=== wb_queue_flat ===
wb_queue_flat, metal 3:
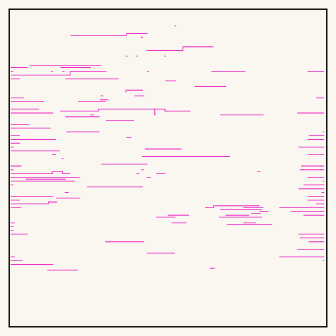
wb_queue_flat, clock distribution:
Bar = 20 µm.
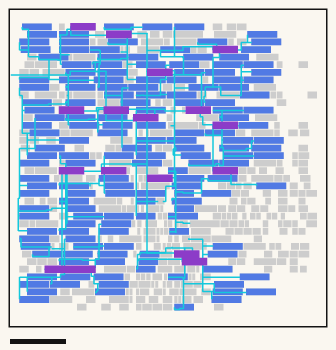
<file path="src/rtl/wb_queue_pkg.sv">
// Shared widths and entry type for the register-file writeback queue.
// Optional forwarding is selected with the WBQ_FORWARD_EN macro.
`ifndef WB_QUEUE_PKG_SV
`define WB_QUEUE_PKG_SV
package wb_queue_pkg;
    localparam int                REG_AW   = 5;
    localparam int                DATA_W   = 32;
    localparam logic [REG_AW-1:0] REG_ZERO = 5'd0;

    typedef struct packed {
        logic [REG_AW-1:0] rd;
        logic [DATA_W-1:0] data;
    } wbq_entry_t;
endpackage
`endif

</file>
<file path="src/rtl/wb_queue_if.sv">
// Producer, regfile-write and decode-lookup signals of the writeback queue.
// Forwarding signals exist only when WBQ_FORWARD_EN is defined.
interface wb_queue_if
    import wb_queue_pkg::*;
#(
    parameter int AW = 2
);
    logic              in_valid;
    logic              in_ready;
    logic [REG_AW-1:0] in_reg;
    logic [DATA_W-1:0] in_data;
    logic              regwrite;
    logic [REG_AW-1:0] wreg;
    logic [DATA_W-1:0] wdata;
    logic [REG_AW-1:0] rreg1;
    logic [REG_AW-1:0] rreg2;
    logic              busy1;
    logic              busy2;
    logic [AW:0]       count;
`ifdef WBQ_FORWARD_EN
    logic              fwd1_hit;
    logic              fwd2_hit;
    logic [DATA_W-1:0] fwd1_data;
    logic [DATA_W-1:0] fwd2_data;

    modport master (
        output in_valid, in_reg, in_data, rreg1, rreg2,
        input  in_ready, regwrite, wreg, wdata, busy1, busy2, count,
        input  fwd1_hit, fwd2_hit, fwd1_data, fwd2_data
    );
    modport slave (
        input  in_valid, in_reg, in_data, rreg1, rreg2,
        output in_ready, regwrite, wreg, wdata, busy1, busy2, count,
        output fwd1_hit, fwd2_hit, fwd1_data, fwd2_data
    );
`else
    modport master (
        output in_valid, in_reg, in_data, rreg1, rreg2,
        input  in_ready, regwrite, wreg, wdata, busy1, busy2, count
    );
    modport slave (
        input  in_valid, in_reg, in_data, rreg1, rreg2,
        output in_ready, regwrite, wreg, wdata, busy1, busy2, count
    );
`endif
endinterface

</file>
<file path="src/rtl/wb_queue_lookup.sv">
// Pending-write lookup for one decode read port: hit plus youngest matching data.
// The data path is present only when WBQ_FORWARD_EN is defined.
module wbq_lookup
    import wb_queue_pkg::*;
#(
    parameter int DEPTH = 4,
    parameter int AW    = 2
) (
    input  logic [REG_AW-1:0]             rreg,
    input  logic [DEPTH-1:0]              vld,
    input  logic [DEPTH-1:0][REG_AW-1:0]  regs,
`ifdef WBQ_FORWARD_EN
    input  logic [DEPTH-1:0][DATA_W-1:0]  datas,
    input  logic [AW-1:0]                 rd_ptr,
    output logic [DATA_W-1:0]             data,
`endif
    output logic                          hit
);
    logic [DEPTH-1:0] match;

    always_comb begin
        match = '0;
        for (int i = 0; i < DEPTH; i++)
            match[i] = vld[i] && (regs[i] == rreg) && (rreg != REG_ZERO);
    end

    assign hit = |match;

`ifdef WBQ_FORWARD_EN
    logic [AW-1:0] idx;

    // Walk oldest to youngest from the head so the last match wins.
    always_comb begin
        data = '0;
        idx  = rd_ptr;
        for (int k = 0; k < DEPTH; k++) begin
            idx = rd_ptr + AW'(k);
            if (match[idx])
                data = datas[idx];
        end
    end
`endif
endmodule

</file>
<file path="src/rtl/wb_queue.sv">
// Writeback FIFO in front of the regfile write port; retires one entry per cycle
// and flags pending writes to decode. WBQ_FORWARD_EN adds data forwarding.
module wb_queue
    import wb_queue_pkg::*;
#(
    parameter int DEPTH = 4,
    parameter int AW    = $clog2(DEPTH)
) (
    input  logic       clk,
    input  logic       reset,
    wb_queue_if.slave  bus
);
    wbq_entry_t [DEPTH-1:0]             mem;
    logic [DEPTH-1:0]                   vld;
    logic [DEPTH-1:0][REG_AW-1:0]       regs;
    logic [AW-1:0]                      rd_ptr, wr_ptr;
    logic [AW:0]                        cnt;
    logic                               push, pop;

    assign bus.in_ready = (cnt != (AW+1)'(DEPTH));
    assign push         = bus.in_valid && bus.in_ready && (bus.in_reg != REG_ZERO);
    assign pop          = (cnt != '0);

    assign bus.count    = cnt;
    assign bus.regwrite = pop;
    assign bus.wreg     = pop ? mem[rd_ptr].rd   : REG_ZERO;
    assign bus.wdata    = pop ? mem[rd_ptr].data : '0;

    always_ff @(posedge clk) begin
        if (reset) begin
            rd_ptr <= '0;
            wr_ptr <= '0;
            cnt    <= '0;
            vld    <= '0;
        end else begin
            if (pop) begin
                vld[rd_ptr] <= 1'b0;
                rd_ptr      <= rd_ptr + 1'b1;
            end
            if (push) begin
                vld[wr_ptr] <= 1'b1;
                wr_ptr      <= wr_ptr + 1'b1;
            end
            case ({push, pop})
                2'b10:   cnt <= cnt + 1'b1;
                2'b01:   cnt <= cnt - 1'b1;
                default: cnt <= cnt;
            endcase
        end
    end

    // Payload needs no reset: it is only observed through valid entries.
    always_ff @(posedge clk) begin
        if (push)
            mem[wr_ptr] <= '{rd: bus.in_reg, data: bus.in_data};
    end

`ifdef WBQ_FORWARD_EN
    logic [DEPTH-1:0][DATA_W-1:0] datas;
`endif

    for (genvar g = 0; g < DEPTH; g++) begin : g_split
        assign regs[g] = mem[g].rd;
`ifdef WBQ_FORWARD_EN
        assign datas[g] = mem[g].data;
`endif
    end

`ifdef WBQ_FORWARD_EN
    assign bus.fwd1_hit = bus.busy1;
    assign bus.fwd2_hit = bus.busy2;

    wbq_lookup #(.DEPTH(DEPTH), .AW(AW)) u_look1 (
        .rreg(bus.rreg1), .vld(vld), .regs(regs), .datas(datas),
        .rd_ptr(rd_ptr), .data(bus.fwd1_data), .hit(bus.busy1)
    );
    wbq_lookup #(.DEPTH(DEPTH), .AW(AW)) u_look2 (
        .rreg(bus.rreg2), .vld(vld), .regs(regs), .datas(datas),
        .rd_ptr(rd_ptr), .data(bus.fwd2_data), .hit(bus.busy2)
    );
`else
    wbq_lookup #(.DEPTH(DEPTH), .AW(AW)) u_look1 (
        .rreg(bus.rreg1), .vld(vld), .regs(regs), .hit(bus.busy1)
    );
    wbq_lookup #(.DEPTH(DEPTH), .AW(AW)) u_look2 (
        .rreg(bus.rreg2), .vld(vld), .regs(regs), .hit(bus.busy2)
    );
`endif
endmodule

</file>
<file path="src/flat_wrapper.sv">
// flat-port wrapper written by rule: the top's interface ports become plain ports
module wb_queue_flat import wb_queue_pkg::*;
#(
    parameter int DEPTH = 4,
    parameter int AW    = $clog2(DEPTH)
)
  (clk, reset, bus_in_valid, bus_in_reg, bus_in_data, bus_rreg1, bus_rreg2, bus_in_ready, bus_regwrite, bus_wreg, bus_wdata, bus_busy1, bus_busy2, bus_count);
  wb_queue_if #(.AW(AW)) bus_i ();
  input  logic clk;
  input  logic reset;
  input wire logic [$bits(bus_i.in_valid)-1:0] bus_in_valid;
  input wire logic [$bits(bus_i.in_reg)-1:0] bus_in_reg;
  input wire logic [$bits(bus_i.in_data)-1:0] bus_in_data;
  input wire logic [$bits(bus_i.rreg1)-1:0] bus_rreg1;
  input wire logic [$bits(bus_i.rreg2)-1:0] bus_rreg2;
  output wire logic [$bits(bus_i.in_ready)-1:0] bus_in_ready;
  output wire logic [$bits(bus_i.regwrite)-1:0] bus_regwrite;
  output wire logic [$bits(bus_i.wreg)-1:0] bus_wreg;
  output wire logic [$bits(bus_i.wdata)-1:0] bus_wdata;
  output wire logic [$bits(bus_i.busy1)-1:0] bus_busy1;
  output wire logic [$bits(bus_i.busy2)-1:0] bus_busy2;
  output wire logic [$bits(bus_i.count)-1:0] bus_count;
  assign bus_i.in_valid = bus_in_valid;
  assign bus_i.in_reg = bus_in_reg;
  assign bus_i.in_data = bus_in_data;
  assign bus_i.rreg1 = bus_rreg1;
  assign bus_i.rreg2 = bus_rreg2;
  assign bus_in_ready = bus_i.in_ready;
  assign bus_regwrite = bus_i.regwrite;
  assign bus_wreg = bus_i.wreg;
  assign bus_wdata = bus_i.wdata;
  assign bus_busy1 = bus_i.busy1;
  assign bus_busy2 = bus_i.busy2;
  assign bus_count = bus_i.count;
  wb_queue #(.DEPTH(DEPTH), .AW(AW)) u_core (.clk(clk), .reset(reset), .bus(bus_i));
endmodule
</file>
<file path="config.mk">
export PLATFORM = sky130hd
export DESIGN_NAME = wb_queue_flat
export DESIGN_NICKNAME = d
export VERILOG_FILES = /design/src/rtl/wb_queue_pkg.sv /design/src/rtl/wb_queue_if.sv /design/src/rtl/wb_queue_lookup.sv /design/src/rtl/wb_queue.sv /design/src/flat_wrapper.sv
export SDC_FILE = /design/constraint.sdc
export NUM_CORES = 1
export LEC_CHECK = 0
export CORE_MARGIN = 3
export CORE_UTILIZATION = 59
export CTS_BUF_LIST = sky130_fd_sc_hd__clkbuf_4 sky130_fd_sc_hd__clkbuf_8 sky130_fd_sc_hd__clkbuf_16
export CTS_CLUSTER_DIAMETER = 40
export DETAILED_ROUTE_END_ITERATION = 7
export GPL_TIMING_DRIVEN = 0
export HOLD_SLACK_MARGIN = 0.15
export PLACE_DENSITY = 0.94
export SLEW_MARGIN = 5
export SYNTH_ARGS = -nofsm -noshare
export SYNTH_HDL_FRONTEND = slang
export SYNTH_HIERARCHICAL = 1
export SYNTH_SLANG_ARGS = --single-unit
</file>
<file path="constraint.sdc">
create_clock -name clk -period 6.35 [get_ports clk]
set_input_delay 0.635 -clock clk [delete_from_list [all_inputs] [get_ports clk]]
set_output_delay 0.635 -clock clk [all_outputs]
set_load 0.05 [all_outputs]
</file>
==> reports/qor.csv <==
metric;value;unit
status;finished clean;
ys_ff;159;
multi_input_comb_cells;182;
postCtsSetupBuffers;0;
async_reset_ff_share;0;%
top_cells_by_count;edfxtp_1 (148), and2_1 (37), mux4_2 (37);
reg2reg_from;u_core/bus.count[2];
crit_family;buffers and inverters;
synth-main-ff-cell;edfxtp_1;
routedWlPerCell;22.4;µm
instances_no_fill;640;
min_from;u_core/bus.count[2];
yosysTopAreaCell;edfxtp_1;
syn_to_final_growth;24.5;%
port_buffers;83;
gr-usage-all-layers;23.9;%
area_leaders;edfxtp_1 (65%), mux4_2 (12%), xor2_1 (4.4%);
n_clock_buffer;19;
dr.pass1.iters;4;
core;11100;µm²
largest_class;flip-flops and latches;
clkSinkCount;159;
clkCellAreaFrac;6.88;%
postSynthSeqShare;68.4;%
power.density;444;nW/µm²
tns;0;ps
finalCriticalPeriod;3530;ps
xor_area_share;5.52;%
viasPerCell;5.85;
grt_pass1_vias;4038;
die_w;113;µm
critical-path-max-stage-delay;830;ps
fin_area;8490;µm²
dp.cells;609;
nNetsFinal;548;
synthSimpleGateAreaFrac;6.28;%
cp.arrival;2890;ps
hold_end;u_core/bus.count[2];
cts_made_buffers;17;
top_cell_area_share;65.2;%
ant_nets;0;
aoi_share;1.87;%
place.gp.congestion;0.979;
cts_resized;0;
placed_area;7900;µm²
lay_top_cells;edfxtp_1 (148), clkdlybuf4s50_1 (83), mux4_2 (37), and2_1 (37), xor2_1 (34);
cts-root-buf;clkbuf_16;
use_met1;28.9;%
p_int;2.45;mW
ff_count;159;
yosysUniqueCellTypes;31;
drtIter0Drc;230;
mux_share;12.6;%
syn-instance-count;382;
ff2ff_setup_slack;3850;ps
clkTransAtPathRegs;60;ps
nNonClkInverters;17;
required;5710;ps
reg2regPathDepth;10;
synth.most_common_cell;edfxtp_1;
Notes on 'metal 3' of wb_queue_flat above:
nets with wire on the layer: 89
main direction: horizontal
Via Count: 3743
met3 Use GR: 7.53%
total wire length: 14.3 mm

Notes on 'clock distribution' of wb_queue_flat above:
legend:
  clock wires:
    colour: cyan
    length: 1630 µm
  cells driving clock nets:
    colour: purple
    count: 17
  flip-flops:
    colour: blue
    count: 159
flops lie: spread over the die
routed clock nets: 18
clk latency late pin: 410 ps
Clk power: 1.01 mW
clock share of power: 26.7%
clk_skew: 6.46 ps

metrics by stage:
stage,utilization (%),hold WS (ps),worst slack (ps),power (mW)
2_1_floorplan,-,467,3400,2.31
3_3_place_gp,70.6,492,3000,2.73
3_5_place_dp,71.3,517,2970,2.77
4_1_cts,76.6,531,2750,3.79
5_1_grt,76.6,543,2660,3.91
6_report,76.6,529,2820,3.77
sequential cells by signal (all words and copies together) (netlist names):
signal	count
u_core/mem	148
u_core/vld	4
u_core/bus.count	3
u_core/rd_ptr	2
u_core/wr_ptr	2

=== distram_rd_stream_flat ===
`src/rtl/distram_pkg.sv`:
```
// distram_pkg: pointer type and pointer arithmetic shared by the distributed-RAM reader and writer.
// Helpers take a wide container plus the address width so any depth can reuse them.
`define DISTRAM_PTR_T(aw) logic [(aw):0]

package distram_pkg;

    localparam int PTR_MAX_W = 32;

    typedef logic [PTR_MAX_W-1:0] ptr_wide_t;

    function automatic ptr_wide_t ptr_mask(input int aw);
        return (ptr_wide_t'(1) << (aw + 1)) - ptr_wide_t'(1);
    endfunction

    function automatic ptr_wide_t ptr_level(input ptr_wide_t wr, input ptr_wide_t rd, input int aw);
        return (wr - rd) & ptr_mask(aw);
    endfunction

    function automatic logic ptr_full(input ptr_wide_t wr, input ptr_wide_t rd, input int aw);
        return ((((wr ^ rd) >> aw) & ptr_wide_t'(1)) != '0) &&
               (((wr ^ rd) & (ptr_mask(aw) >> 1)) == '0);
    endfunction

endpackage

```
`src/rtl/distram_rd_stream_if.sv`:
```
// distram_rd_stream_if: RAM read port, pointer exchange and output stream of the buffer reader.
interface distram_rd_stream_if #(
    parameter int ADDR_WIDTH = 6,
    parameter int DATA_WIDTH = 8
);
    logic [ADDR_WIDTH:0]   WR_PTR;
    logic [ADDR_WIDTH-1:0] DPRA;
    logic [DATA_WIDTH-1:0] DPO;
    logic [ADDR_WIDTH:0]   RD_PTR;
    logic                  M_VALID;
    logic                  M_READY;
    logic [DATA_WIDTH-1:0] M_DATA;
    logic                  FLUSH;
    logic [ADDR_WIDTH:0]   LEVEL;
    logic                  ERR;

    modport master (
        input  WR_PTR, DPO, M_READY, FLUSH,
        output DPRA, RD_PTR, M_VALID, M_DATA, LEVEL, ERR
    );

    modport slave (
        output WR_PTR, DPO, M_READY, FLUSH,
        input  DPRA, RD_PTR, M_VALID, M_DATA, LEVEL, ERR
    );
endinterface

```
`src/rtl/distram_rd_stream.sv`:
```
// distram_rd_stream: reads a dual-port distributed RAM in order into a first-word-fall-through
// output register, returning its read pointer to the writer and flagging writer overruns.
module distram_rd_stream
    import distram_pkg::*;
#(
    parameter int ADDR_WIDTH = 6,
    parameter int DATA_WIDTH = 8
) (
    input logic CLK,
    input logic RST,
    distram_rd_stream_if.master bus
);

    localparam int PW = ADDR_WIDTH + 1;

    `DISTRAM_PTR_T(ADDR_WIDTH) rd_ptr_q, rd_ptr_d;
    logic                  m_valid_q, m_valid_d;
    logic [DATA_WIDTH-1:0] m_data_q, m_data_d;
    logic                  err_q, err_d;
    logic                  empty, load, overrun;
    ptr_wide_t             level_w;

    assign level_w = ptr_level(ptr_wide_t'(bus.WR_PTR), ptr_wide_t'(rd_ptr_q), ADDR_WIDTH);
    assign overrun = level_w > (ptr_wide_t'(1) << ADDR_WIDTH);

    always_comb begin
        empty     = rd_ptr_q == bus.WR_PTR;
        load      = !empty && (!m_valid_q || bus.M_READY) && !bus.FLUSH;
        rd_ptr_d  = bus.FLUSH ? bus.WR_PTR : load ? rd_ptr_q + PW'(1) : rd_ptr_q;
        m_valid_d = bus.FLUSH ? 1'b0 : load ? 1'b1 : (m_valid_q && bus.M_READY) ? 1'b0 : m_valid_q;
        m_data_d  = load ? bus.DPO : m_data_q;
        err_d     = err_q || overrun;
    end

    always_ff @(posedge CLK or posedge RST) begin
        if (RST) begin
            rd_ptr_q  <= '0;
            m_valid_q <= 1'b0;
            m_data_q  <= '0;
            err_q     <= 1'b0;
        end else begin
            rd_ptr_q  <= rd_ptr_d;
            m_valid_q <= m_valid_d;
            m_data_q  <= m_data_d;
            err_q     <= err_d;
        end
    end

    // DPO is asynchronous, so the address comes straight off the pointer flop.
    assign bus.DPRA    = rd_ptr_q[ADDR_WIDTH-1:0];
    assign bus.RD_PTR  = rd_ptr_q;
    assign bus.M_VALID = m_valid_q;
    assign bus.M_DATA  = m_data_q;
    assign bus.LEVEL   = PW'(level_w);
    assign bus.ERR     = err_q;

endmodule

```
`src/flat_wrapper.sv`:
```
// flat-port wrapper written by rule: the top's interface ports become plain ports
module distram_rd_stream_flat import distram_pkg::*;
#(
    parameter int ADDR_WIDTH = 6,
    parameter int DATA_WIDTH = 8
)
  (CLK, RST, bus_WR_PTR, bus_DPO, bus_M_READY, bus_FLUSH, bus_DPRA, bus_RD_PTR, bus_M_VALID, bus_M_DATA, bus_LEVEL, bus_ERR);
  distram_rd_stream_if #(.ADDR_WIDTH(ADDR_WIDTH), .DATA_WIDTH(DATA_WIDTH)) bus_i ();
  input logic CLK;
  input logic RST;
  input wire logic [$bits(bus_i.WR_PTR)-1:0] bus_WR_PTR;
  input wire logic [$bits(bus_i.DPO)-1:0] bus_DPO;
  input wire logic [$bits(bus_i.M_READY)-1:0] bus_M_READY;
  input wire logic [$bits(bus_i.FLUSH)-1:0] bus_FLUSH;
  output wire logic [$bits(bus_i.DPRA)-1:0] bus_DPRA;
  output wire logic [$bits(bus_i.RD_PTR)-1:0] bus_RD_PTR;
  output wire logic [$bits(bus_i.M_VALID)-1:0] bus_M_VALID;
  output wire logic [$bits(bus_i.M_DATA)-1:0] bus_M_DATA;
  output wire logic [$bits(bus_i.LEVEL)-1:0] bus_LEVEL;
  output wire logic [$bits(bus_i.ERR)-1:0] bus_ERR;
  assign bus_i.WR_PTR = bus_WR_PTR;
  assign bus_i.DPO = bus_DPO;
  assign bus_i.M_READY = bus_M_READY;
  assign bus_i.FLUSH = bus_FLUSH;
  assign bus_DPRA = bus_i.DPRA;
  assign bus_RD_PTR = bus_i.RD_PTR;
  assign bus_M_VALID = bus_i.M_VALID;
  assign bus_M_DATA = bus_i.M_DATA;
  assign bus_LEVEL = bus_i.LEVEL;
  assign bus_ERR = bus_i.ERR;
  distram_rd_stream #(.ADDR_WIDTH(ADDR_WIDTH), .DATA_WIDTH(DATA_WIDTH)) u_core (.CLK(CLK), .RST(RST), .bus(bus_i));
endmodule
```
`config.mk`:
```
export PLATFORM = sky130hd
export DESIGN_NAME = distram_rd_stream_flat
export DESIGN_NICKNAME = d
export VERILOG_FILES = /design/src/rtl/distram_pkg.sv /design/src/rtl/distram_rd_stream_if.sv /design/src/rtl/distram_rd_stream.sv /design/src/flat_wrapper.sv
export SDC_FILE = /design/constraint.sdc
export NUM_CORES = 1
export LEC_CHECK = 0
export ABC_AREA = 1
export ABC_CLOCK_PERIOD_IN_PS = 4800
export CORE_MARGIN = 2
export CORE_UTILIZATION = 35
export CTS_BUF_LIST = sky130_fd_sc_hd__clkbuf_16
export CTS_CLUSTER_DIAMETER = 30
export DETAILED_ROUTE_END_ITERATION = 6
export PLACE_DENSITY = 0.67
export SLEW_MARGIN = 25
export SYNTH_ARGS = -nofsm -noshare
export SYNTH_HDL_FRONTEND = slang
export SYNTH_SLANG_ARGS = --single-unit
```
`constraint.sdc`:
```
create_clock -name CLK -period 4.8 [get_ports CLK]
set_input_delay 0.72 -clock CLK [delete_from_list [all_inputs] [get_ports CLK]]
set_output_delay 0.72 -clock CLK [all_outputs]
set_load 0.02 [all_outputs]
```
==> reports/qor.csv <==
metric;value;unit
wirelength;2.94;mm
grt_pass1_wl;5.00;mm
syn_to_final_growth;43.5;%
grt-busiest-layer;met2;
min_from;u_core.bus.M_DATA[3];
sh_seq_area;23.3;%
dp_hpwl;2.34;mm
dr.pass1.iters;4;
lay_top_cells;nand2_1 (81), clkdlybuf4s50_1 (48), inv_1 (25);
yosysUniqueCellTypes;22;
hold_buffers;0;
clock_path_buffers;2;
grt_pass1_vias;1135;
postCtsSetupBuffers;0;
multi_input_comb_cells;132;
antenna_found_initial;0;
ys_warn_count;0;
routedWlPerCell;10.7;µm
cp-end-kind;output port;
place.gp.congestion;0.815;
viasPerCell;4.31;
cts_tree;done;
peakVddDrop;0.158;mV
largest_class;combinational gates;
dp.cells;271;
critPathLaunch;bus_WR_PTR[0];
top_cell_area_share;33.4;%
reg2reg_from;u_core.bus.RD_PTR[2];
seq_power;0.187;mW
rsz0062_at_grt;no;
reg2regPathDepth;9;
status;finished clean;
yosysTopAreaCell;dfrtp_1;
leakagePower;0.962;nW
nonClkBufAreaFrac;26.3;%
synth_area;1270;µm²
fp_nets;212;
n_clock_buffer;3;
slowest_stage;clkdlybuf4s50_1;
wl_met3;120;µm
finalCriticalPeriod;3600;ps
vias;1184;
setup_slack;1200;ps
cpMostUsedCell;nand2_1;
io_pins;49;
nNonClkInverters;28;
area_leaders;dfrtp_1 (33%), nand2_1 (24%), inv_1 (7.4%);
fin_area;1830;µm²
topRoutingLayerUsed;met4;
## logic make-up after synthesis
| kind of cell | Yosys count | share of synthesized area [%] |
|---|---|---|
| XOR/XNOR | 5 | 3.43 |
| adder cells (fa/ha/maj) | 8 | 8.44 |
| buffers and inverters | 36 | 13.2 |
| AND-OR/OR-AND | 11 | 6.18 |
| AND/OR/NAND/NOR | 108 | 35.3 |
| flip-flops | 17 | 33.4 |
## state kept, by name, indices dropped and copies added (netlist names)
register	count
u_core.bus.M_DATA	8
u_core.bus.M_VALID	1
u_core.bus.ERR	1
u_core.bus.RD_PTR	7
distram_rd_stream_flat, clock distribution:
Bar = 20 µm.
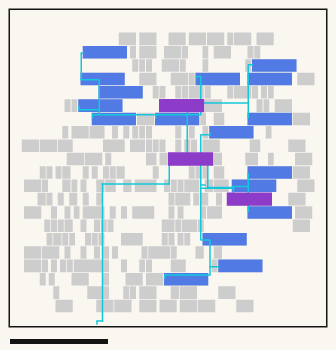
legend:
  cells driving clock nets:
    colour: purple
    count: 3
  flip-flops:
    colour: blue
    count: 17
  clock wires:
    colour: cyan
    length: 225 µm
routed clock nets: 4
clk latency late pin: 250 ps
Clk power: 0.165 mW
clock share of power: 23.7%
clk_skew: 1.56 ps

distram_rd_stream_flat, ports around the boundary:
Pins as bars across the die edge, other pins in grey.
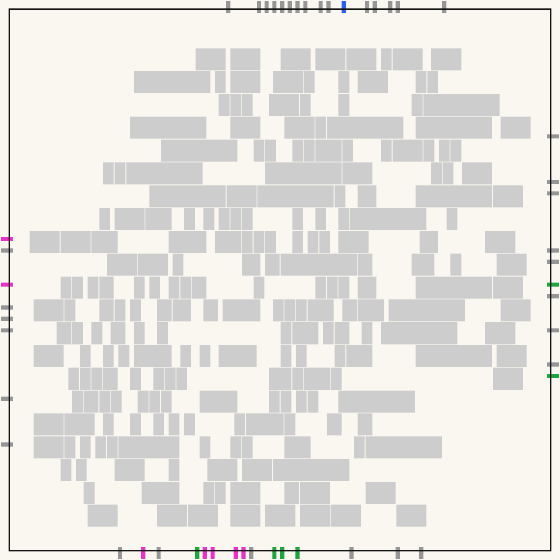
legend:
  `bus_WR_PTR`:
    colour: magenta
    pins: 7
    direction: input
    edge: 5 bottom, 2 left
  `bus_DPRA`:
    colour: green
    pins: 6
    direction: output
    edge: 4 bottom, 2 right
  `RST`:
    colour: blue
    pins: 1
    direction: input
    edge: top
all pins by edge: 16 top, 15 bottom, 10 right, 8 left
Buffers on Ports: 48
die height: 64.4 µm
die width: 64.4 µm


=== apb_uart_multimode ===
apb_uart_multimode, metal 3:
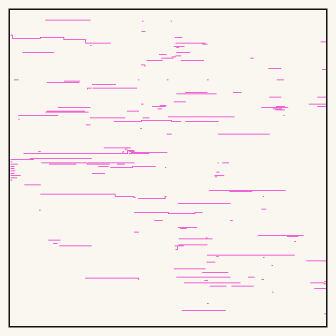
apb_uart_multimode, ports around the boundary:
Pins as bars across the die edge, other pins in grey.
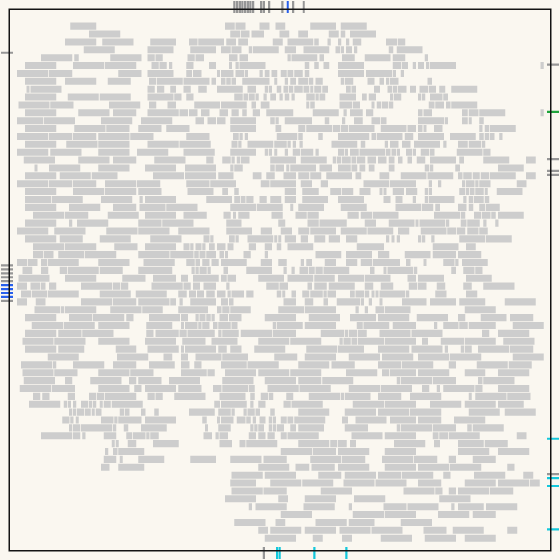
## src/rtl/apb_uart_multimode.sv

```systemverilog
// APB UART slave: runtime 5-8 data bits, optional even/odd parity, 1 or 2 stop bits,
// 16x oversampled fractional baud generator, TX/RX FIFOs, loopback and sticky error flags.
module apb_uart_multimode #(
    parameter int          FIFO_DEPTH = 16,
    parameter logic [12:0] BAUD_RESET = 13'd1,
    parameter logic [2:0]  FRAC_RESET = 3'd0,
    parameter logic [7:0]  CTRL_RESET = 8'h03
) (
    input  logic       PCLK,
    input  logic       PRESETN,
    input  logic       PSEL,
    input  logic       PENABLE,
    input  logic       PWRITE,
    input  logic [4:0] PADDR,
    input  logic [7:0] PWDATA,
    output logic [7:0] PRDATA,
    output logic       PREADY,
    output logic       PSLVERR,
    input  logic       RX,
    output logic       TX,
    output logic       TXRDY,
    output logic       RXRDY,
    output logic       PARITY_ERR,
    output logic       FRAMING_ERR,
    output logic       OVERFLOW,
    output logic [2:0] tx_state_dbg,
    output logic [2:0] rx_state_dbg
);
    localparam int          AW    = $clog2(FIFO_DEPTH);
    localparam logic [AW:0] DEPTH = (AW+1)'(FIFO_DEPTH);

    typedef enum logic [2:0] {T_IDLE, T_START, T_DATA, T_PAR, T_STOP1, T_STOP2} tx_state_t;
    typedef enum logic [2:0] {R_IDLE, R_START, R_DATA, R_PAR, R_STOP, R_BRK} rx_state_t;

    function automatic logic [7:0] len_mask(input logic [1:0] len);
        return 8'hFF >> (2'd3 - len);
    endfunction

    // Handshake: one transfer per access cycle (PSEL & PENABLE); PREADY is tied high so there
    // are no wait states, and read data is driven combinationally only during that cycle.
    logic acc_wr, acc_rd, stat_rd_q;
    assign acc_wr  = PSEL & PENABLE & PWRITE;
    assign acc_rd  = PSEL & PENABLE & ~PWRITE;
    assign PREADY  = 1'b1;
    assign PSLVERR = 1'b0;

    logic [12:0] baud_div;
    logic [2:0]  frac;
    logic [7:0]  ctrl;

    always_ff @(posedge PCLK or negedge PRESETN) begin
        if (!PRESETN) begin
            baud_div  <= BAUD_RESET;
            frac      <= FRAC_RESET;
            ctrl      <= CTRL_RESET;
            stat_rd_q <= 1'b0;
        end else begin
            stat_rd_q <= acc_rd && (PADDR == 5'h14);
            if (acc_wr) begin
                case (PADDR)
                    5'h08:   baud_div[7:0] <= PWDATA;
                    5'h0C:   begin baud_div[12:8] <= PWDATA[4:0]; frac <= PWDATA[7:5]; end
                    5'h10:   ctrl <= PWDATA;
                    default: ;
                endcase
            end
        end
    end

    // Fractional baud: a carry out of the eighths accumulator stretches the next interval by one.
    logic [13:0] brg_cnt;
    logic [2:0]  brg_acc;
    logic [3:0]  brg_sum;
    logic        tick;
    assign brg_sum = {1'b0, brg_acc} + {1'b0, frac};
    assign tick    = (brg_cnt == 14'd0);

    always_ff @(posedge PCLK or negedge PRESETN) begin
        if (!PRESETN) begin
            brg_cnt <= 14'd0;
            brg_acc <= 3'd0;
        end else if (tick) begin
            brg_acc <= brg_sum[2:0];
            brg_cnt <= {1'b0, baud_div} + {13'd0, brg_sum[3]};
        end else begin
            brg_cnt <= brg_cnt - 14'd1;
        end
    end

    // TX FIFO
    logic [7:0]    tx_mem [FIFO_DEPTH];
    logic [AW-1:0] tx_wptr, tx_rptr;
    logic [AW:0]   tx_count;
    logic          tx_full, tx_empty, tx_push, tx_pop;
    assign tx_full  = (tx_count == DEPTH);
    assign tx_empty = (tx_count == '0);
    assign tx_push  = acc_wr && (PADDR == 5'h00) && (!tx_full || tx_pop);

    always_ff @(posedge PCLK) if (tx_push) tx_mem[tx_wptr] <= PWDATA;

    always_ff @(posedge PCLK or negedge PRESETN) begin
        if (!PRESETN) begin
            tx_wptr <= '0; tx_rptr <= '0; tx_count <= '0;
        end else begin
            if (tx_push) tx_wptr <= tx_wptr + AW'(1);
            if (tx_pop)  tx_rptr <= tx_rptr + AW'(1);
            if (tx_push && !tx_pop)      tx_count <= tx_count + (AW+1)'(1);
            else if (!tx_push && tx_pop) tx_count <= tx_count - (AW+1)'(1);
        end
    end

    // TX FSM; the frame format is captured at pop so CTRL writes only affect later frames
    tx_state_t  tx_state, tx_next;
    logic [7:0] tx_shreg;
    logic [1:0] tx_len;
    logic       tx_par_en, tx_par_bit, tx_two_stop, tx_pend, tx_bit, tx_bit_end;
    logic [3:0] tx_cnt;
    logic [2:0] tx_idx;
    assign tx_bit_end   = tick && (tx_cnt == 4'd15);
    assign tx_state_dbg = tx_state;

    always_ff @(posedge PCLK or negedge PRESETN) begin
        if (!PRESETN) tx_state <= T_IDLE;
        else          tx_state <= tx_next;
    end

    always_comb begin
        tx_next = tx_state;
        case (tx_state)
            T_IDLE:  if (tx_pend && tick) tx_next = T_START;
            T_START: if (tx_bit_end) tx_next = T_DATA;
            T_DATA:  if (tx_bit_end && tx_idx == 3'd4 + {1'b0, tx_len})
                         tx_next = tx_par_en ? T_PAR : T_STOP1;
            T_PAR:   if (tx_bit_end) tx_next = T_STOP1;
            T_STOP1: if (tx_bit_end) tx_next = tx_two_stop ? T_STOP2 : T_IDLE;
            T_STOP2: if (tx_bit_end) tx_next = T_IDLE;
            default: tx_next = T_IDLE;
        endcase
    end

    always_comb begin
        tx_bit = 1'b1;
        case (tx_state)
            T_START: tx_bit = 1'b0;
            T_DATA:  tx_bit = tx_shreg[tx_idx];
            T_PAR:   tx_bit = tx_par_bit;
            default: tx_bit = 1'b1;
        endcase
        tx_pop = (tx_state == T_IDLE) && !tx_pend && !tx_empty;
    end

    always_ff @(posedge PCLK or negedge PRESETN) begin
        if (!PRESETN) begin
            tx_shreg <= 8'd0; tx_len <= 2'd0; tx_par_en <= 1'b0; tx_par_bit <= 1'b0;
            tx_two_stop <= 1'b0; tx_pend <= 1'b0; tx_cnt <= 4'd0; tx_idx <= 3'd0;
        end else begin
            if (tx_pop) begin
                tx_shreg    <= tx_mem[tx_rptr] & len_mask(ctrl[1:0]);
                tx_len      <= ctrl[1:0];
                tx_par_en   <= ctrl[2];
                tx_par_bit  <= ^(tx_mem[tx_rptr] & len_mask(ctrl[1:0])) ^ ctrl[3];
                tx_two_stop <= ctrl[4];
                tx_pend     <= 1'b1;
            end
            if (tx_state == T_IDLE && tx_pend && tick) begin
                tx_pend <= 1'b0;
                tx_cnt  <= 4'd0;
                tx_idx  <= 3'd0;
            end else if (tx_state != T_IDLE && tick) begin
                tx_cnt <= tx_cnt + 4'd1;
                if (tx_bit_end && tx_state == T_DATA) tx_idx <= tx_idx + 3'd1;
            end
        end
    end

    assign TX = ctrl[5] ? 1'b1 : tx_bit;

    // RX input: loopback swaps the pin for the internal TX bit ahead of the synchroniser
    logic rx_s1, rx_in, rx_prev, rx_src;
    assign rx_src = ctrl[5] ? tx_bit : RX;
    always_ff @(posedge PCLK or negedge PRESETN) begin
        if (!PRESETN) begin
            rx_s1 <= 1'b1; rx_in <= 1'b1; rx_prev <= 1'b1;
        end else begin
            rx_s1 <= rx_src; rx_in <= rx_s1; rx_prev <= rx_in;
        end
    end

    // RX FIFO
    logic [7:0]    rx_mem [FIFO_DEPTH];
    logic [AW-1:0] rx_wptr, rx_rptr;
    logic [AW:0]   rx_count;
    logic          rx_full, rx_empty, rx_push, rx_push_ok, rx_pop;
    logic [7:0]    rx_shreg;
    assign rx_full    = (rx_count == DEPTH);
    assign rx_empty   = (rx_count == '0);
    assign rx_pop     = acc_rd && (PADDR == 5'h04) && !rx_empty;
    assign rx_push_ok = rx_push && (!rx_full || rx_pop);

    always_ff @(posedge PCLK) if (rx_push_ok) rx_mem[rx_wptr] <= rx_shreg;

    always_ff @(posedge PCLK or negedge PRESETN) begin
        if (!PRESETN) begin
            rx_wptr <= '0; rx_rptr <= '0; rx_count <= '0;
        end else begin
            if (rx_push_ok) rx_wptr <= rx_wptr + AW'(1);
            if (rx_pop)     rx_rptr <= rx_rptr + AW'(1);
            if (rx_push_ok && !rx_pop)      rx_count <= rx_count + (AW+1)'(1);
            else if (!rx_push_ok && rx_pop) rx_count <= rx_count - (AW+1)'(1);
        end
    end

    // RX FSM
    rx_state_t  rx_state, rx_next;
    logic [3:0] rx_cnt;
    logic [2:0] rx_idx;
    logic       rx_perr, rx_sample, rx_bit_end, rx_fall, pe_evt, fe_evt, ov_evt;
    assign rx_sample    = tick && (rx_cnt == 4'd7);
    assign rx_bit_end   = tick && (rx_cnt == 4'd15);
    assign rx_fall      = rx_prev && !rx_in;
    assign rx_state_dbg = rx_state;

    always_ff @(posedge PCLK or negedge PRESETN) begin
        if (!PRESETN) rx_state <= R_IDLE;
        else          rx_state <= rx_next;
    end

    always_comb begin
        rx_next = rx_state;
        case (rx_state)
            R_IDLE:  if (rx_fall) rx_next = R_START;
            R_START: if (rx_sample && rx_in) rx_next = R_IDLE;
                     else if (rx_bit_end)    rx_next = R_DATA;
            R_DATA:  if (rx_bit_end && rx_idx == 3'd4 + {1'b0, ctrl[1:0]})
                         rx_next = ctrl[2] ? R_PAR : R_STOP;
            R_PAR:   if (rx_bit_end) rx_next = R_STOP;
            R_STOP:  if (rx_sample) rx_next = rx_in ? R_IDLE : R_BRK;
            R_BRK:   if (rx_in) rx_next = R_IDLE;
            default: rx_next = R_IDLE;
        endcase
    end

    always_comb begin
        rx_push = (rx_state == R_STOP) && rx_sample;
        fe_evt  = rx_push && !rx_in;
        pe_evt  = rx_push && rx_perr;
        ov_evt  = rx_push && rx_full && !rx_pop;
    end

    always_ff @(posedge PCLK or negedge PRESETN) begin
        if (!PRESETN) begin
            rx_cnt <= 4'd0; rx_idx <= 3'd0; rx_shreg <= 8'd0; rx_perr <= 1'b0;
        end else if (rx_state == R_IDLE) begin
            if (rx_fall) begin
                rx_cnt <= 4'd0; rx_idx <= 3'd0; rx_shreg <= 8'd0; rx_perr <= 1'b0;
            end
        end else if (tick && rx_state != R_BRK) begin
            rx_cnt <= rx_cnt + 4'd1;
            if (rx_state == R_DATA && rx_sample)  rx_shreg[rx_idx] <= rx_in;
            if (rx_state == R_DATA && rx_bit_end) rx_idx <= rx_idx + 3'd1;
            if (rx_state == R_PAR && rx_sample)   rx_perr <= (rx_in != (^rx_shreg ^ ctrl[3]));
        end
    end

    // Sticky flags: a new event beats the clear that follows a STATUS read
    always_ff @(posedge PCLK or negedge PRESETN) begin
        if (!PRESETN) begin
            PARITY_ERR <= 1'b0; FRAMING_ERR <= 1'b0; OVERFLOW <= 1'b0;
        end else begin
            PARITY_ERR  <= pe_evt | (PARITY_ERR  & ~stat_rd_q);
            FRAMING_ERR <= fe_evt | (FRAMING_ERR & ~stat_rd_q);
            OVERFLOW    <= ov_evt | (OVERFLOW    & ~stat_rd_q);
        end
    end

    logic tx_idle;
    assign tx_idle = (tx_state == T_IDLE) && tx_empty && !tx_pend;
    assign TXRDY   = !tx_full;
    assign RXRDY   = !rx_empty;

    always_comb begin
        PRDATA = 8'h00;
        if (acc_rd) begin
            case (PADDR)
                5'h04:   PRDATA = rx_empty ? 8'h00 : (rx_mem[rx_rptr] & len_mask(ctrl[1:0]));
                5'h08:   PRDATA = baud_div[7:0];
                5'h0C:   PRDATA = {frac, baud_div[12:8]};
                5'h10:   PRDATA = ctrl;
                5'h14:   PRDATA = {2'b00, tx_idle, FRAMING_ERR, OVERFLOW, PARITY_ERR, RXRDY, TXRDY};
                default: PRDATA = 8'h00;
            endcase
        end
    end
endmodule

```

## config.mk

```make
export PLATFORM = sky130hd
export DESIGN_NAME = apb_uart_multimode
export DESIGN_NICKNAME = d
export VERILOG_FILES = /design/src/rtl/apb_uart_multimode.sv
export SDC_FILE = /design/constraint.sdc
export NUM_CORES = 1
export LEC_CHECK = 0
export CAP_MARGIN = 20
export CORE_MARGIN = 2
export CORE_UTILIZATION = 49
export DETAILED_ROUTE_END_ITERATION = 8
export PLACE_DENSITY = 0.65
export SETUP_SLACK_MARGIN = 0.15
export SLEW_MARGIN = 0
export SYNTH_ARGS = -nofsm -noshare
export SYNTH_HDL_FRONTEND = slang
export SYNTH_SLANG_ARGS = --single-unit
```

## constraint.sdc

```tcl
create_clock -name PCLK -period 3.9 [get_ports PCLK]
set_input_delay 0.585 -clock PCLK [delete_from_list [all_inputs] [get_ports PCLK]]
set_output_delay 0.585 -clock PCLK [all_outputs]
set_load 0.01 [all_outputs]
```

==> reports/qor.csv <==
metric;value;unit
yosysTopAreaCell;edfxtp_1;
power.total;10.5;mW
clock_path_buffers;3;
r2r-end;rx_count[4];
critical-path-max-stage-delay;560;ps
top_cell_area_share;47.1;%
ys_warn_count;0;
logic_area;5400;µm²
leakagePower;7.05;nW
aoi_share;5.52;%
tns;0;ps
syn-instance-count;1061;
rsz0062_at_grt;no;
yosysUniqueCellTypes;67;
cp-end-kind;output port;
power.density;559;nW/µm²
initCoreUtil;49.9;%
grt_pass1_vias;9491;
n_clock_buffer;56;
utilization;57.5;%
critPathLaunch;rx_rptr[0];
die_area;34800;µm²
io_pins;41;
cap_violations;0;
routedWlPerCell;21.4;µm
finalCritPeriodShare;94.2;%
crit_fanout;12;
grt-busiest-layer;met2;
relSlewSlack;40.5;%
largest_class;flip-flops and latches;
synth-main-ff-cell;edfxtp_1;
top_logic_kind;multiplexers;
mostFrequentLayoutCell;edfxtp_1;
ff_count;373;
grt_pass1_wl;55.1;mm
num_tap_cells;442;
status;finished clean;
buffers;101;
hp-class;in2async;
ys_cells;1061;
cp.arrival;3090;ps
Notes on 'metal 3' of apb_uart_multimode above:
nets with wire on the layer: 96
longest straight run: 61.4 µm
Via Count: 9244
met3 Use GR: 3.07%
total wire length: 34.7 mm

Notes on 'ports around the boundary' of apb_uart_multimode above:
legend:
  `PWDATA`:
    colour: cyan
    pins: 8
    direction: input
    edge: 4 right, 4 bottom
  `PADDR`:
    colour: blue
    pins: 5
    direction: input
    edge: 4 left, 1 top
  `PSLVERR`:
    colour: green
    pins: 1
    direction: output
    edge: right
all pins by edge: 15 top, 11 left, 10 right, 5 bottom
Buffers on Ports: 38
die height: 186 µm
die width: 186 µm

power breakdown:
group | switching (mW) | internal [mW] | total [mW]
clock | 1.49 | 2.04 | 3.52
sequential | 0.415 | 4.47 | 4.89
combinational | 0.975 | 1.13 | 2.10
registers in the layout, indices dropped and copies added (netlist names), 4 cells and up:
signal / flops
tx_rptr: 4
tx_mem: 128
rx_rptr: 4
ctrl: 8
rx_count: 5
tx_shreg: 8
brg_cnt: 14
tx_wptr: 4
tx_count: 5
rx_cnt: 4
rx_shreg: 8
baud_div: 13
rx_wptr: 4
rx_mem: 128
tx_cnt: 4

=== bayer_demosaic_p ===
[config.mk]
export PLATFORM = sky130hd
export DESIGN_NAME = bayer_demosaic_p
export DESIGN_NICKNAME = d
export VERILOG_FILES = /design/src/rtl/bayer_demosaic_pkg.sv /design/src/rtl/bayer_nbr_addr.sv /design/src/rtl/bayer_demosaic_p.sv
export SDC_FILE = /design/constraint.sdc
export NUM_CORES = 1
export LEC_CHECK = 0
export CAP_MARGIN = 5
export CELL_PAD_IN_SITES_DETAIL_PLACEMENT = 1
export CELL_PAD_IN_SITES_GLOBAL_PLACEMENT = 1
export CORE_UTILIZATION = 43
export CTS_CLUSTER_SIZE = 20
export DETAILED_ROUTE_END_ITERATION = 8
export HOLD_SLACK_MARGIN = 0.02
export PLACE_DENSITY = 0.95
export SLEW_MARGIN = 10
export SYNTH_ARGS = -nofsm -noshare
export SYNTH_HDL_FRONTEND = slang
export SYNTH_SLANG_ARGS = --single-unit
export TNS_END_PERCENT = 1
[constraint.sdc]
create_clock -name clk -period 14.2 [get_ports clk]
set_clock_uncertainty 0.15 [all_clocks]
set_input_delay 1.42 -clock clk [delete_from_list [all_inputs] [get_ports clk]]
set_output_delay 1.42 -clock clk [all_outputs]
set_load 0.01 [all_outputs]
[src/rtl/bayer_demosaic_pkg.sv]
// Shared types for the bilinear Bayer demosaic engine: FSM states, colour
// codes, Bayer phase constants and the pixel colour decode.
package bayer_demosaic_pkg;

  typedef enum logic [2:0] {
    ST_LOAD  = 3'd0,
    ST_FETCH = 3'd1,
    ST_DRAIN = 3'd2,
    ST_WRITE = 3'd3,
    ST_DONE  = 3'd4
  } state_t;

  typedef enum logic [1:0] {
    COL_RED   = 2'd0,
    COL_GREEN = 2'd1,
    COL_BLUE  = 2'd2
  } colour_t;

  localparam logic [1:0] PAT_RGGB = 2'b00;
  localparam logic [1:0] PAT_GRBG = 2'b01;
  localparam logic [1:0] PAT_GBRG = 2'b10;
  localparam logic [1:0] PAT_BGGR = 2'b11;

  // Phase {row^pr, col^pc}: 00 red, 11 blue, otherwise green.
  function automatic colour_t colour_of(input logic r0, input logic c0,
                                        input logic [1:0] pat);
    logic [1:0] ph;
    ph = {r0 ^ pat[1], c0 ^ pat[0]};
    case (ph)
      2'b00:   colour_of = COL_RED;
      2'b11:   colour_of = COL_BLUE;
      default: colour_of = COL_GREEN;
    endcase
  endfunction

endpackage

[src/rtl/bayer_nbr_addr.sv]
// Neighbour address generator: for fetch step k, returns the mirrored
// addresses read on the two interpolated planes of the centre pixel.
module bayer_nbr_addr
  import bayer_demosaic_pkg::*;
#(
  parameter int COLS_LOG2 = 7,
  parameter int ROWS_LOG2 = 7,
  localparam int AW = COLS_LOG2 + ROWS_LOG2
) (
  input  logic [ROWS_LOG2-1:0] row,
  input  logic [COLS_LOG2-1:0] col,
  input  logic [1:0]           k,
  input  colour_t              pclass,
  output logic [AW-1:0]        addr_p0,
  output logic [AW-1:0]        addr_p1
);

  localparam logic [ROWS_LOG2-1:0] RMAX = '1;
  localparam logic [COLS_LOG2-1:0] CMAX = '1;

  logic [ROWS_LOG2-1:0] rm, rp;
  logic [COLS_LOG2-1:0] cm, cp;

  // Mirror at the borders so the neighbour keeps the centre's colour parity.
  always_comb begin
    if (row == '0) rm = ROWS_LOG2'(1);
    else           rm = row - ROWS_LOG2'(1);
    if (row == RMAX) rp = RMAX - ROWS_LOG2'(1);
    else             rp = row + ROWS_LOG2'(1);
    if (col == '0) cm = COLS_LOG2'(1);
    else           cm = col - COLS_LOG2'(1);
    if (col == CMAX) cp = CMAX - COLS_LOG2'(1);
    else             cp = col + COLS_LOG2'(1);
  end

  // Green: p0 horizontal, p1 vertical. Red/blue: p0 cross, p1 diagonal.
  always_comb begin
    addr_p0 = '0;
    addr_p1 = '0;
    if (pclass == COL_GREEN) begin
      if (k[0] == 1'b0) begin
        addr_p0 = {row, cm};
        addr_p1 = {rm, col};
      end else begin
        addr_p0 = {row, cp};
        addr_p1 = {rp, col};
      end
    end else begin
      case (k)
        2'd0: begin addr_p0 = {rm, col}; addr_p1 = {rm, cm}; end
        2'd1: begin addr_p0 = {row, cm}; addr_p1 = {rm, cp}; end
        2'd2: begin addr_p0 = {row, cp}; addr_p1 = {rp, cm}; end
        2'd3: begin addr_p0 = {rp, col}; addr_p1 = {rp, cp}; end
        default: begin addr_p0 = '0; addr_p1 = '0; end
      endcase
    end
  end

endmodule

[src/rtl/bayer_demosaic_p.sv]
// Bilinear Bayer demosaic: loads a raw frame into R/G/B planes, then fills in
// the missing colours per pixel. BAYER_DEMOSAIC_ROUND_EN enables round-half-up.
module bayer_demosaic_p
  import bayer_demosaic_pkg::*;
#(
  parameter int DW        = 8,
  parameter int COLS_LOG2 = 7,
  parameter int ROWS_LOG2 = 7,
  localparam int AW = COLS_LOG2 + ROWS_LOG2
) (
  input  logic          clk,
  input  logic          reset,
  input  logic          in_en,
  input  logic [DW-1:0] data_in,
  input  logic [1:0]    pattern,
  output logic          wr_r,
  output logic          wr_g,
  output logic          wr_b,
  output logic [AW-1:0] addr_r,
  output logic [AW-1:0] addr_g,
  output logic [AW-1:0] addr_b,
  output logic [DW-1:0] wdata_r,
  output logic [DW-1:0] wdata_g,
  output logic [DW-1:0] wdata_b,
  input  logic [DW-1:0] rdata_r,
  input  logic [DW-1:0] rdata_g,
  input  logic [DW-1:0] rdata_b,
  output logic          busy,
  output logic          done
);

  localparam logic [AW-1:0] LAST_IDX = '1;

  state_t        state;
  logic [AW-1:0] index;
  logic [1:0]    k;
  logic [DW+1:0] acc0, acc1;
  logic [1:0]    pat_q;

  logic [1:0]    cur_pat;
  colour_t       cur_col, plane0, plane1;
  logic          is_green, red_row;
  logic [1:0]    last_k;
  logic [DW-1:0] rd0, rd1, res0, res1;
  logic [DW+1:0] rnd;
  logic [AW-1:0] nbr0, nbr1, a0, a1;
  logic          we;

  // The first sample of a frame uses the live pattern; it is latched with it.
  always_comb begin
    if (state == ST_LOAD && index == '0) cur_pat = pattern;
    else                                 cur_pat = pat_q;
    cur_col  = colour_of(index[COLS_LOG2], index[0], cur_pat);
    red_row  = ~(index[COLS_LOG2] ^ cur_pat[1]);
    is_green = (cur_col == COL_GREEN);
    if (is_green) last_k = 2'd1;
    else          last_k = 2'd3;
  end

  // Map the two neighbour streams onto the planes this pixel lacks.
  always_comb begin
    case (cur_col)
      COL_RED:  begin plane0 = COL_GREEN; plane1 = COL_BLUE; end
      COL_BLUE: begin plane0 = COL_GREEN; plane1 = COL_RED;  end
      default: begin
        if (red_row) begin plane0 = COL_RED;  plane1 = COL_BLUE; end
        else         begin plane0 = COL_BLUE; plane1 = COL_RED;  end
      end
    endcase
  end

  // Select returning read data for each accumulator.
  always_comb begin
    case (plane0)
      COL_RED:   rd0 = rdata_r;
      COL_BLUE:  rd0 = rdata_b;
      default:   rd0 = rdata_g;
    endcase
    case (plane1)
      COL_RED:   rd1 = rdata_r;
      COL_BLUE:  rd1 = rdata_b;
      default:   rd1 = rdata_g;
    endcase
  end

  // Average of 2 or 4 operands; the DW+2-bit sum cannot overflow.
  always_comb begin
`ifdef BAYER_DEMOSAIC_ROUND_EN
    if (is_green) rnd = (DW+2)'(1);
    else          rnd = (DW+2)'(2);
`else
    rnd = '0;
`endif
    if (is_green) begin
      res0 = DW'((acc0 + rnd) >> 1);
      res1 = DW'((acc1 + rnd) >> 1);
    end else begin
      res0 = DW'((acc0 + rnd) >> 2);
      res1 = DW'((acc1 + rnd) >> 2);
    end
  end

  bayer_nbr_addr #(
    .COLS_LOG2(COLS_LOG2),
    .ROWS_LOG2(ROWS_LOG2)
  ) u_nbr (
    .row    (index[AW-1:COLS_LOG2]),
    .col    (index[COLS_LOG2-1:0]),
    .k      (k),
    .pclass (cur_col),
    .addr_p0(nbr0),
    .addr_p1(nbr1)
  );

  // Main FSM with index counter, fetch step and accumulators.
  always_ff @(posedge clk or posedge reset) begin
    if (reset) begin
      state <= ST_LOAD;
      index <= '0;
      k     <= 2'd0;
      acc0  <= '0;
      acc1  <= '0;
      pat_q <= PAT_RGGB;
    end else begin
      case (state)
        ST_LOAD: begin
          if (in_en) begin
            if (index == '0) pat_q <= pattern;
            if (index == LAST_IDX) begin
              state <= ST_FETCH;
              index <= '0;
              k     <= 2'd0;
            end else begin
              index <= index + AW'(1);
            end
          end
        end
        ST_FETCH: begin
          // Step 0 sees stale read data from the previous pixel.
          if (k == 2'd0) begin
            acc0 <= '0;
            acc1 <= '0;
          end else begin
            acc0 <= acc0 + {2'b00, rd0};
            acc1 <= acc1 + {2'b00, rd1};
          end
          if (k == last_k) state <= ST_DRAIN;
          else             k     <= k + 2'd1;
        end
        ST_DRAIN: begin
          acc0  <= acc0 + {2'b00, rd0};
          acc1  <= acc1 + {2'b00, rd1};
          k     <= 2'd0;
          state <= ST_WRITE;
        end
        ST_WRITE: begin
          k <= 2'd0;
          if (index == LAST_IDX) begin
            index <= '0;
            state <= ST_DONE;
          end else begin
            index <= index + AW'(1);
            state <= ST_FETCH;
          end
        end
        ST_DONE: begin
          index <= '0;
          state <= ST_LOAD;
        end
        default: begin
          index <= '0;
          state <= ST_LOAD;
        end
      endcase
    end
  end

  assign busy = (state == ST_FETCH) || (state == ST_DRAIN) || (state == ST_WRITE);
  assign done = (state == ST_DONE);

  always_comb begin
    we = (state == ST_WRITE);
    if (we) begin
      a0 = index;
      a1 = index;
    end else begin
      a0 = nbr0;
      a1 = nbr1;
    end
  end

  // Plane port drive: raw writes in LOAD, neighbour reads in FETCH, results in WRITE.
  always_comb begin
    wr_r = 1'b0;  wr_g = 1'b0;  wr_b = 1'b0;
    addr_r = '0;  addr_g = '0;  addr_b = '0;
    wdata_r = '0; wdata_g = '0; wdata_b = '0;
    if (reset) begin
      wr_r = 1'b0;
    end else begin
      case (state)
        ST_LOAD: begin
          if (in_en) begin
            case (cur_col)
              COL_RED:  begin wr_r = 1'b1; addr_r = index; wdata_r = data_in; end
              COL_BLUE: begin wr_b = 1'b1; addr_b = index; wdata_b = data_in; end
              default:  begin wr_g = 1'b1; addr_g = index; wdata_g = data_in; end
            endcase
          end else begin
            wr_r = 1'b0;
          end
        end
        ST_FETCH, ST_WRITE: begin
          case (plane0)
            COL_RED:  begin addr_r = a0; wr_r = we; wdata_r = we ? res0 : '0; end
            COL_BLUE: begin addr_b = a0; wr_b = we; wdata_b = we ? res0 : '0; end
            default:  begin addr_g = a0; wr_g = we; wdata_g = we ? res0 : '0; end
          endcase
          case (plane1)
            COL_RED:  begin addr_r = a1; wr_r = we; wdata_r = we ? res1 : '0; end
            COL_BLUE: begin addr_b = a1; wr_b = we; wdata_b = we ? res1 : '0; end
            default:  begin addr_g = a1; wr_g = we; wdata_g = we ? res1 : '0; end
          endcase
        end
        default: begin
          wr_r = 1'b0;
        end
      endcase
    end
  end

endmodule

==> reports/qor.csv <==
metric;value;unit
status;finished, violations left;
violations;DRC;
ys_sh_adder;6.17;%
syn_to_final_growth;17.6;%
async_reset_ff_share;100;%
grt-busiest-layer;met2;
grtUsageMet2;62.1;%
hold_ws;367;ps
reg_top3;index x14, acc0 x10, acc1 x10;
n_clock_buffer;5;
synthSimpleGateAreaFrac;29.8;%
reg2regPathDepth;22;
largest_class;combinational gates;
postCtsSetupBuffers;0;
ff_count;41;
placed_area;7490;µm²
power.total;0.572;mW
dp_hpwl;22.2;mm
cp-start-kind;register;
warnings;35;
cts-root-buf;clkbuf_16;
drtIter0Drc;1077;
diodes;0;
mux_share;2.41;%
ys_warn_count;0;
comb_share;64.6;%
route.detailed.drc;7;
r2r-end;acc1[6];
antenna_found_initial;0;
mostFrequentLayoutCell;nand2_1;
finalCritPeriodShare;57.7;%
==> report_power, final <==
group / switching [mW] / internal, mW
registers: 0.0178 / 0.120
logic: 0.178 / 0.100
clock network: 0.0551 / 0.101
total: 0.251 / 0.321
==> cell usage after synthesis (11+ instances only) <==
cell        n
a31oi_1    19
xor2_1     11
nor2b_1    13
a21oi_1    50
nor3_1     41
and3_1     12
clkbuf_1   67
a32o_1     19
mux2i_1    12
o211ai_1   14
nand2b_1   16
o22ai_1    11
inv_1      28
dfrtp_1    41
nand3_1    37
nor2_1     88
a22oi_1    32
o21ai_0    72
ha_1       29
nand2_1   112
bayer_demosaic_p, placed standard cells:
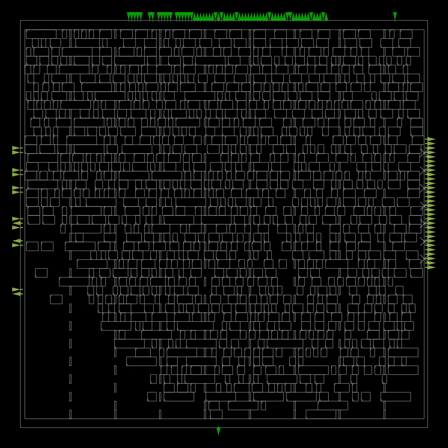
Core ar.: 14700 µm²
fillcell total: 1928
Final Core Density: 52.3%
Tapcells: 184


=== pipe_hazard_unit ===
pipe_hazard_unit, local utilization:
The die is cut into 10 by 10 equal tiles; white is low, dark blue is high, 0 to 100% covered.
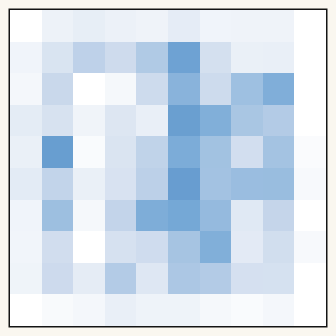
<file path="src/rtl/pipe_hazard_unit.sv">
// pipe_hazard_unit: load-use stall, EX redirect flush and operand forwarding control.
// Define HAZ_PERF_CNT_EN to build the saturating stall/flush event counters.
module pipe_hazard_unit #(
    parameter int DEPTH    = 3,
    parameter int REG_AW   = 5,
    parameter int LOAD_LAT = 1,
    localparam int FW      = $clog2(DEPTH)
) (
    input  logic              clk,
    input  logic              reset,
    input  logic              id_valid,
    input  logic [REG_AW-1:0] id_rs1_ad,
    input  logic [REG_AW-1:0] id_rs2_ad,
    input  logic              id_rs1_read,
    input  logic              id_rs2_read,
    input  logic [REG_AW-1:0] id_rd_ad,
    input  logic              id_rdEn,
    input  logic              id_is_load,
    input  logic              ex_redirect,
    output logic              pc_hold,
    output logic              ifid_hold,
    output logic              flush_ifid,
    output logic              ex_bubble,
    output logic [FW-1:0]     fwd_a,
    output logic [FW-1:0]     fwd_b,
    output logic              ex_valid,
    output logic [31:0]       stall_cnt,
    output logic [31:0]       flush_cnt
);
    typedef struct packed {
        logic              v;
        logic [REG_AW-1:0] rd;
        logic              en;
        logic              ld;
    } slot_t;

    slot_t slot [DEPTH];
    logic load_use, stall, flush, enter, unused_wb;
    logic [FW-1:0] nxt_a, nxt_b;

    function automatic logic hit(input slot_t e, input logic [REG_AW-1:0] s, input logic r);
        return e.v && e.en && (e.rd == s) && r && (s != '0);
    endfunction

    // Walk from the oldest forwardable slot down so the youngest producer wins.
    always_comb begin
        load_use = 1'b0;
        nxt_a = '0;
        nxt_b = '0;
        for (int k = 0; k < LOAD_LAT; k++)
            load_use = load_use | (slot[k].ld &&
                (hit(slot[k], id_rs1_ad, id_rs1_read) || hit(slot[k], id_rs2_ad, id_rs2_read)));
        for (int j = DEPTH - 1; j >= 1; j--) begin
            nxt_a = hit(slot[j-1], id_rs1_ad, id_rs1_read) ? FW'(j) : nxt_a;
            nxt_b = hit(slot[j-1], id_rs2_ad, id_rs2_read) ? FW'(j) : nxt_b;
        end
    end

    assign flush      = !reset && ex_redirect;
    assign stall      = !reset && id_valid && load_use && !ex_redirect;
    assign enter      = id_valid && !stall && !flush;
    assign pc_hold    = stall;
    assign ifid_hold  = stall;
    assign flush_ifid = flush;
    assign ex_bubble  = stall || flush;
    assign ex_valid   = slot[0].v;
    // The WB entry is never consulted: the register file is write-first.
    assign unused_wb  = ^slot[DEPTH-1];

    always_ff @(posedge clk) begin
        if (reset) begin
            for (int k = 0; k < DEPTH; k++) slot[k] <= '0;
            fwd_a <= '0;
            fwd_b <= '0;
        end else begin
            for (int k = 1; k < DEPTH; k++) slot[k] <= slot[k-1];
            slot[0] <= enter ? {1'b1, id_rd_ad, id_rdEn, id_is_load} : '0;
            fwd_a   <= enter ? nxt_a : '0;
            fwd_b   <= enter ? nxt_b : '0;
        end
    end

`ifdef HAZ_PERF_CNT_EN
    always_ff @(posedge clk) begin
        if (reset) begin
            stall_cnt <= '0;
            flush_cnt <= '0;
        end else begin
            if (pc_hold && !(&stall_cnt)) stall_cnt <= stall_cnt + 32'd1;
            if (flush_ifid && !(&flush_cnt)) flush_cnt <= flush_cnt + 32'd1;
        end
    end
`else
    assign stall_cnt = '0;
    assign flush_cnt = '0;
`endif
endmodule
</file>
<file path="config.mk">
export PLATFORM = sky130hd
export DESIGN_NAME = pipe_hazard_unit
export DESIGN_NICKNAME = d
export VERILOG_FILES = /design/src/rtl/pipe_hazard_unit.sv
export SDC_FILE = /design/constraint.sdc
export NUM_CORES = 1
export LEC_CHECK = 0
export ABC_AREA = 0
export CAP_MARGIN = 5
export CELL_PAD_IN_SITES_DETAIL_PLACEMENT = 1
export CELL_PAD_IN_SITES_GLOBAL_PLACEMENT = 2
export CORE_MARGIN = 8
export CORE_UTILIZATION = 19
export DETAILED_ROUTE_END_ITERATION = 16
export GPL_TIMING_DRIVEN = 0
export PLACE_DENSITY_LB_ADDON = 0.1
export SETUP_SLACK_MARGIN = 0.4
export SYNTH_ARGS = -nofsm -noshare
export SYNTH_HDL_FRONTEND = slang
export SYNTH_SLANG_ARGS = --single-unit
export TNS_END_PERCENT = 10
</file>
<file path="constraint.sdc">
create_clock -name clk -period 6.1 [get_ports clk]
set_input_delay 1.22 -clock clk [delete_from_list [all_inputs] [get_ports clk]]
set_output_delay 1.22 -clock clk [all_outputs]
set_load 0.03 [all_outputs]
</file>
==> reports/qor.csv <==
metric;value;unit
status;finished clean;
required;4880;ps
instances_no_fill;349;
synthSimpleGateAreaFrac;17.5;%
regArea;380;µm²
comb_share;35.1;%
wl_met2;1.65;mm
viasPerCell;3.06;
cp-end-kind;output port;
pre_cts_slack;1190;ps
synth_area;1360;µm²
warnings;26;
diodes;0;
grt_pass1_wl;5.33;mm
syn_area_per_cell;8.91;µm²
slowest_stage;clkdlybuf4s50_1;
r2r-end;slot[0][2];
p_int;0.222;mW
grtUsageMet2;11.0;%
finalCriticalPeriod;4860;ps
logic_area;727;µm²
crit_end;ex_bubble;
clkTransAtPathRegs;70;ps
clkSinkCount;19;
ff_count;19;
min_from;slot[0][1];
ff2ff_setup_slack;4450;ps
ys_sh_adder;0;%
placed_area;2020;µm²
syn-instance-count;153;
routedWlPerCell;10.2;µm
finalSetupViolations;0;
grt-ovfl-total;0;
ys_area;1360;µm²
num_rows;31;
p_clk_share;25.5;%
buffers;96;
clkCellAreaFrac;2.18;%
reg2reg_from;slot[0][5];
skew;6.29;ps
hold_ws;493;ps
peakVddDrop;0.0607;mV
antenna_found_initial;0;
Notes on 'local utilization' of pipe_hazard_unit above:
densest ninth of the die: centre
nearly empty tiles: 11%
mean over tiles: 19%
fullest tile: 55%
Initial Utilization: 19.2%
Core ar.: 7100 µm²
Final Core Density: 29.2%

## layout by cell type (no fill, tap or decap), types with 2 or more instances in the layout
cell	synthesis	routed
nand4_1	4	4
nor3b_1	2	2
xnor2_1	14	14
nor2b_1	8	8
dfxtp_1	19	19
a2111oi_2	2	2
nor3_2	2	2
clkbuf_8	0	3
nand3_1	2	2
nand2_1	7	7
clkdlybuf4s50_1	0	30
nor2_1	8	8
buf_4	65	65
xor2_1	6	6
conb_1	1	64
nor3_1	2	2
## kinds of logic after synthesis
group | count (synthesis)
compound gates | 6
xor+xnor | 20
buf+inv | 66
flops | 19
other cells | 1
simple gates | 41

=== pipe_stage_chain_flat ===
pipe_stage_chain_flat, metal 3:
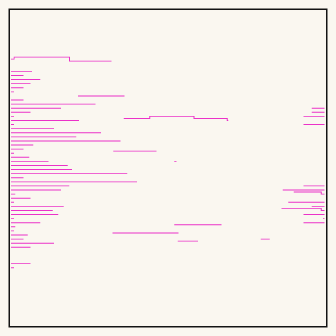
$ cat config.mk
export PLATFORM = sky130hd
export DESIGN_NAME = pipe_stage_chain_flat
export DESIGN_NICKNAME = d
export VERILOG_FILES = /design/src/rtl/pipe_stage_chain_if.sv /design/src/rtl/pipe_stage_chain.sv /design/src/flat_wrapper.sv
export SDC_FILE = /design/constraint.sdc
export NUM_CORES = 1
export LEC_CHECK = 0
export CAP_MARGIN = 5
export CELL_PAD_IN_SITES_DETAIL_PLACEMENT = 0
export CELL_PAD_IN_SITES_GLOBAL_PLACEMENT = 2
export CORE_MARGIN = 4
export CORE_UTILIZATION = 25
export CTS_BUF_LIST = sky130_fd_sc_hd__clkbuf_16
export CTS_CLUSTER_DIAMETER = 150
export DETAILED_ROUTE_END_ITERATION = 10
export GPL_TIMING_DRIVEN = 0
export PLACE_DENSITY_LB_ADDON = 0.1
export REMOVE_ABC_BUFFERS = 1
export SYNTH_ARGS = -nofsm -noshare
export SYNTH_HDL_FRONTEND = slang
export SYNTH_SLANG_ARGS = --single-unit
$ cat constraint.sdc
create_clock -name Clk -period 2 [get_ports Clk]
set_input_delay 0.2 -clock Clk [delete_from_list [all_inputs] [get_ports Clk]]
set_output_delay 0.2 -clock Clk [all_outputs]
set_load 0.02 [all_outputs]
$ cat src/rtl/pipe_stage_chain_if.sv
// Bundle of the pipe_stage_chain handshake, control and status signals.
// The master modport is the producer/controller side; the slave modport is the chain itself.
interface pipe_stage_chain_if #(
  parameter int DATA_W = 32,
  parameter int CTRL_W = 8,
  parameter int DEPTH  = 1
);
  logic [DATA_W-1:0] InData;
  logic [CTRL_W-1:0] InCtrl;
  logic              InValid;
  logic              InReady;
  logic [DEPTH-1:0]  Stall;
  logic [DEPTH-1:0]  Flush;
  logic              ClearCount;
  logic [DATA_W-1:0] OutData;
  logic [CTRL_W-1:0] OutCtrl;
  logic              OutValid;
  logic [DEPTH-1:0]  StageValid;
  logic [15:0]       StallCount;

  modport master (
    output InData, InCtrl, InValid, Stall, Flush, ClearCount,
    input  InReady, OutData, OutCtrl, OutValid, StageValid, StallCount
  );

  modport slave (
    input  InData, InCtrl, InValid, Stall, Flush, ClearCount,
    output InReady, OutData, OutCtrl, OutValid, StageValid, StallCount
  );
endinterface

$ cat src/rtl/pipe_stage_chain.sv
// DEPTH chained pipeline registers with per-stage stall/flush; DEPTH cycles latency, bubble under a stalled stage.
// Backpressure: any stall at or below stage k freezes stage k; InReady drops combinationally when stage 0 is frozen.
module pipe_stage_chain #(
  parameter int                DATA_W      = 32,
  parameter int                CTRL_W      = 8,
  parameter int                DEPTH       = 1,
  parameter logic [CTRL_W-1:0] CTRL_BUBBLE = '0
) (
  input logic               Clk,
  input logic               Reset,
  pipe_stage_chain_if.slave bus
);
  logic [DEPTH-1:0][DATA_W-1:0] dataQ;
  logic [DEPTH-1:0][DATA_W-1:0] srcData;
  logic [DEPTH-1:0][CTRL_W-1:0] ctrlQ;
  logic [DEPTH-1:0][CTRL_W-1:0] srcCtrl;
  logic [DEPTH-1:0]             validQ;
  logic [DEPTH-1:0]             srcValid;
  logic [DEPTH-1:0]             hold;
  logic [DEPTH-1:0]             bubbleIn;
  logic [15:0]                  stallCnt;

  for (genvar k = 0; k < DEPTH; k++) begin : gLink
    assign hold[k] = |bus.Stall[DEPTH-1:k];
    if (k == 0) begin : gHead
      // An invalid input is normalised to a bubble so ctrl never carries stray bits.
      assign srcValid[0] = bus.InValid;
      assign srcData[0]  = bus.InValid ? bus.InData : '0;
      assign srcCtrl[0]  = bus.InValid ? bus.InCtrl : CTRL_BUBBLE;
      assign bubbleIn[0] = 1'b0;
    end else begin : gBody
      assign srcValid[k] = validQ[k-1];
      assign srcData[k]  = dataQ[k-1];
      assign srcCtrl[k]  = ctrlQ[k-1];
      assign bubbleIn[k] = hold[k-1];
    end
  end

  always_ff @(posedge Clk or posedge Reset) begin
    if (Reset) begin
      dataQ  <= '0;
      ctrlQ  <= {DEPTH{CTRL_BUBBLE}};
      validQ <= '0;
    end else begin
      for (int k = 0; k < DEPTH; k++) begin
        if (bus.Flush[k] || (!hold[k] && bubbleIn[k])) begin
          dataQ[k]  <= '0;
          ctrlQ[k]  <= CTRL_BUBBLE;
          validQ[k] <= 1'b0;
        end else if (!hold[k]) begin
          dataQ[k]  <= srcData[k];
          ctrlQ[k]  <= srcCtrl[k];
          validQ[k] <= srcValid[k];
        end
      end
    end
  end

  always_ff @(posedge Clk or posedge Reset) begin
    if (Reset) begin
      stallCnt <= '0;
    end else if (bus.ClearCount) begin
      stallCnt <= '0;
    end else if ((|bus.Stall) && (stallCnt != 16'hFFFF)) begin
      stallCnt <= stallCnt + 16'd1;
    end
  end

  assign bus.InReady    = ~hold[0];
  assign bus.OutData    = dataQ[DEPTH-1];
  assign bus.OutCtrl    = ctrlQ[DEPTH-1];
  assign bus.OutValid   = validQ[DEPTH-1];
  assign bus.StageValid = validQ;
  assign bus.StallCount = stallCnt;
endmodule

$ cat src/flat_wrapper.sv
// flat-port wrapper written by rule: the top's interface ports become plain ports
module pipe_stage_chain_flat 
#(
  parameter int                DATA_W      = 32,
  parameter int                CTRL_W      = 8,
  parameter int                DEPTH       = 1,
  parameter logic [CTRL_W-1:0] CTRL_BUBBLE = '0
)
  (Clk, Reset, bus_InData, bus_InCtrl, bus_InValid, bus_Stall, bus_Flush, bus_ClearCount, bus_InReady, bus_OutData, bus_OutCtrl, bus_OutValid, bus_StageValid, bus_StallCount);
  pipe_stage_chain_if #(.DATA_W(DATA_W), .CTRL_W(CTRL_W), .DEPTH(DEPTH)) bus_i ();
  input logic Clk;
  input logic Reset;
  input wire logic [$bits(bus_i.InData)-1:0] bus_InData;
  input wire logic [$bits(bus_i.InCtrl)-1:0] bus_InCtrl;
  input wire logic [$bits(bus_i.InValid)-1:0] bus_InValid;
  input wire logic [$bits(bus_i.Stall)-1:0] bus_Stall;
  input wire logic [$bits(bus_i.Flush)-1:0] bus_Flush;
  input wire logic [$bits(bus_i.ClearCount)-1:0] bus_ClearCount;
  output wire logic [$bits(bus_i.InReady)-1:0] bus_InReady;
  output wire logic [$bits(bus_i.OutData)-1:0] bus_OutData;
  output wire logic [$bits(bus_i.OutCtrl)-1:0] bus_OutCtrl;
  output wire logic [$bits(bus_i.OutValid)-1:0] bus_OutValid;
  output wire logic [$bits(bus_i.StageValid)-1:0] bus_StageValid;
  output wire logic [$bits(bus_i.StallCount)-1:0] bus_StallCount;
  assign bus_i.InData = bus_InData;
  assign bus_i.InCtrl = bus_InCtrl;
  assign bus_i.InValid = bus_InValid;
  assign bus_i.Stall = bus_Stall;
  assign bus_i.Flush = bus_Flush;
  assign bus_i.ClearCount = bus_ClearCount;
  assign bus_InReady = bus_i.InReady;
  assign bus_OutData = bus_i.OutData;
  assign bus_OutCtrl = bus_i.OutCtrl;
  assign bus_OutValid = bus_i.OutValid;
  assign bus_StageValid = bus_i.StageValid;
  assign bus_StallCount = bus_i.StallCount;
  pipe_stage_chain #(.DATA_W(DATA_W), .CTRL_W(CTRL_W), .DEPTH(DEPTH), .CTRL_BUBBLE(CTRL_BUBBLE)) u_core (.Clk(Clk), .Reset(Reset), .bus(bus_i));
endmodule
==> reports/qor.csv <==
metric;value;unit
status;finished clean;
diodes;0;
hold_ws;360;ps
n_fill_cell;933;
clkCellAreaFrac;6.62;%
required;2200;ps
cts_resized;0;
cts_made_buffers;9;
crit_fanout;7;
cts_tree;done;
area_leaders;dfrtp_1 (61%), a22o_1 (15%), a21oi_1 (2.3%);
routedWlPerCell;16.7;µm
top_logic_kind;AND-OR/OR-AND gates;
peakVddDrop;0.359;mV
critical-path-max-stage-delay;650;ps
hp-class;in2async;
die_area;11000;µm²
drive_gt1_share;10.0;%
ys_area;2360;µm²
instances_no_fill;410;
hold_buffers;0;
syn_to_final_growth;62.9;%
Notes on 'metal 3' of pipe_stage_chain_flat above:
main direction: horizontal
share of all routed wire: 11%
wire length on this layer: 744 µm
total wire length: 6.86 mm
Via Count: 1978

where the power goes:
group	total, mW	switching, mW	internal, mW
logic	0.330	0.149	0.182
registers	1.21	0.0229	1.19
clock network	1.32	0.509	0.809
total	2.86	0.681	2.18
sequential cells by signal, summed over array words and instances (netlist names):
name and flops:
u_core.bus.OutValid 1, u_core.bus.OutCtrl 8, u_core.bus.StallCount 16, u_core.bus.OutData 32
layer usage:
metal	global-route usage (%)	part of all wire (%)	up-vias
li1	-	-	935
met1	16.5	44	966
met2	19.3	45	73
met3	7.60	11	4
met4	3.47	0.74	0
met5	0	0	-

=== nfc_sfr_bank ===
nfc_sfr_bank, clock distribution:
Bar = 50 µm.
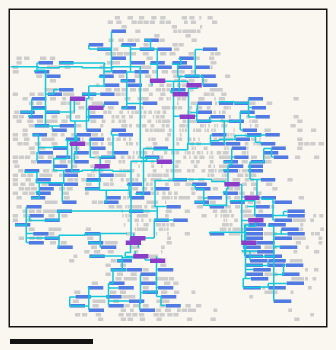
$ cat src/rtl/nfc_sfr_bank.sv
// NAND-flash-controller SFR bank: byte-wide register file between the MIF bus
// and the NFC engine, with command FIFO, RnB synchroniser, W1C interrupts and config lock.
module nfc_sfr_bank #(
  parameter int NUM_CE     = 4,
  parameter int FIFO_DEPTH = 4,
  parameter int SEED_BYTES = 4
) (
  input  logic                    nfc_clk,
  input  logic                    rstb_nfc,
  input  logic                    mif_nfc_reg_wr,
  input  logic                    mif_nfc_reg_rd,
  input  logic [8:0]              mif_nfc_reg_addr,
  input  logic [7:0]              mif_nfc_reg_din,
  output logic [7:0]              nfc_mif_reg_dout,
  input  logic                    rnb_i,
  input  logic                    nf_busy,
  input  logic                    addr_clear,
  input  logic                    data_clear,
  input  logic                    cmd_done,
  input  logic                    ecc_err,
  output logic [7:0]              nf_cmd,
  output logic                    nf_cmd_valid,
  input  logic                    nf_cmd_ready,
  output logic [7:0]              nf_ctrl0,
  output logic [1:0]              nf_ecc_ctrl,
  output logic [NUM_CE-1:0]       nf_ceb,
  output logic [7:0]              nf_timing,
  output logic [15:0]             nf_trn_cnt,
  output logic [31:0]             nf_column_addr,
  output logic [31:0]             nf_row_addr,
  output logic [8*SEED_BYTES-1:0] nf_rand_seed,
  output logic                    nf_irq
);

  localparam int PTR_W = $clog2(FIFO_DEPTH);
  localparam int CNT_W = PTR_W + 1;
  localparam logic [NUM_CE-1:0] CEB_RST = ~NUM_CE'(1);

  localparam logic [5:0] A_ECC    = 6'h00;
  localparam logic [5:0] A_CMD    = 6'h10;
  localparam logic [5:0] A_CTRL0  = 6'h11;
  localparam logic [5:0] A_CE     = 6'h12;
  localparam logic [5:0] A_STAT   = 6'h13;
  localparam logic [5:0] A_MASK   = 6'h14;
  localparam logic [5:0] A_TIMING = 6'h15;
  localparam logic [5:0] A_ROW3   = 6'h1F;

  logic             sel;
  logic [5:0]       off;
  logic             wr_en;
  logic             seed_hit;
  logic             lockable;
  logic             lock_hit;
  logic             wr_cfg;

  logic [7:0]       mem [FIFO_DEPTH];
  logic [PTR_W-1:0] wptr;
  logic [PTR_W-1:0] rptr;
  logic [CNT_W-1:0] count;
  logic             full;
  logic             push_req;
  logic             push;
  logic             pop;
  logic             ovf;

  logic             rnb_p0;
  logic             rnb_p1;
  logic             rnb_p2;
  logic             rnb_rise;
  logic [4:0]       int_status;
  logic [4:0]       int_mask;
  logic [4:0]       stat_set;
  logic [4:0]       stat_clr;
  logic [7:0]       rd_data;

  function automatic logic [3:0] sat_level(input logic [CNT_W-1:0] c);
    logic [4:0] c5;
    c5 = 5'(c);
    return (c5 > 5'd15) ? 4'hF : c5[3:0];
  endfunction

  assign sel      = (mif_nfc_reg_addr[8:6] == 3'b000);
  assign off      = mif_nfc_reg_addr[5:0];
  assign wr_en    = mif_nfc_reg_wr & sel;
  assign seed_hit = (int'(off) >= 32) && (int'(off) < 32 + SEED_BYTES);
  assign lockable = ((off >= A_TIMING) && (off <= A_ROW3)) || seed_hit;
  assign lock_hit = wr_en & nf_busy & lockable;
  assign wr_cfg   = wr_en & ~nf_busy;

  // Command FIFO: a push into a full FIFO is still accepted when the head pops that cycle
  assign full         = (count == CNT_W'(FIFO_DEPTH));
  assign nf_cmd_valid = (count != '0);
  assign pop          = nf_cmd_valid & nf_cmd_ready;
  assign push_req     = wr_en & (off == A_CMD);
  assign push         = push_req & (~full | pop);
  assign ovf          = push_req & full & ~pop;
  assign nf_cmd       = nf_cmd_valid ? mem[rptr] : 8'h00;

  always_ff @(posedge nfc_clk) begin
    if (push) mem[wptr] <= mif_nfc_reg_din;
  end

  always_ff @(posedge nfc_clk or negedge rstb_nfc) begin
    if (!rstb_nfc) begin
      wptr  <= '0;
      rptr  <= '0;
      count <= '0;
    end else begin
      if (push) wptr <= wptr + PTR_W'(1);
      if (pop)  rptr <= rptr + PTR_W'(1);
      count <= count + CNT_W'(push) - CNT_W'(pop);
    end
  end

  // RnB synchroniser: p0/p1 resynchronise, p2 holds the previous synced value for edge detect
  always_ff @(posedge nfc_clk or negedge rstb_nfc) begin
    if (!rstb_nfc) begin
      rnb_p0 <= 1'b0;
      rnb_p1 <= 1'b0;
      rnb_p2 <= 1'b0;
    end else begin
      rnb_p0 <= rnb_i;
      rnb_p1 <= rnb_p0;
      rnb_p2 <= rnb_p1;
    end
  end

  assign rnb_rise = rnb_p1 & ~rnb_p2;
  assign stat_set = {ecc_err, lock_hit, ovf, cmd_done, rnb_rise};
  assign stat_clr = (wr_en && (off == A_STAT)) ? mif_nfc_reg_din[4:0] : 5'b0;

  always_ff @(posedge nfc_clk or negedge rstb_nfc) begin
    if (!rstb_nfc) begin
      int_status <= '0;
      nf_irq     <= 1'b0;
    end else begin
      int_status <= (int_status & ~stat_clr) | stat_set;
      nf_irq     <= |(int_status & int_mask);
    end
  end

  always_ff @(posedge nfc_clk or negedge rstb_nfc) begin
    if (!rstb_nfc) begin
      nf_ecc_ctrl    <= '0;
      nf_ctrl0       <= '0;
      nf_ceb         <= CEB_RST;
      int_mask       <= '0;
      nf_timing      <= '0;
      nf_trn_cnt     <= '0;
      nf_column_addr <= '0;
      nf_row_addr    <= '0;
      nf_rand_seed   <= '1;
    end else begin
      if (wr_en && (off == A_ECC))  nf_ecc_ctrl <= mif_nfc_reg_din[1:0];
      if (wr_en && (off == A_CE))   nf_ceb      <= mif_nfc_reg_din[NUM_CE-1:0];
      if (wr_en && (off == A_MASK)) int_mask    <= mif_nfc_reg_din[4:0];
      // A CPU write overrides the engine-side clear pulses
      if (wr_en && (off == A_CTRL0)) begin
        nf_ctrl0 <= mif_nfc_reg_din;
      end else begin
        if (addr_clear) nf_ctrl0[1] <= 1'b0;
        if (data_clear) nf_ctrl0[0] <= 1'b0;
      end
      if (wr_cfg) begin
        case (off)
          A_TIMING: nf_timing             <= mif_nfc_reg_din;
          6'h16:    nf_trn_cnt[7:0]       <= mif_nfc_reg_din;
          6'h17:    nf_trn_cnt[15:8]      <= mif_nfc_reg_din;
          6'h18:    nf_column_addr[7:0]   <= mif_nfc_reg_din;
          6'h19:    nf_column_addr[15:8]  <= mif_nfc_reg_din;
          6'h1A:    nf_column_addr[23:16] <= mif_nfc_reg_din;
          6'h1B:    nf_column_addr[31:24] <= mif_nfc_reg_din;
          6'h1C:    nf_row_addr[7:0]      <= mif_nfc_reg_din;
          6'h1D:    nf_row_addr[15:8]     <= mif_nfc_reg_din;
          6'h1E:    nf_row_addr[23:16]    <= mif_nfc_reg_din;
          6'h1F:    nf_row_addr[31:24]    <= mif_nfc_reg_din;
          default:  ;
        endcase
        for (int i = 0; i < SEED_BYTES; i++) begin
          if (int'(off) == 32 + i) nf_rand_seed[8*i +: 8] <= mif_nfc_reg_din;
        end
      end
    end
  end

  always_comb begin
    rd_data = 8'h00;
    if (sel) begin
      case (off)
        A_ECC:    rd_data = {6'b0, nf_ecc_ctrl};
        A_CMD:    rd_data = {4'b0, sat_level(count)};
        A_CTRL0:  rd_data = nf_ctrl0;
        A_CE:     rd_data[NUM_CE-1:0] = nf_ceb;
        A_STAT:   rd_data = {rnb_p1, 2'b00, int_status};
        A_MASK:   rd_data = {3'b0, int_mask};
        A_TIMING: rd_data = nf_timing;
        6'h16:    rd_data = nf_trn_cnt[7:0];
        6'h17:    rd_data = nf_trn_cnt[15:8];
        6'h18:    rd_data = nf_column_addr[7:0];
        6'h19:    rd_data = nf_column_addr[15:8];
        6'h1A:    rd_data = nf_column_addr[23:16];
        6'h1B:    rd_data = nf_column_addr[31:24];
        6'h1C:    rd_data = nf_row_addr[7:0];
        6'h1D:    rd_data = nf_row_addr[15:8];
        6'h1E:    rd_data = nf_row_addr[23:16];
        6'h1F:    rd_data = nf_row_addr[31:24];
        default: begin
          for (int i = 0; i < SEED_BYTES; i++) begin
            if (int'(off) == 32 + i) rd_data = nf_rand_seed[8*i +: 8];
          end
        end
      endcase
    end
  end

  // Read data stage: captured on rd, held until the next rd
  always_ff @(posedge nfc_clk or negedge rstb_nfc) begin
    if (!rstb_nfc)           nfc_mif_reg_dout <= 8'h00;
    else if (mif_nfc_reg_rd) nfc_mif_reg_dout <= rd_data;
  end

endmodule

$ cat config.mk
export PLATFORM = sky130hd
export DESIGN_NAME = nfc_sfr_bank
export DESIGN_NICKNAME = d
export VERILOG_FILES = /design/src/rtl/nfc_sfr_bank.sv
export SDC_FILE = /design/constraint.sdc
export NUM_CORES = 1
export LEC_CHECK = 0
export CORE_UTILIZATION = 25
export DETAILED_ROUTE_END_ITERATION = 10
export GPL_TIMING_DRIVEN = 1
export SLEW_MARGIN = 20
export SYNTH_ARGS = -nofsm -noshare
export SYNTH_HDL_FRONTEND = slang
export SYNTH_SLANG_ARGS = --single-unit
$ cat constraint.sdc
create_clock -name nfc_clk -period 2.27 [get_ports nfc_clk]
set_input_delay 0.227 -clock nfc_clk [delete_from_list [all_inputs] [get_ports nfc_clk]]
set_output_delay 0.227 -clock nfc_clk [all_outputs]
set_load 0.05 [all_outputs]
==> reports/qor.csv <==
metric;value;unit
largest_class;flip-flops and latches;
yosysTopAreaCell;dfrtp_1;
instances_no_fill;1373;
cts_made_buffers;17;
crit_fanout;2;
critPathLaunch;count[1];
n_clock_buffer;18;
synth-main-ff-cell;dfrtp_1;
drtIter0Drc;495;
power.total;8.75;mW
dr.pass1.iters;5;
ys_warn_count;0;
clock_path_buffers;2;
use_met1;24.4;%
place.gp.congestion;0.863;
utilization;36.7;%
drive_gt1_share;40.7;%
diodes;0;
finalSetupViolations;0;
wirelength;31.5;mm
wl_met2;14.9;mm
crit_chain;buf_6 -> or3_4 -> and2_4 -> ha_4 -> inv_2 -> ha_4 -> fa_2 -> xnor2_2 -> xnor2_1;
htree_levels;4;
nonClkBufAreaFrac;21.7;%
hold_end;rnb_p0;
die_area;36500;µm²
combPwrFrac;21.3;%
met3_usage;3.56;%
finalCritPeriodShare;98.3;%
reg2regPathDepth;9;
vias;6521;
reg2reg_from;count[1];
cpMostUsedCell;ha_4;
seqPwrFrac;43.1;%
area_leaders;dfrtp_1 (36%), mux2_2 (17%), edfxtp_1 (11%);
critical-path-max-stage-delay;400;ps
grt_pass1_wl;46.3;mm
num_rows;68;
warnings;31;
syn-instance-count;642;
comb_share;28.9;%
p_switching;2.77;mW
grt_max_degree;61;
fin_area;12800;µm²
crit_end;count[2];
ys_area;8930;µm²
clock.latency.late_pin;450;ps
required;2590;ps
cts_tree;done;
clkSinkCount;195;
core;34900;µm²
status;finished clean;
hold_viol_final;0;
dp_hpwl;23.5;mm
die_w;191;µm
io_pins;180;
grtUsageMet2;28.0;%
gr-usage-all-layers;17.6;%
viasPerCell;4.75;
fp_nets;677;
finalCriticalPeriod;2230;ps
port_buffers;179;
wl_met3;1.65;mm
About 'clock distribution' of nfc_sfr_bank:
legend:
  flip-flops:
    colour: blue
    count: 195
  cells driving clock nets:
    colour: purple
    count: 17
  clock wires:
    colour: cyan
    length: 2610 µm
routed clock nets: 18
flops lie: spread over the die
clk_skew: 12.7 ps
clock share of power: 35.7%

-- worst reg2reg max path, delay by kind of cell, from the launching register on --
| family | cells | cell delay, ps |
|---|---|---|
| flops | 1 | 400 |
| xor+xnor | 2 | 270 |
| buf+inv | 2 | 160 |
| fa+ha+maj | 3 | 760 |
| simple gates | 2 | 540 |
-- cells by family (layout without fill, tap and decap cells) --
logic type,after synthesis,count (layout),synth area share (%)
flops,195,195,56.9
mux,172,172,24.6
simple gates,122,122,7.57
compound gates,89,89,6.91
buf+inv,52,328,2.45
fa+ha+maj,7,7,1.06
xor+xnor,5,5,0.490

=== prog_loader ===
--- src/rtl/prog_loader_pkg.sv ---
`default_nettype none
// ============================================================================
//  Module   : prog_loader_pkg
//  Purpose  : Shared widths and loader state encoding.
//  Revision : 1.0
// ============================================================================
package prog_loader_pkg;

    localparam int DATA_W = 8;
    localparam int ADDR_W = 8;

    typedef enum logic [2:0] {
        S_LEN  = 3'd0,
        S_DATA = 3'd1,
        S_SUM  = 3'd2,
        S_DONE = 3'd3,
        S_ERR  = 3'd4
    } state_t;

endpackage
`default_nettype wire

--- src/rtl/prog_loader.sv ---
`default_nettype none
// ============================================================================
//  Module   : prog_loader
//  Purpose  : Receives a LEN/data/SUM framed byte stream and writes it to RAM.
//  Revision : 1.0
// ============================================================================
module prog_loader
    import prog_loader_pkg::*;
(
    input  logic              clk,
    input  logic              rstn,
    input  logic [DATA_W-1:0] in_data,
    input  logic              in_valid,
    output logic              in_ready,
    input  logic              clear,
    output logic [ADDR_W-1:0] ram_addr,
    output logic [DATA_W-1:0] ram_wdata,
    output logic              ram_wren,
    output logic              busy,
    output logic              run,
    output logic              done,
    output logic              err
);

    state_t              r_state;
    state_t              w_next_state;
    logic [ADDR_W-1:0]   r_len;
    logic [ADDR_W-1:0]   r_idx;
    logic [DATA_W-1:0]   r_acc;
    logic [ADDR_W-1:0]   r_ram_addr;
    logic [DATA_W-1:0]   r_ram_wdata;
    logic                r_ram_wren;
    logic                r_run;
    logic                r_done;
    logic                r_err;
    logic                r_busy;
    logic                w_ready;
    logic                w_accept;
    logic                w_last;
    logic                w_sum_ok;

    assign w_accept = in_valid & w_ready;
    // len of 0 wraps to 255 here, giving a 256-byte frame
    assign w_last   = (r_idx == (r_len - 8'd1));
    assign w_sum_ok = (in_data == r_acc);

    // State register
    always_ff @(posedge clk or negedge rstn) begin
        if (!rstn) begin
            r_state <= S_LEN;
        end else begin
            r_state <= w_next_state;
        end
    end

    // Next-state logic
    always_comb begin
        w_next_state = r_state;
        if (clear) begin
            w_next_state = S_LEN;
        end else begin
            case (r_state)
                S_LEN:   if (w_accept) w_next_state = S_DATA;
                S_DATA:  if (w_accept && w_last) w_next_state = S_SUM;
                S_SUM:   if (w_accept) w_next_state = w_sum_ok ? S_DONE : S_ERR;
                S_DONE:  w_next_state = S_DONE;
                S_ERR:   w_next_state = S_ERR;
                default: w_next_state = S_LEN;
            endcase
        end
    end

    // Output logic: only the handshake is combinational
    always_comb begin
        w_ready = 1'b0;
        case (r_state)
            S_LEN, S_DATA, S_SUM: w_ready = ~clear;
            default:              w_ready = 1'b0;
        endcase
    end

    // Datapath: counter, accumulator, RAM port and status flags
    always_ff @(posedge clk or negedge rstn) begin
        if (!rstn) begin
            r_len       <= '0;
            r_idx       <= '0;
            r_acc       <= '0;
            r_ram_addr  <= '0;
            r_ram_wdata <= '0;
            r_ram_wren  <= 1'b0;
            r_run       <= 1'b0;
            r_done      <= 1'b0;
            r_err       <= 1'b0;
            r_busy      <= 1'b1;
        end else begin
            r_ram_wren <= 1'b0;
            r_run      <= 1'b0;
            r_done     <= (w_next_state == S_DONE);
            r_err      <= (w_next_state == S_ERR);
            r_busy     <= (w_next_state != S_DONE);
            if (clear) begin
                r_idx <= '0;
                r_acc <= '0;
            end else if (w_accept) begin
                case (r_state)
                    S_LEN: begin
                        r_len <= in_data;
                        r_idx <= '0;
                        r_acc <= '0;
                    end
                    S_DATA: begin
                        r_ram_wren  <= 1'b1;
                        r_ram_addr  <= r_idx;
                        r_ram_wdata <= in_data;
                        r_acc       <= r_acc + in_data;
                        if (!w_last) begin
                            r_idx <= r_idx + 8'd1;
                        end
                    end
                    S_SUM:   r_run <= w_sum_ok;
                    default: ;
                endcase
            end
        end
    end

    assign in_ready  = w_ready;
    assign ram_addr  = r_ram_addr;
    assign ram_wdata = r_ram_wdata;
    assign ram_wren  = r_ram_wren;
    assign run       = r_run;
    assign done      = r_done;
    assign err       = r_err;
    assign busy      = r_busy;

endmodule
`default_nettype wire
--- config.mk ---
export PLATFORM = sky130hd
export DESIGN_NAME = prog_loader
export DESIGN_NICKNAME = d
export VERILOG_FILES = /design/src/rtl/prog_loader_pkg.sv /design/src/rtl/prog_loader.sv
export SDC_FILE = /design/constraint.sdc
export NUM_CORES = 1
export LEC_CHECK = 0
export CAP_MARGIN = 20
export CELL_PAD_IN_SITES_DETAIL_PLACEMENT = 1
export CELL_PAD_IN_SITES_GLOBAL_PLACEMENT = 1
export CORE_MARGIN = 2
export CORE_UTILIZATION = 38
export DETAILED_ROUTE_END_ITERATION = 12
export PLACE_DENSITY_LB_ADDON = 0.1
export SETUP_SLACK_MARGIN = 0.4
export SLEW_MARGIN = 25
export SYNTH_ARGS = -nofsm -noshare
export SYNTH_HDL_FRONTEND = slang
export SYNTH_SLANG_ARGS = --single-unit
--- constraint.sdc ---
create_clock -name clk -period 1.8 [get_ports clk]
set_input_delay 0.18 -clock clk [delete_from_list [all_inputs] [get_ports clk]]
set_output_delay 0.18 -clock clk [all_outputs]
set_load 0.01 [all_outputs]
==> reports/qor.csv <==
metric;value;unit
status;finished, violations left;
violations;setup timing;
place.gp.congestion;0.766;
aoi_share;12.8;%
cts_made_buffers;5;
initCoreUtil;39.3;%
finalSetupViolations;12;
slowest_stage;dfrtp_1;
placed_area;3350;µm²
tightest_slew;569;ps
pre_cts_slack;-454;ps
mostFrequentLayoutCell;buf_4;
hold_buffers;1;
clkCellAreaFrac;2.55;%
drtIter0Drc;70;
topRoutingLayerUsed;met4;
n_clock_buffer;6;
syn_area_per_cell;9.77;µm²
finalCriticalPeriod;2100;ps
dp_hpwl;4.90;mm
ys_sh_adder;5.32;%
clkTransAtPathRegs;100;ps
multi_input_comb_cells;188;
grtUsageMet2;40.1;%
warnings;29;
power.density;714;nW/µm²
postCtsSetupBuffers;17;
nonClkBufAreaFrac;24.8;%
die_h;85.0;µm
drive_gt1_share;46.7;%
logic_area;1720;µm²
nNetsFinal;381;
leakagePower;2.22;nW
largest_class;combinational gates;
slew_violations;0;
swShare;31.7;%
grt_pass1_vias;2475;
cp-end-kind;register;
grt-ovfl-total;0;
syn-instance-count;255;
setup_slack;-298;ps
worstSetupPathType;reg2reg;
cp.arrival;2340;ps
clkSinkCount;48;
grt-busiest-layer;met2;
worst max-delay path, delay by kind of cell (launching register included):
family | cells | cell delay (ps)
buffers and inverters | 3 | 390
adders and majority gates | 1 | 170
DFF | 1 | 430
AOI/OAI and AO/OA | 3 | 540
and+or+nand+nor | 2 | 290
xor gates and xnor gates | 1 | 190
per-stage QoR:
stage | hold slack [ps] | util (%) | setup TNS, ps
after floorplan | -116 | - | -235
after global placement | 188 | 52.7 | -3050
after detailed placement | 188 | 52.7 | -3990
after CTS | 370 | 60.0 | -2050
after global routing | 383 | 66.5 | -3870
final | 352 | 66.5 | -2970
prog_loader, metal 3:
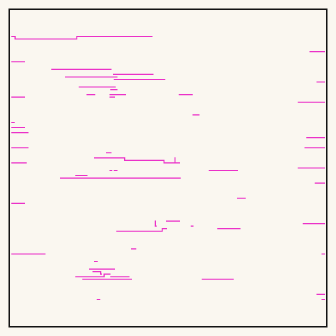
share of all routed wire: 3.6%
nets with wire on the layer: 38
wire length on this layer: 340 µm
total wire length: 9.45 mm
Via Count: 2388
met3 Use GR: 2.92%


=== edge_detect_multi ===
edge_detect_multi, clock distribution:
Bar = 20 µm.
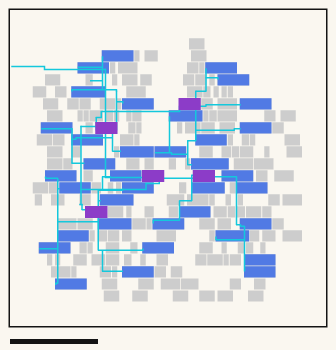
`src/rtl/edge_detect_pkg.sv`:
```
// Shared types and edge-mode encodings for the multi-channel edge detector.
// Mode bit 0 selects rising edges, bit 1 selects falling edges.
package edge_detect_pkg;

  typedef logic [1:0] mode_t;

  localparam mode_t EDGE_OFF  = 2'b00;
  localparam mode_t EDGE_RISE = 2'b01;
  localparam mode_t EDGE_FALL = 2'b10;
  localparam mode_t EDGE_BOTH = 2'b11;

  // True when a transition to new_level is one the mode asks to report.
  function automatic logic edge_selected(input mode_t m, input logic new_level);
    return new_level ? m[0] : m[1];
  endfunction

endpackage

```
`src/rtl/edge_detect_chan.sv`:
```
// One edge-detect channel: synchroniser, persistence filter, edge qualification,
// registered pulse and sticky write-1-to-clear event/overrun flags.
module edge_detect_chan
  import edge_detect_pkg::*;
#(
  parameter int SYNC_STAGES   = 2,
  parameter int FILTER_CYCLES = 3
) (
  input  logic  clk,
  input  logic  reset,
  input  logic  signal_in,
  input  mode_t mode,
  input  logic  clear,
  output logic  level_out,
  output logic  pulse_out,
  output logic  event_flag,
  output logic  overrun
);

  localparam int CW = $clog2(FILTER_CYCLES) + 1;
  localparam logic [CW-1:0] CNT_LAST = CW'(FILTER_CYCLES - 1);

  logic          s;
  logic          level_q;
  logic [CW-1:0] cnt_q;
  logic          pulse_q;
  logic          event_q;
  logic          overrun_q;
  logic          toggle;
  logic          pulse_nxt;

  generate
    if (SYNC_STAGES == 0) begin : g_bypass
      assign s = signal_in;
    end else begin : g_sync
      logic [SYNC_STAGES-1:0] sync_q;
      always_ff @(posedge clk) begin
        if (reset) begin
          sync_q <= '0;
        end else begin
          sync_q[0] <= signal_in;
          for (int k = 1; k < SYNC_STAGES; k++) begin
            sync_q[k] <= sync_q[k-1];
          end
        end
      end
      assign s = sync_q[SYNC_STAGES-1];
    end
  endgenerate

  // A new level is accepted only once it has disagreed for FILTER_CYCLES samples.
  assign toggle    = (s != level_q) && (cnt_q == CNT_LAST);
  assign pulse_nxt = toggle && edge_selected(mode, ~level_q);

  always_ff @(posedge clk) begin
    if (reset) begin
      level_q   <= 1'b0;
      cnt_q     <= '0;
      pulse_q   <= 1'b0;
      event_q   <= 1'b0;
      overrun_q <= 1'b0;
    end else begin
      if (s == level_q) begin
        cnt_q <= '0;
      end else if (toggle) begin
        level_q <= ~level_q;
        cnt_q   <= '0;
      end else begin
        cnt_q <= cnt_q + 1'b1;
      end
      pulse_q   <= pulse_nxt;
      // A pulse coinciding with clear wins for event, so no event is ever dropped.
      event_q   <= pulse_nxt | (event_q & ~clear);
      overrun_q <= (pulse_nxt & event_q & ~clear) | (overrun_q & ~clear);
    end
  end

  assign level_out  = level_q;
  assign pulse_out  = pulse_q;
  assign event_flag = event_q;
  assign overrun    = overrun_q;

endmodule

```
`src/rtl/edge_detect_multi.sv`:
```
// CHANNELS independent filtered edge detectors for asynchronous pins and strobes;
// any_event summarises the sticky event flags for the register block.
module edge_detect_multi
  import edge_detect_pkg::*;
#(
  parameter int CHANNELS      = 4,
  parameter int SYNC_STAGES   = 2,
  parameter int FILTER_CYCLES = 3
) (
  input  logic                  clk,
  input  logic                  reset,
  input  logic [CHANNELS-1:0]   signal_in,
  input  logic [2*CHANNELS-1:0] mode,
  input  logic [CHANNELS-1:0]   clear,
  output logic [CHANNELS-1:0]   level_out,
  output logic [CHANNELS-1:0]   pulse_out,
  output logic [CHANNELS-1:0]   event_flag,
  output logic [CHANNELS-1:0]   overrun,
  output logic                  any_event
);

  generate
    for (genvar i = 0; i < CHANNELS; i++) begin : g_chan
      edge_detect_chan #(
        .SYNC_STAGES  (SYNC_STAGES),
        .FILTER_CYCLES(FILTER_CYCLES)
      ) u_chan (
        .clk       (clk),
        .reset     (reset),
        .signal_in (signal_in[i]),
        .mode      (mode_t'(mode[2*i +: 2])),
        .clear     (clear[i]),
        .level_out (level_out[i]),
        .pulse_out (pulse_out[i]),
        .event_flag(event_flag[i]),
        .overrun   (overrun[i])
      );
    end
  endgenerate

  assign any_event = |event_flag;

endmodule

```
`config.mk`:
```
export PLATFORM = sky130hd
export DESIGN_NAME = edge_detect_multi
export DESIGN_NICKNAME = d
export VERILOG_FILES = /design/src/rtl/edge_detect_pkg.sv /design/src/rtl/edge_detect_chan.sv /design/src/rtl/edge_detect_multi.sv
export SDC_FILE = /design/constraint.sdc
export NUM_CORES = 1
export LEC_CHECK = 0
export CAP_MARGIN = 10
export CORE_MARGIN = 5
export CORE_UTILIZATION = 40
export CTS_BUF_LIST = sky130_fd_sc_hd__clkbuf_4 sky130_fd_sc_hd__clkbuf_8
export DETAILED_ROUTE_END_ITERATION = 12
export GPL_TIMING_DRIVEN = 0
export PLACE_DENSITY_LB_ADDON = 0.15
export SYNTH_ARGS = -nofsm -noshare
export SYNTH_HDL_FRONTEND = slang
export SYNTH_SLANG_ARGS = --single-unit
```
`constraint.sdc`:
```
create_clock -name clk -period 1.5 [get_ports clk]
set_input_delay 0.225 -clock clk [delete_from_list [all_inputs] [get_ports clk]]
set_output_delay 0.225 -clock clk [all_outputs]
set_load 0.01 [all_outputs]
```
==> reports/qor.csv <==
metric;value;unit
powerComb;0.0960;mW
cp-start-kind;register;
clk-power;0.693;mW
crit_chain;or4_4 -> buf_6;
required;1270;ps
routedWlPerCell;11.6;µm
syn-instance-count;160;
setup_slack;-13.2;ps
largest_class;flip-flops and latches;
swShare;21.3;%
fin_area;2030;µm²
die_w;71.6;µm
edf_count;0;
violations;setup timing;
yosysTopAreaCell;dfxtp_1;
cts_tree;done;
ff_count;36;
cts_made_buffers;5;
logic_area;643;µm²
ys_area;1520;µm²
wl_met3;147;µm
synth_area;1520;µm²
nonClkBufAreaFrac;23.6;%
m1WireLength;1.24;mm
num_tap_cells;48;
reg2reg_from;g_chan[0].u_chan.cnt_q[0];
hold_viol_final;0;
seqPwrFrac;55.3;%
pre_cts_slack;-89.3;ps
p_int;1.39;mW
clkTransAtPathRegs;70;ps
yosysUniqueCellTypes;25;
hp-class;in2reg;
top_cell_area_share;47.5;%
async_reset_ff_share;0;%
utilization;55.5;%
n_fill_cell;342;
grt-ovfl-total;0;
met3_usage;5.19;%
fp_nets;186;
seq_power;0.975;mW
use_met1;13.4;%
synth-main-ff-cell;dfxtp_1;
wirelength;2.90;mm
synth.most_common_cell;dfxtp_1;
status;finished, violations left;
lay_top_cells;dfxtp_1 (28), clkdlybuf4s50_1 (22), nor2_1 (21);
dr.pass1.iters;4;
maxPowerGroup;registers;
finalSetupViolations;1;
instances_no_fill;250;
About 'clock distribution' of edge_detect_multi:
legend:
  flip-flops:
    colour: blue
    count: 36
  clock wires:
    colour: cyan
    length: 416 µm
  cells driving clock nets:
    colour: purple
    count: 5
routed clock nets: 6
clk latency late pin: 280 ps
clk_skew: 3.19 ps

[worst paths after layout]
kind                                  endpoint  slack, ps  cells after the start
max                                  any_event        -10                      2
min          g_chan[3].u_chan.g_sync.sync_q[1]        260                      2
max reg2reg         g_chan[0].u_chan.level_out        330                      5
min reg2reg  g_chan[1].u_chan.g_sync.sync_q[1]        440                      1
[timing repair]
| item | in CTS | in global routing |
|---|---|---|
| resized | 17 | 8 |
| endpoints found under the hold margin | 0 | 0 |
| endpoints found under the setup margin | 10 | 6 |
| buffers inserted | 1 | 0 |

=== stream_in_hs ===
$ cat src/rtl/aes_stream_pkg.sv
// Shared types and sizing helpers for the AES stream blocks.
// Used by stream_in_hs and stream_out_slot.
package aes_stream_pkg;

  localparam logic TYPE_DATA = 1'b0;
  localparam logic TYPE_KEY  = 1'b1;

  localparam int DIN_W_DEF  = 16;
  localparam int DOUT_W_DEF = 128;

  // Beats per block; returns 0 when the widths do not divide evenly.
  function automatic int beat_count(input int din_w, input int dout_w);
    if (din_w <= 0) return 0;
    if ((dout_w % din_w) != 0) return 0;
    return dout_w / din_w;
  endfunction

endpackage

$ cat src/rtl/stream_out_slot.sv
// One-entry valid/ready holding register for a typed data block.
// A load and a drain may coincide; the slot then reloads and stays valid.
module stream_out_slot
  import aes_stream_pkg::*;
#(
  parameter int W = DOUT_W_DEF
) (
  input  logic         clk,
  input  logic         rst_n,
  input  logic         load,
  input  logic [W-1:0] ld_data,
  input  logic         ld_type,
  input  logic         rout,
  output logic         vout,
  output logic [W-1:0] dout,
  output logic         tout
);

  logic         vout_q, vout_d;
  logic [W-1:0] data_q, data_d;
  logic         type_q, type_d;

  // Next slot contents: a load wins, otherwise a drain empties the slot.
  always_comb begin
    vout_d = vout_q;
    data_d = data_q;
    type_d = type_q;
    if (load) begin
      vout_d = 1'b1;
      data_d = ld_data;
      type_d = ld_type;
    end else if (vout_q && rout) begin
      vout_d = 1'b0;
    end
  end

  // Slot registers with synchronous clear.
  always_ff @(posedge clk) begin
    if (!rst_n) begin
      vout_q <= 1'b0;
      data_q <= '0;
      type_q <= TYPE_DATA;
    end else begin
      vout_q <= vout_d;
      data_q <= data_d;
      type_q <= type_d;
    end
  end

  assign vout = vout_q;
  assign dout = data_q;
  assign tout = type_q;

endmodule

$ cat src/rtl/stream_in_hs.sv
// Packs DIN_W-bit beats into DOUT_W-bit typed blocks with valid/ready on both sides.
// Define STREAM_IN_HS_LE_EN for little-endian beat placement (default big-endian).
module stream_in_hs
  import aes_stream_pkg::*;
#(
  parameter int DIN_W  = DIN_W_DEF,
  parameter int DOUT_W = DOUT_W_DEF
) (
  input  logic              clk,
  input  logic              rst_n,
  input  logic              vin,
  output logic              rin,
  input  logic              tin,
  input  logic [DIN_W-1:0]  din,
  input  logic              abort,
  output logic              vout,
  input  logic              rout,
  output logic              tout,
  output logic [DOUT_W-1:0] dout,
  output logic              terr
);

  localparam int BEATS = beat_count(DIN_W, DOUT_W);
  localparam int CNT_W = (BEATS < 2) ? 1 : $clog2(BEATS);
  localparam logic [CNT_W-1:0] LAST = CNT_W'(BEATS - 1);

  if (((DOUT_W % DIN_W) != 0) || (BEATS < 2)) begin : g_cfg_err
    $error("stream_in_hs: DOUT_W must be a multiple of DIN_W with >= 2 beats");
  end

  logic [CNT_W-1:0]  cnt_q, cnt_d;
  logic [DOUT_W-1:0] asm_q, asm_d;
  logic              type_q, type_d;
  logic              terr_q, terr_d;
  logic [DOUT_W-1:0] asm_nx;
  logic              last, acc, load;

  assign last = (cnt_q == LAST);
  // rout reaches rin combinationally: only the final beat waits on the slot.
  assign rin  = rst_n & ~(last & vout & ~rout);
  assign acc  = vin & rin & ~abort;
  assign load = acc & last;

`ifdef STREAM_IN_HS_LE_EN
  assign asm_nx = {din, asm_q[DOUT_W-1:DIN_W]};
`else
  assign asm_nx = {asm_q[DOUT_W-DIN_W-1:0], din};
`endif

  // Beat counter, assembly shift, type latch and type-mismatch flag.
  always_comb begin
    cnt_d  = cnt_q;
    asm_d  = asm_q;
    type_d = type_q;
    terr_d = 1'b0;
    if (abort) begin
      cnt_d = '0;
    end else if (acc) begin
      asm_d = asm_nx;
      cnt_d = last ? '0 : cnt_q + 1'b1;
      if (cnt_q == '0) type_d = tin;
      else terr_d = (tin != type_q);
    end
  end

  // Assembly state registers with synchronous clear.
  always_ff @(posedge clk) begin
    if (!rst_n) begin
      cnt_q  <= '0;
      asm_q  <= '0;
      type_q <= TYPE_DATA;
      terr_q <= 1'b0;
    end else begin
      cnt_q  <= cnt_d;
      asm_q  <= asm_d;
      type_q <= type_d;
      terr_q <= terr_d;
    end
  end

  assign terr = terr_q;

  stream_out_slot #(.W(DOUT_W)) u_slot (
    .clk     (clk),
    .rst_n   (rst_n),
    .load    (load),
    .ld_data (asm_nx),
    .ld_type (type_q),
    .rout    (rout),
    .vout    (vout),
    .dout    (dout),
    .tout    (tout)
  );

endmodule

$ cat config.mk
export PLATFORM = sky130hd
export DESIGN_NAME = stream_in_hs
export DESIGN_NICKNAME = d
export VERILOG_FILES = /design/src/rtl/aes_stream_pkg.sv /design/src/rtl/stream_out_slot.sv /design/src/rtl/stream_in_hs.sv
export SDC_FILE = /design/constraint.sdc
export NUM_CORES = 1
export LEC_CHECK = 0
export ABC_CLOCK_PERIOD_IN_PS = 2000
export CAP_MARGIN = 20
export CORE_MARGIN = 5
export CORE_UTILIZATION = 54
export DETAILED_ROUTE_END_ITERATION = 8
export GPL_ROUTABILITY_DRIVEN = 0
export GPL_TIMING_DRIVEN = 0
export HOLD_SLACK_MARGIN = 0.15
export PLACE_DENSITY = 0.89
export SETUP_SLACK_MARGIN = 0.05
export SYNTH_ARGS = -nofsm -noshare
export SYNTH_HDL_FRONTEND = slang
export SYNTH_SLANG_ARGS = --single-unit
$ cat constraint.sdc
create_clock -name clk -period 2 [get_ports clk]
set_input_delay 0.4 -clock clk [delete_from_list [all_inputs] [get_ports clk]]
set_output_delay 0.4 -clock clk [all_outputs]
set_load 0.03 [all_outputs]
stream_in_hs, clock distribution:
Bar = 50 µm.
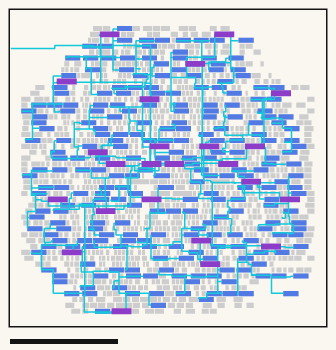
legend:
  clock wires:
    colour: cyan
    length: 2750 µm
  flip-flops:
    colour: blue
    count: 247
  cells driving clock nets:
    colour: purple
    count: 24
routed clock nets: 25
flops lie: spread over the die
clk latency late pin: 520 ps
clk_skew: 9.56 ps
Clk power: 4.24 mW
clock share of power: 44.5%

stream_in_hs, local utilization:
The die is cut into 15 by 15 equal tiles; white is low, dark blue is high, 0 to 100% covered.
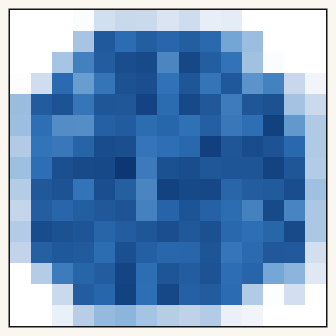
mean over tiles: 59%
emptiest ninth of the die: upper right
nearly empty tiles: 13%
densest ninth of the die: centre
tiles over 75% full: 51%
Initial Utilization: 55.2%
Final Core Density: 70.5%
Core ar.: 18100 µm²

==> reports/qor.csv <==
metric;value;unit
regArea;4950;µm²
lay_top_cells;dfxtp_1 (245), a21oi_1 (242), nand4_1 (129), o31ai_1 (129), nand3_1 (116);
clock_path_buffers;3;
swShare;21.9;%
finalCriticalPeriod;2140;ps
die_h;146;µm
num_rows;49;
crit_chain;ha_4 -> ha_4 -> and3b_2 -> buf_6 -> nor2_4 -> buf_6;
leakagePower;5.13;nW
dp_hpwl;21.2;mm
instances_no_fill;1588;
max_freq;0.466;GHz
async_reset_ff_share;0;%
powerComb;0.344;mW
routedWlPerCell;19.4;µm
diodes;0;
finalCritPeriodShare;107;%
fp_nets;1190;
drive_gt1_share;10.8;%
finalSetupViolations;1;
violations;setup timing;
grt-ovfl-total;0;
setup_slack;-144;ps
status;finished, violations left;
worst paths after layout:
path / end / depth (start not counted)
max reg2reg: asm_q[109] / 8
max: rin / 6
min: u_slot.dout[79] / 2
min reg2reg: u_slot.dout[79] / 2
per-layer routing:
metal,global-route usage (%),up-vias,part of all wire [%]
met5,0,-,0
met4,10.7,0,3.7
met3,5.39,109,8.4
met2,45.7,555,48
met1,34.0,4763,40
li1,-,4773,-
flip-flops by register name (all words and copies together) (netlist names):
signal and count:
u_slot.vout 1, asm_q 112, u_slot.tout 1, cnt_q 3, type_q 1, terr 1, u_slot.dout 128

=== apb4_master_arbiter ===
### config.mk
export PLATFORM = sky130hd
export DESIGN_NAME = apb4_master_arbiter
export DESIGN_NICKNAME = d
export VERILOG_FILES = /design/src/rtl/apb4_arb_pkg.sv /design/src/rtl/apb4_rr_arbiter.sv /design/src/rtl/apb4_master_arbiter.sv
export SDC_FILE = /design/constraint.sdc
export NUM_CORES = 1
export LEC_CHECK = 0
export CAP_MARGIN = 20
export CORE_ASPECT_RATIO = 1.4
export CORE_MARGIN = 2
export CORE_UTILIZATION = 25
export DETAILED_ROUTE_END_ITERATION = 7
export GPL_ROUTABILITY_DRIVEN = 0
export GPL_TIMING_DRIVEN = 1
export REMOVE_ABC_BUFFERS = 1
export SLEW_MARGIN = 20
export SYNTH_ARGS = -nofsm -noshare
export SYNTH_HDL_FRONTEND = slang
export SYNTH_SLANG_ARGS = --single-unit
### constraint.sdc
create_clock -name clk -period 4.61 [get_ports clk]
set_input_delay 0.461 -clock clk [delete_from_list [all_inputs] [get_ports clk]]
set_output_delay 0.461 -clock clk [all_outputs]
set_load 0.01 [all_outputs]
### src/rtl/apb4_arb_pkg.sv
// Shared types and sizing helpers for the APB4 master arbiter.
package apb4_arb_pkg;

  typedef enum logic [1:0] {IDLE, SETUP, ACCESS} arb_state_e;

  localparam int TIMEOUT_CYCLES_DEF = 16;
  localparam int TO_W = $clog2(TIMEOUT_CYCLES_DEF + 1);

  // Wait-counter width for a given timeout; stays >= 1 so a disabled timeout still sizes cleanly.
  function automatic int cnt_w(input int cycles);
    return (cycles < 1) ? 1 : $clog2(cycles + 1);
  endfunction

endpackage

### src/rtl/apb4_rr_arbiter.sv
// Round-robin one-hot grant; the pointer owns last-served index and advances only on accept.
module apb4_rr_arbiter #(
  parameter int NUM_REQ = 2,
  localparam int IW = $clog2(NUM_REQ)
) (
  input  logic               clk,
  input  logic               rst,
  input  logic [NUM_REQ-1:0] req_i,
  input  logic               accept_i,
  output logic [NUM_REQ-1:0] gnt_o,
  output logic [IW-1:0]      gnt_idx_o,
  output logic               any_o
);

  logic [IW-1:0] last_q;
  int            idx;

  // Search last+1 .. last+NUM_REQ (mod NUM_REQ); the first hit wins.
  always_comb begin
    gnt_o     = '0;
    gnt_idx_o = '0;
    any_o     = 1'b0;
    idx       = 0;
    for (int off = 1; off <= NUM_REQ; off++) begin
      idx = 32'(last_q) + off;
      if (idx >= NUM_REQ) idx = idx - NUM_REQ;
      if (!any_o && req_i[idx]) begin
        any_o      = 1'b1;
        gnt_o[idx] = 1'b1;
        gnt_idx_o  = idx[IW-1:0];
      end
    end
  end

  always_ff @(posedge clk) begin
    if (rst)           last_q <= IW'(NUM_REQ - 1);
    else if (accept_i) last_q <= gnt_idx_o;
  end

endmodule

### src/rtl/apb4_master_arbiter.sv
// Shares one APB4 master port among NUM_REQ requesters: RR accept in IDLE, SETUP/ACCESS
// phasing, wait-state absorption and timeout abort, with a registered one-cycle response.
module apb4_master_arbiter
  import apb4_arb_pkg::*;
#(
  parameter int NUM_REQ        = 2,
  parameter int ADDR_WIDTH     = 3,
  parameter int DATA_WIDTH     = 32,
  parameter int TIMEOUT_CYCLES = 16
) (
  input  logic                          clk,
  input  logic                          rst,
  input  logic [NUM_REQ-1:0]            req_valid,
  input  logic [NUM_REQ-1:0]            req_write,
  input  logic [NUM_REQ*ADDR_WIDTH-1:0] req_addr,
  input  logic [NUM_REQ*DATA_WIDTH-1:0] req_wdata,
  output logic [NUM_REQ-1:0]            req_ready,
  output logic [NUM_REQ-1:0]            rsp_valid,
  output logic [DATA_WIDTH-1:0]         rsp_rdata,
  output logic                          rsp_err,
  output logic                          psel,
  output logic                          penable,
  output logic                          pwrite,
  output logic [ADDR_WIDTH-1:0]         paddr,
  output logic [DATA_WIDTH-1:0]         pwdata,
  output logic [DATA_WIDTH/8-1:0]       pstrb,
  input  logic [DATA_WIDTH-1:0]         prdata,
  input  logic                          pready,
  input  logic                          pslverr
);

  localparam int IW  = $clog2(NUM_REQ);
  localparam int CW  = cnt_w(TIMEOUT_CYCLES);
  localparam int LIM = (TIMEOUT_CYCLES > 0) ? TIMEOUT_CYCLES - 1 : 0;

  arb_state_e            state_q, state_d;
  logic                  psel_q, psel_d, penable_q, penable_d, pwrite_q, pwrite_d;
  logic [ADDR_WIDTH-1:0] paddr_q, paddr_d;
  logic [DATA_WIDTH-1:0] pwdata_q, pwdata_d;
  logic [NUM_REQ-1:0]    own_q, own_d;
  logic [CW-1:0]         cnt_q, cnt_d;
  logic [NUM_REQ-1:0]    rsp_valid_q, rsp_valid_d;
  logic [DATA_WIDTH-1:0] rsp_rdata_q, rsp_rdata_d;
  logic                  rsp_err_q, rsp_err_d;

  logic [NUM_REQ-1:0]    gnt;
  logic [IW-1:0]         gnt_idx;
  logic                  any, accept;
  logic                  w_sel;
  logic [ADDR_WIDTH-1:0] a_sel;
  logic [DATA_WIDTH-1:0] d_sel;

  apb4_rr_arbiter #(.NUM_REQ(NUM_REQ)) u_rr (
    .clk       (clk),
    .rst       (rst),
    .req_i     (req_valid),
    .accept_i  (accept),
    .gnt_o     (gnt),
    .gnt_idx_o (gnt_idx),
    .any_o     (any)
  );

  always_comb begin
    w_sel = 1'b0;
    a_sel = '0;
    d_sel = '0;
    for (int i = 0; i < NUM_REQ; i++) begin
      if (gnt[i]) begin
        w_sel = req_write[i];
        a_sel = req_addr[i*ADDR_WIDTH +: ADDR_WIDTH];
        d_sel = req_wdata[i*DATA_WIDTH +: DATA_WIDTH];
      end
    end
  end

  always_comb begin
    state_d     = state_q;
    psel_d      = psel_q;
    penable_d   = penable_q;
    pwrite_d    = pwrite_q;
    paddr_d     = paddr_q;
    pwdata_d    = pwdata_q;
    own_d       = own_q;
    cnt_d       = cnt_q;
    rsp_valid_d = '0;
    rsp_rdata_d = '0;
    rsp_err_d   = 1'b0;
    req_ready   = '0;
    accept      = 1'b0;
    case (state_q)
      IDLE: if (any) begin
        accept    = 1'b1;
        req_ready = gnt;
        pwrite_d  = w_sel;
        paddr_d   = a_sel;
        pwdata_d  = d_sel;
        own_d     = gnt;
        psel_d    = 1'b1;
        cnt_d     = '0;
        state_d   = SETUP;
      end
      SETUP: begin
        penable_d = 1'b1;
        cnt_d     = '0;
        state_d   = ACCESS;
      end
      ACCESS: begin
        if (pready) begin
          psel_d      = 1'b0;
          penable_d   = 1'b0;
          rsp_valid_d = own_q;
          rsp_err_d   = pslverr;
          rsp_rdata_d = pwrite_q ? '0 : prdata;
          state_d     = IDLE;
        end else if (TIMEOUT_CYCLES != 0 && cnt_q == CW'(LIM)) begin
          // Abort: the slave never answered, report an error with no data.
          psel_d      = 1'b0;
          penable_d   = 1'b0;
          rsp_valid_d = own_q;
          rsp_err_d   = 1'b1;
          state_d     = IDLE;
        end else if (TIMEOUT_CYCLES != 0) begin
          cnt_d = cnt_q + 1'b1;
        end
      end
      default: state_d = IDLE;
    endcase
  end

  always_ff @(posedge clk) begin
    if (rst) begin
      state_q     <= IDLE;
      psel_q      <= 1'b0;
      penable_q   <= 1'b0;
      pwrite_q    <= 1'b0;
      paddr_q     <= '0;
      pwdata_q    <= '0;
      own_q       <= '0;
      cnt_q       <= '0;
      rsp_valid_q <= '0;
      rsp_rdata_q <= '0;
      rsp_err_q   <= 1'b0;
    end else begin
      state_q     <= state_d;
      psel_q      <= psel_d;
      penable_q   <= penable_d;
      pwrite_q    <= pwrite_d;
      paddr_q     <= paddr_d;
      pwdata_q    <= pwdata_d;
      own_q       <= own_d;
      cnt_q       <= cnt_d;
      rsp_valid_q <= rsp_valid_d;
      rsp_rdata_q <= rsp_rdata_d;
      rsp_err_q   <= rsp_err_d;
    end
  end

  assign psel      = psel_q;
  assign penable   = penable_q;
  assign pwrite    = pwrite_q;
  assign paddr     = paddr_q;
  assign pwdata    = pwdata_q;
  assign pstrb     = '1;
  assign rsp_valid = rsp_valid_q;
  assign rsp_rdata = rsp_rdata_q;
  assign rsp_err   = rsp_err_q;

endmodule

==> reports/qor.csv <==
metric;value;unit
worstSetupPathType;in2out;
yosysUniqueCellTypes;35;
status;finished clean;
aoi_share;19.0;%
edf_count;0;
swShare;24.7;%
powerComb;0.352;mW
buffers;188;
vias;3370;
warnings;26;
xor_area_share;0;%
hold_end;own_q[1];
logic_area;1430;µm²
port_buffers;184;
min_from;own_q[1];
largest_class;non-clock buffers;
tns;0;ps
comb_share;25.9;%
cap_violations;0;
cts_made_buffers;9;
die_h;139;µm
seqPwrFrac;39.9;%
n_clock_buffer;9;
state kept, by name, indices dropped and copies added (netlist names):
signal       count
own_q            2
rsp_err          1
pwdata          32
paddr            3
pwrite           1
psel             1
rsp_valid        2
penable          1
cnt_q            5
state_q          2
u_rr.last_q      1
rsp_rdata       32
critical path: stages:
cell             delay (ps)
clkdlybuf4s50_1         530
nand2b_1                130
buf_4                   360
nand3_1                 180
inv_1                   110
clkdlybuf4s50_1         540
apb4_master_arbiter, clock distribution:
Bar = 20 µm.
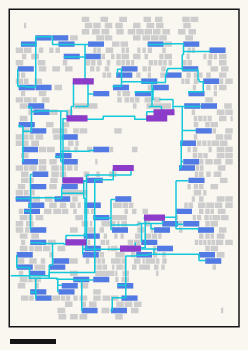
legend:
  clock wires:
    colour: cyan
    length: 1130 µm
  cells driving clock nets:
    colour: purple
    count: 9
  flip-flops:
    colour: blue
    count: 83
routed clock nets: 10
flops lie: spread over the die
Clk power: 0.833 mW
clock share of power: 42.3%
clk_skew: 9.74 ps
clk latency late pin: 340 ps



==> notes/layouts.md <==
Pictures saved along the way, in no particular order.

Local utilization.
image #1
The die is cut into 8 by 8 equal tiles; white is low, dark blue is high, 0 to 100% covered.
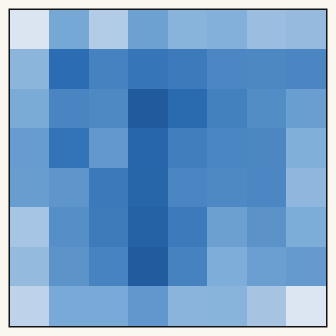
image #2
The die is cut into 6 by 6 equal tiles; white is low, dark blue is high, 0 to 100% covered.
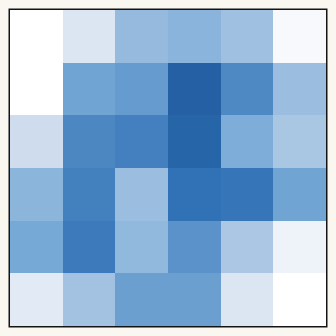
image #3
The die is cut into 19 by 19 equal tiles; white is low, dark blue is high, 0 to 100% covered.
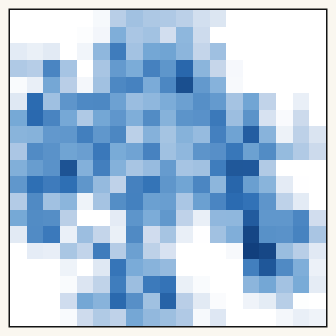
image #4
The die is cut into 11 by 11 equal tiles; white is low, dark blue is high, 0 to 100% covered.
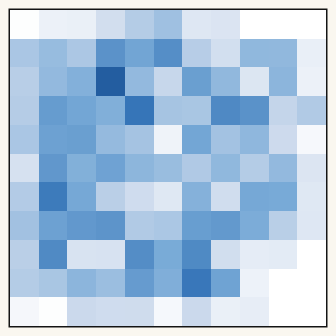
image #5
The die is cut into 7 by 7 equal tiles; white is low, dark blue is high, 0 to 100% covered.
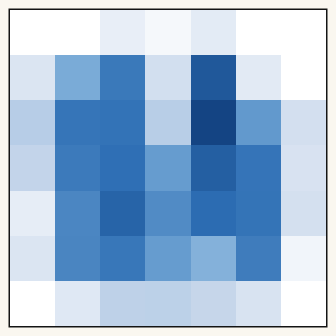
image #6
The die is cut into 10 by 14 equal tiles; white is low, dark blue is high, 0 to 100% covered.
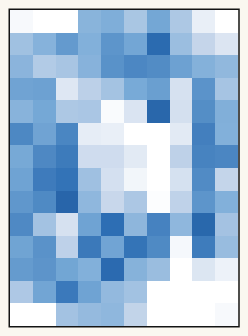
- highest utilization: image #1
prog_loader: image #1
edge_detect_multi: image #5
apb4_master_arbiter: image #6
nfc_sfr_bank: image #3
pipe_stage_chain_flat: image #4
distram_rd_stream_flat: image #2


==> gallery <==
Metal 3.
(a)
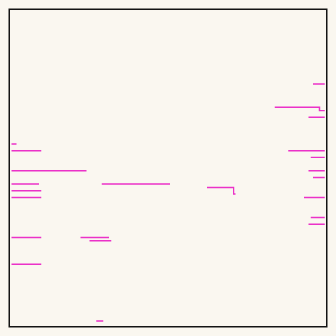
(b)
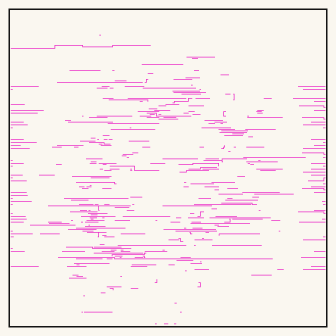
(c)
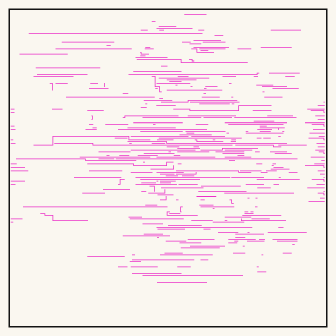
(d)
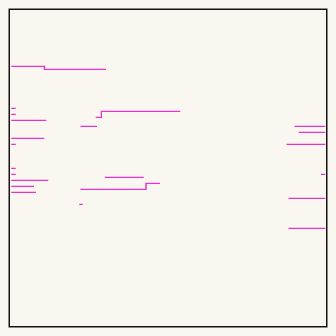
(e)
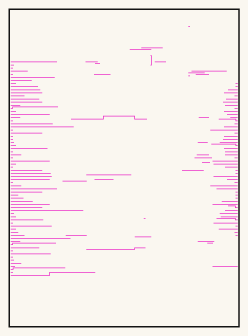
(f)
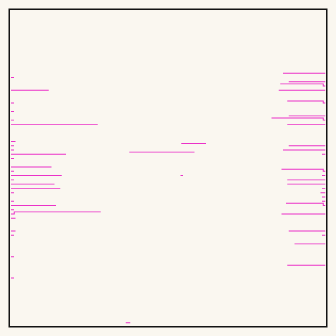
pipe_hazard_unit is (f).
apb4_master_arbiter is (e).
distram_rd_stream_flat is (a).
stream_in_hs is (b).
bayer_demosaic_p is (c).
edge_detect_multi is (d).

Key to (e):
nets with wire on the layer: 137
wire length on this layer: 1160 µm
share of all routed wire: 11%
longest straight run: 31.5 µm
main direction: horizontal

Power and IR drop assume default switching activity.
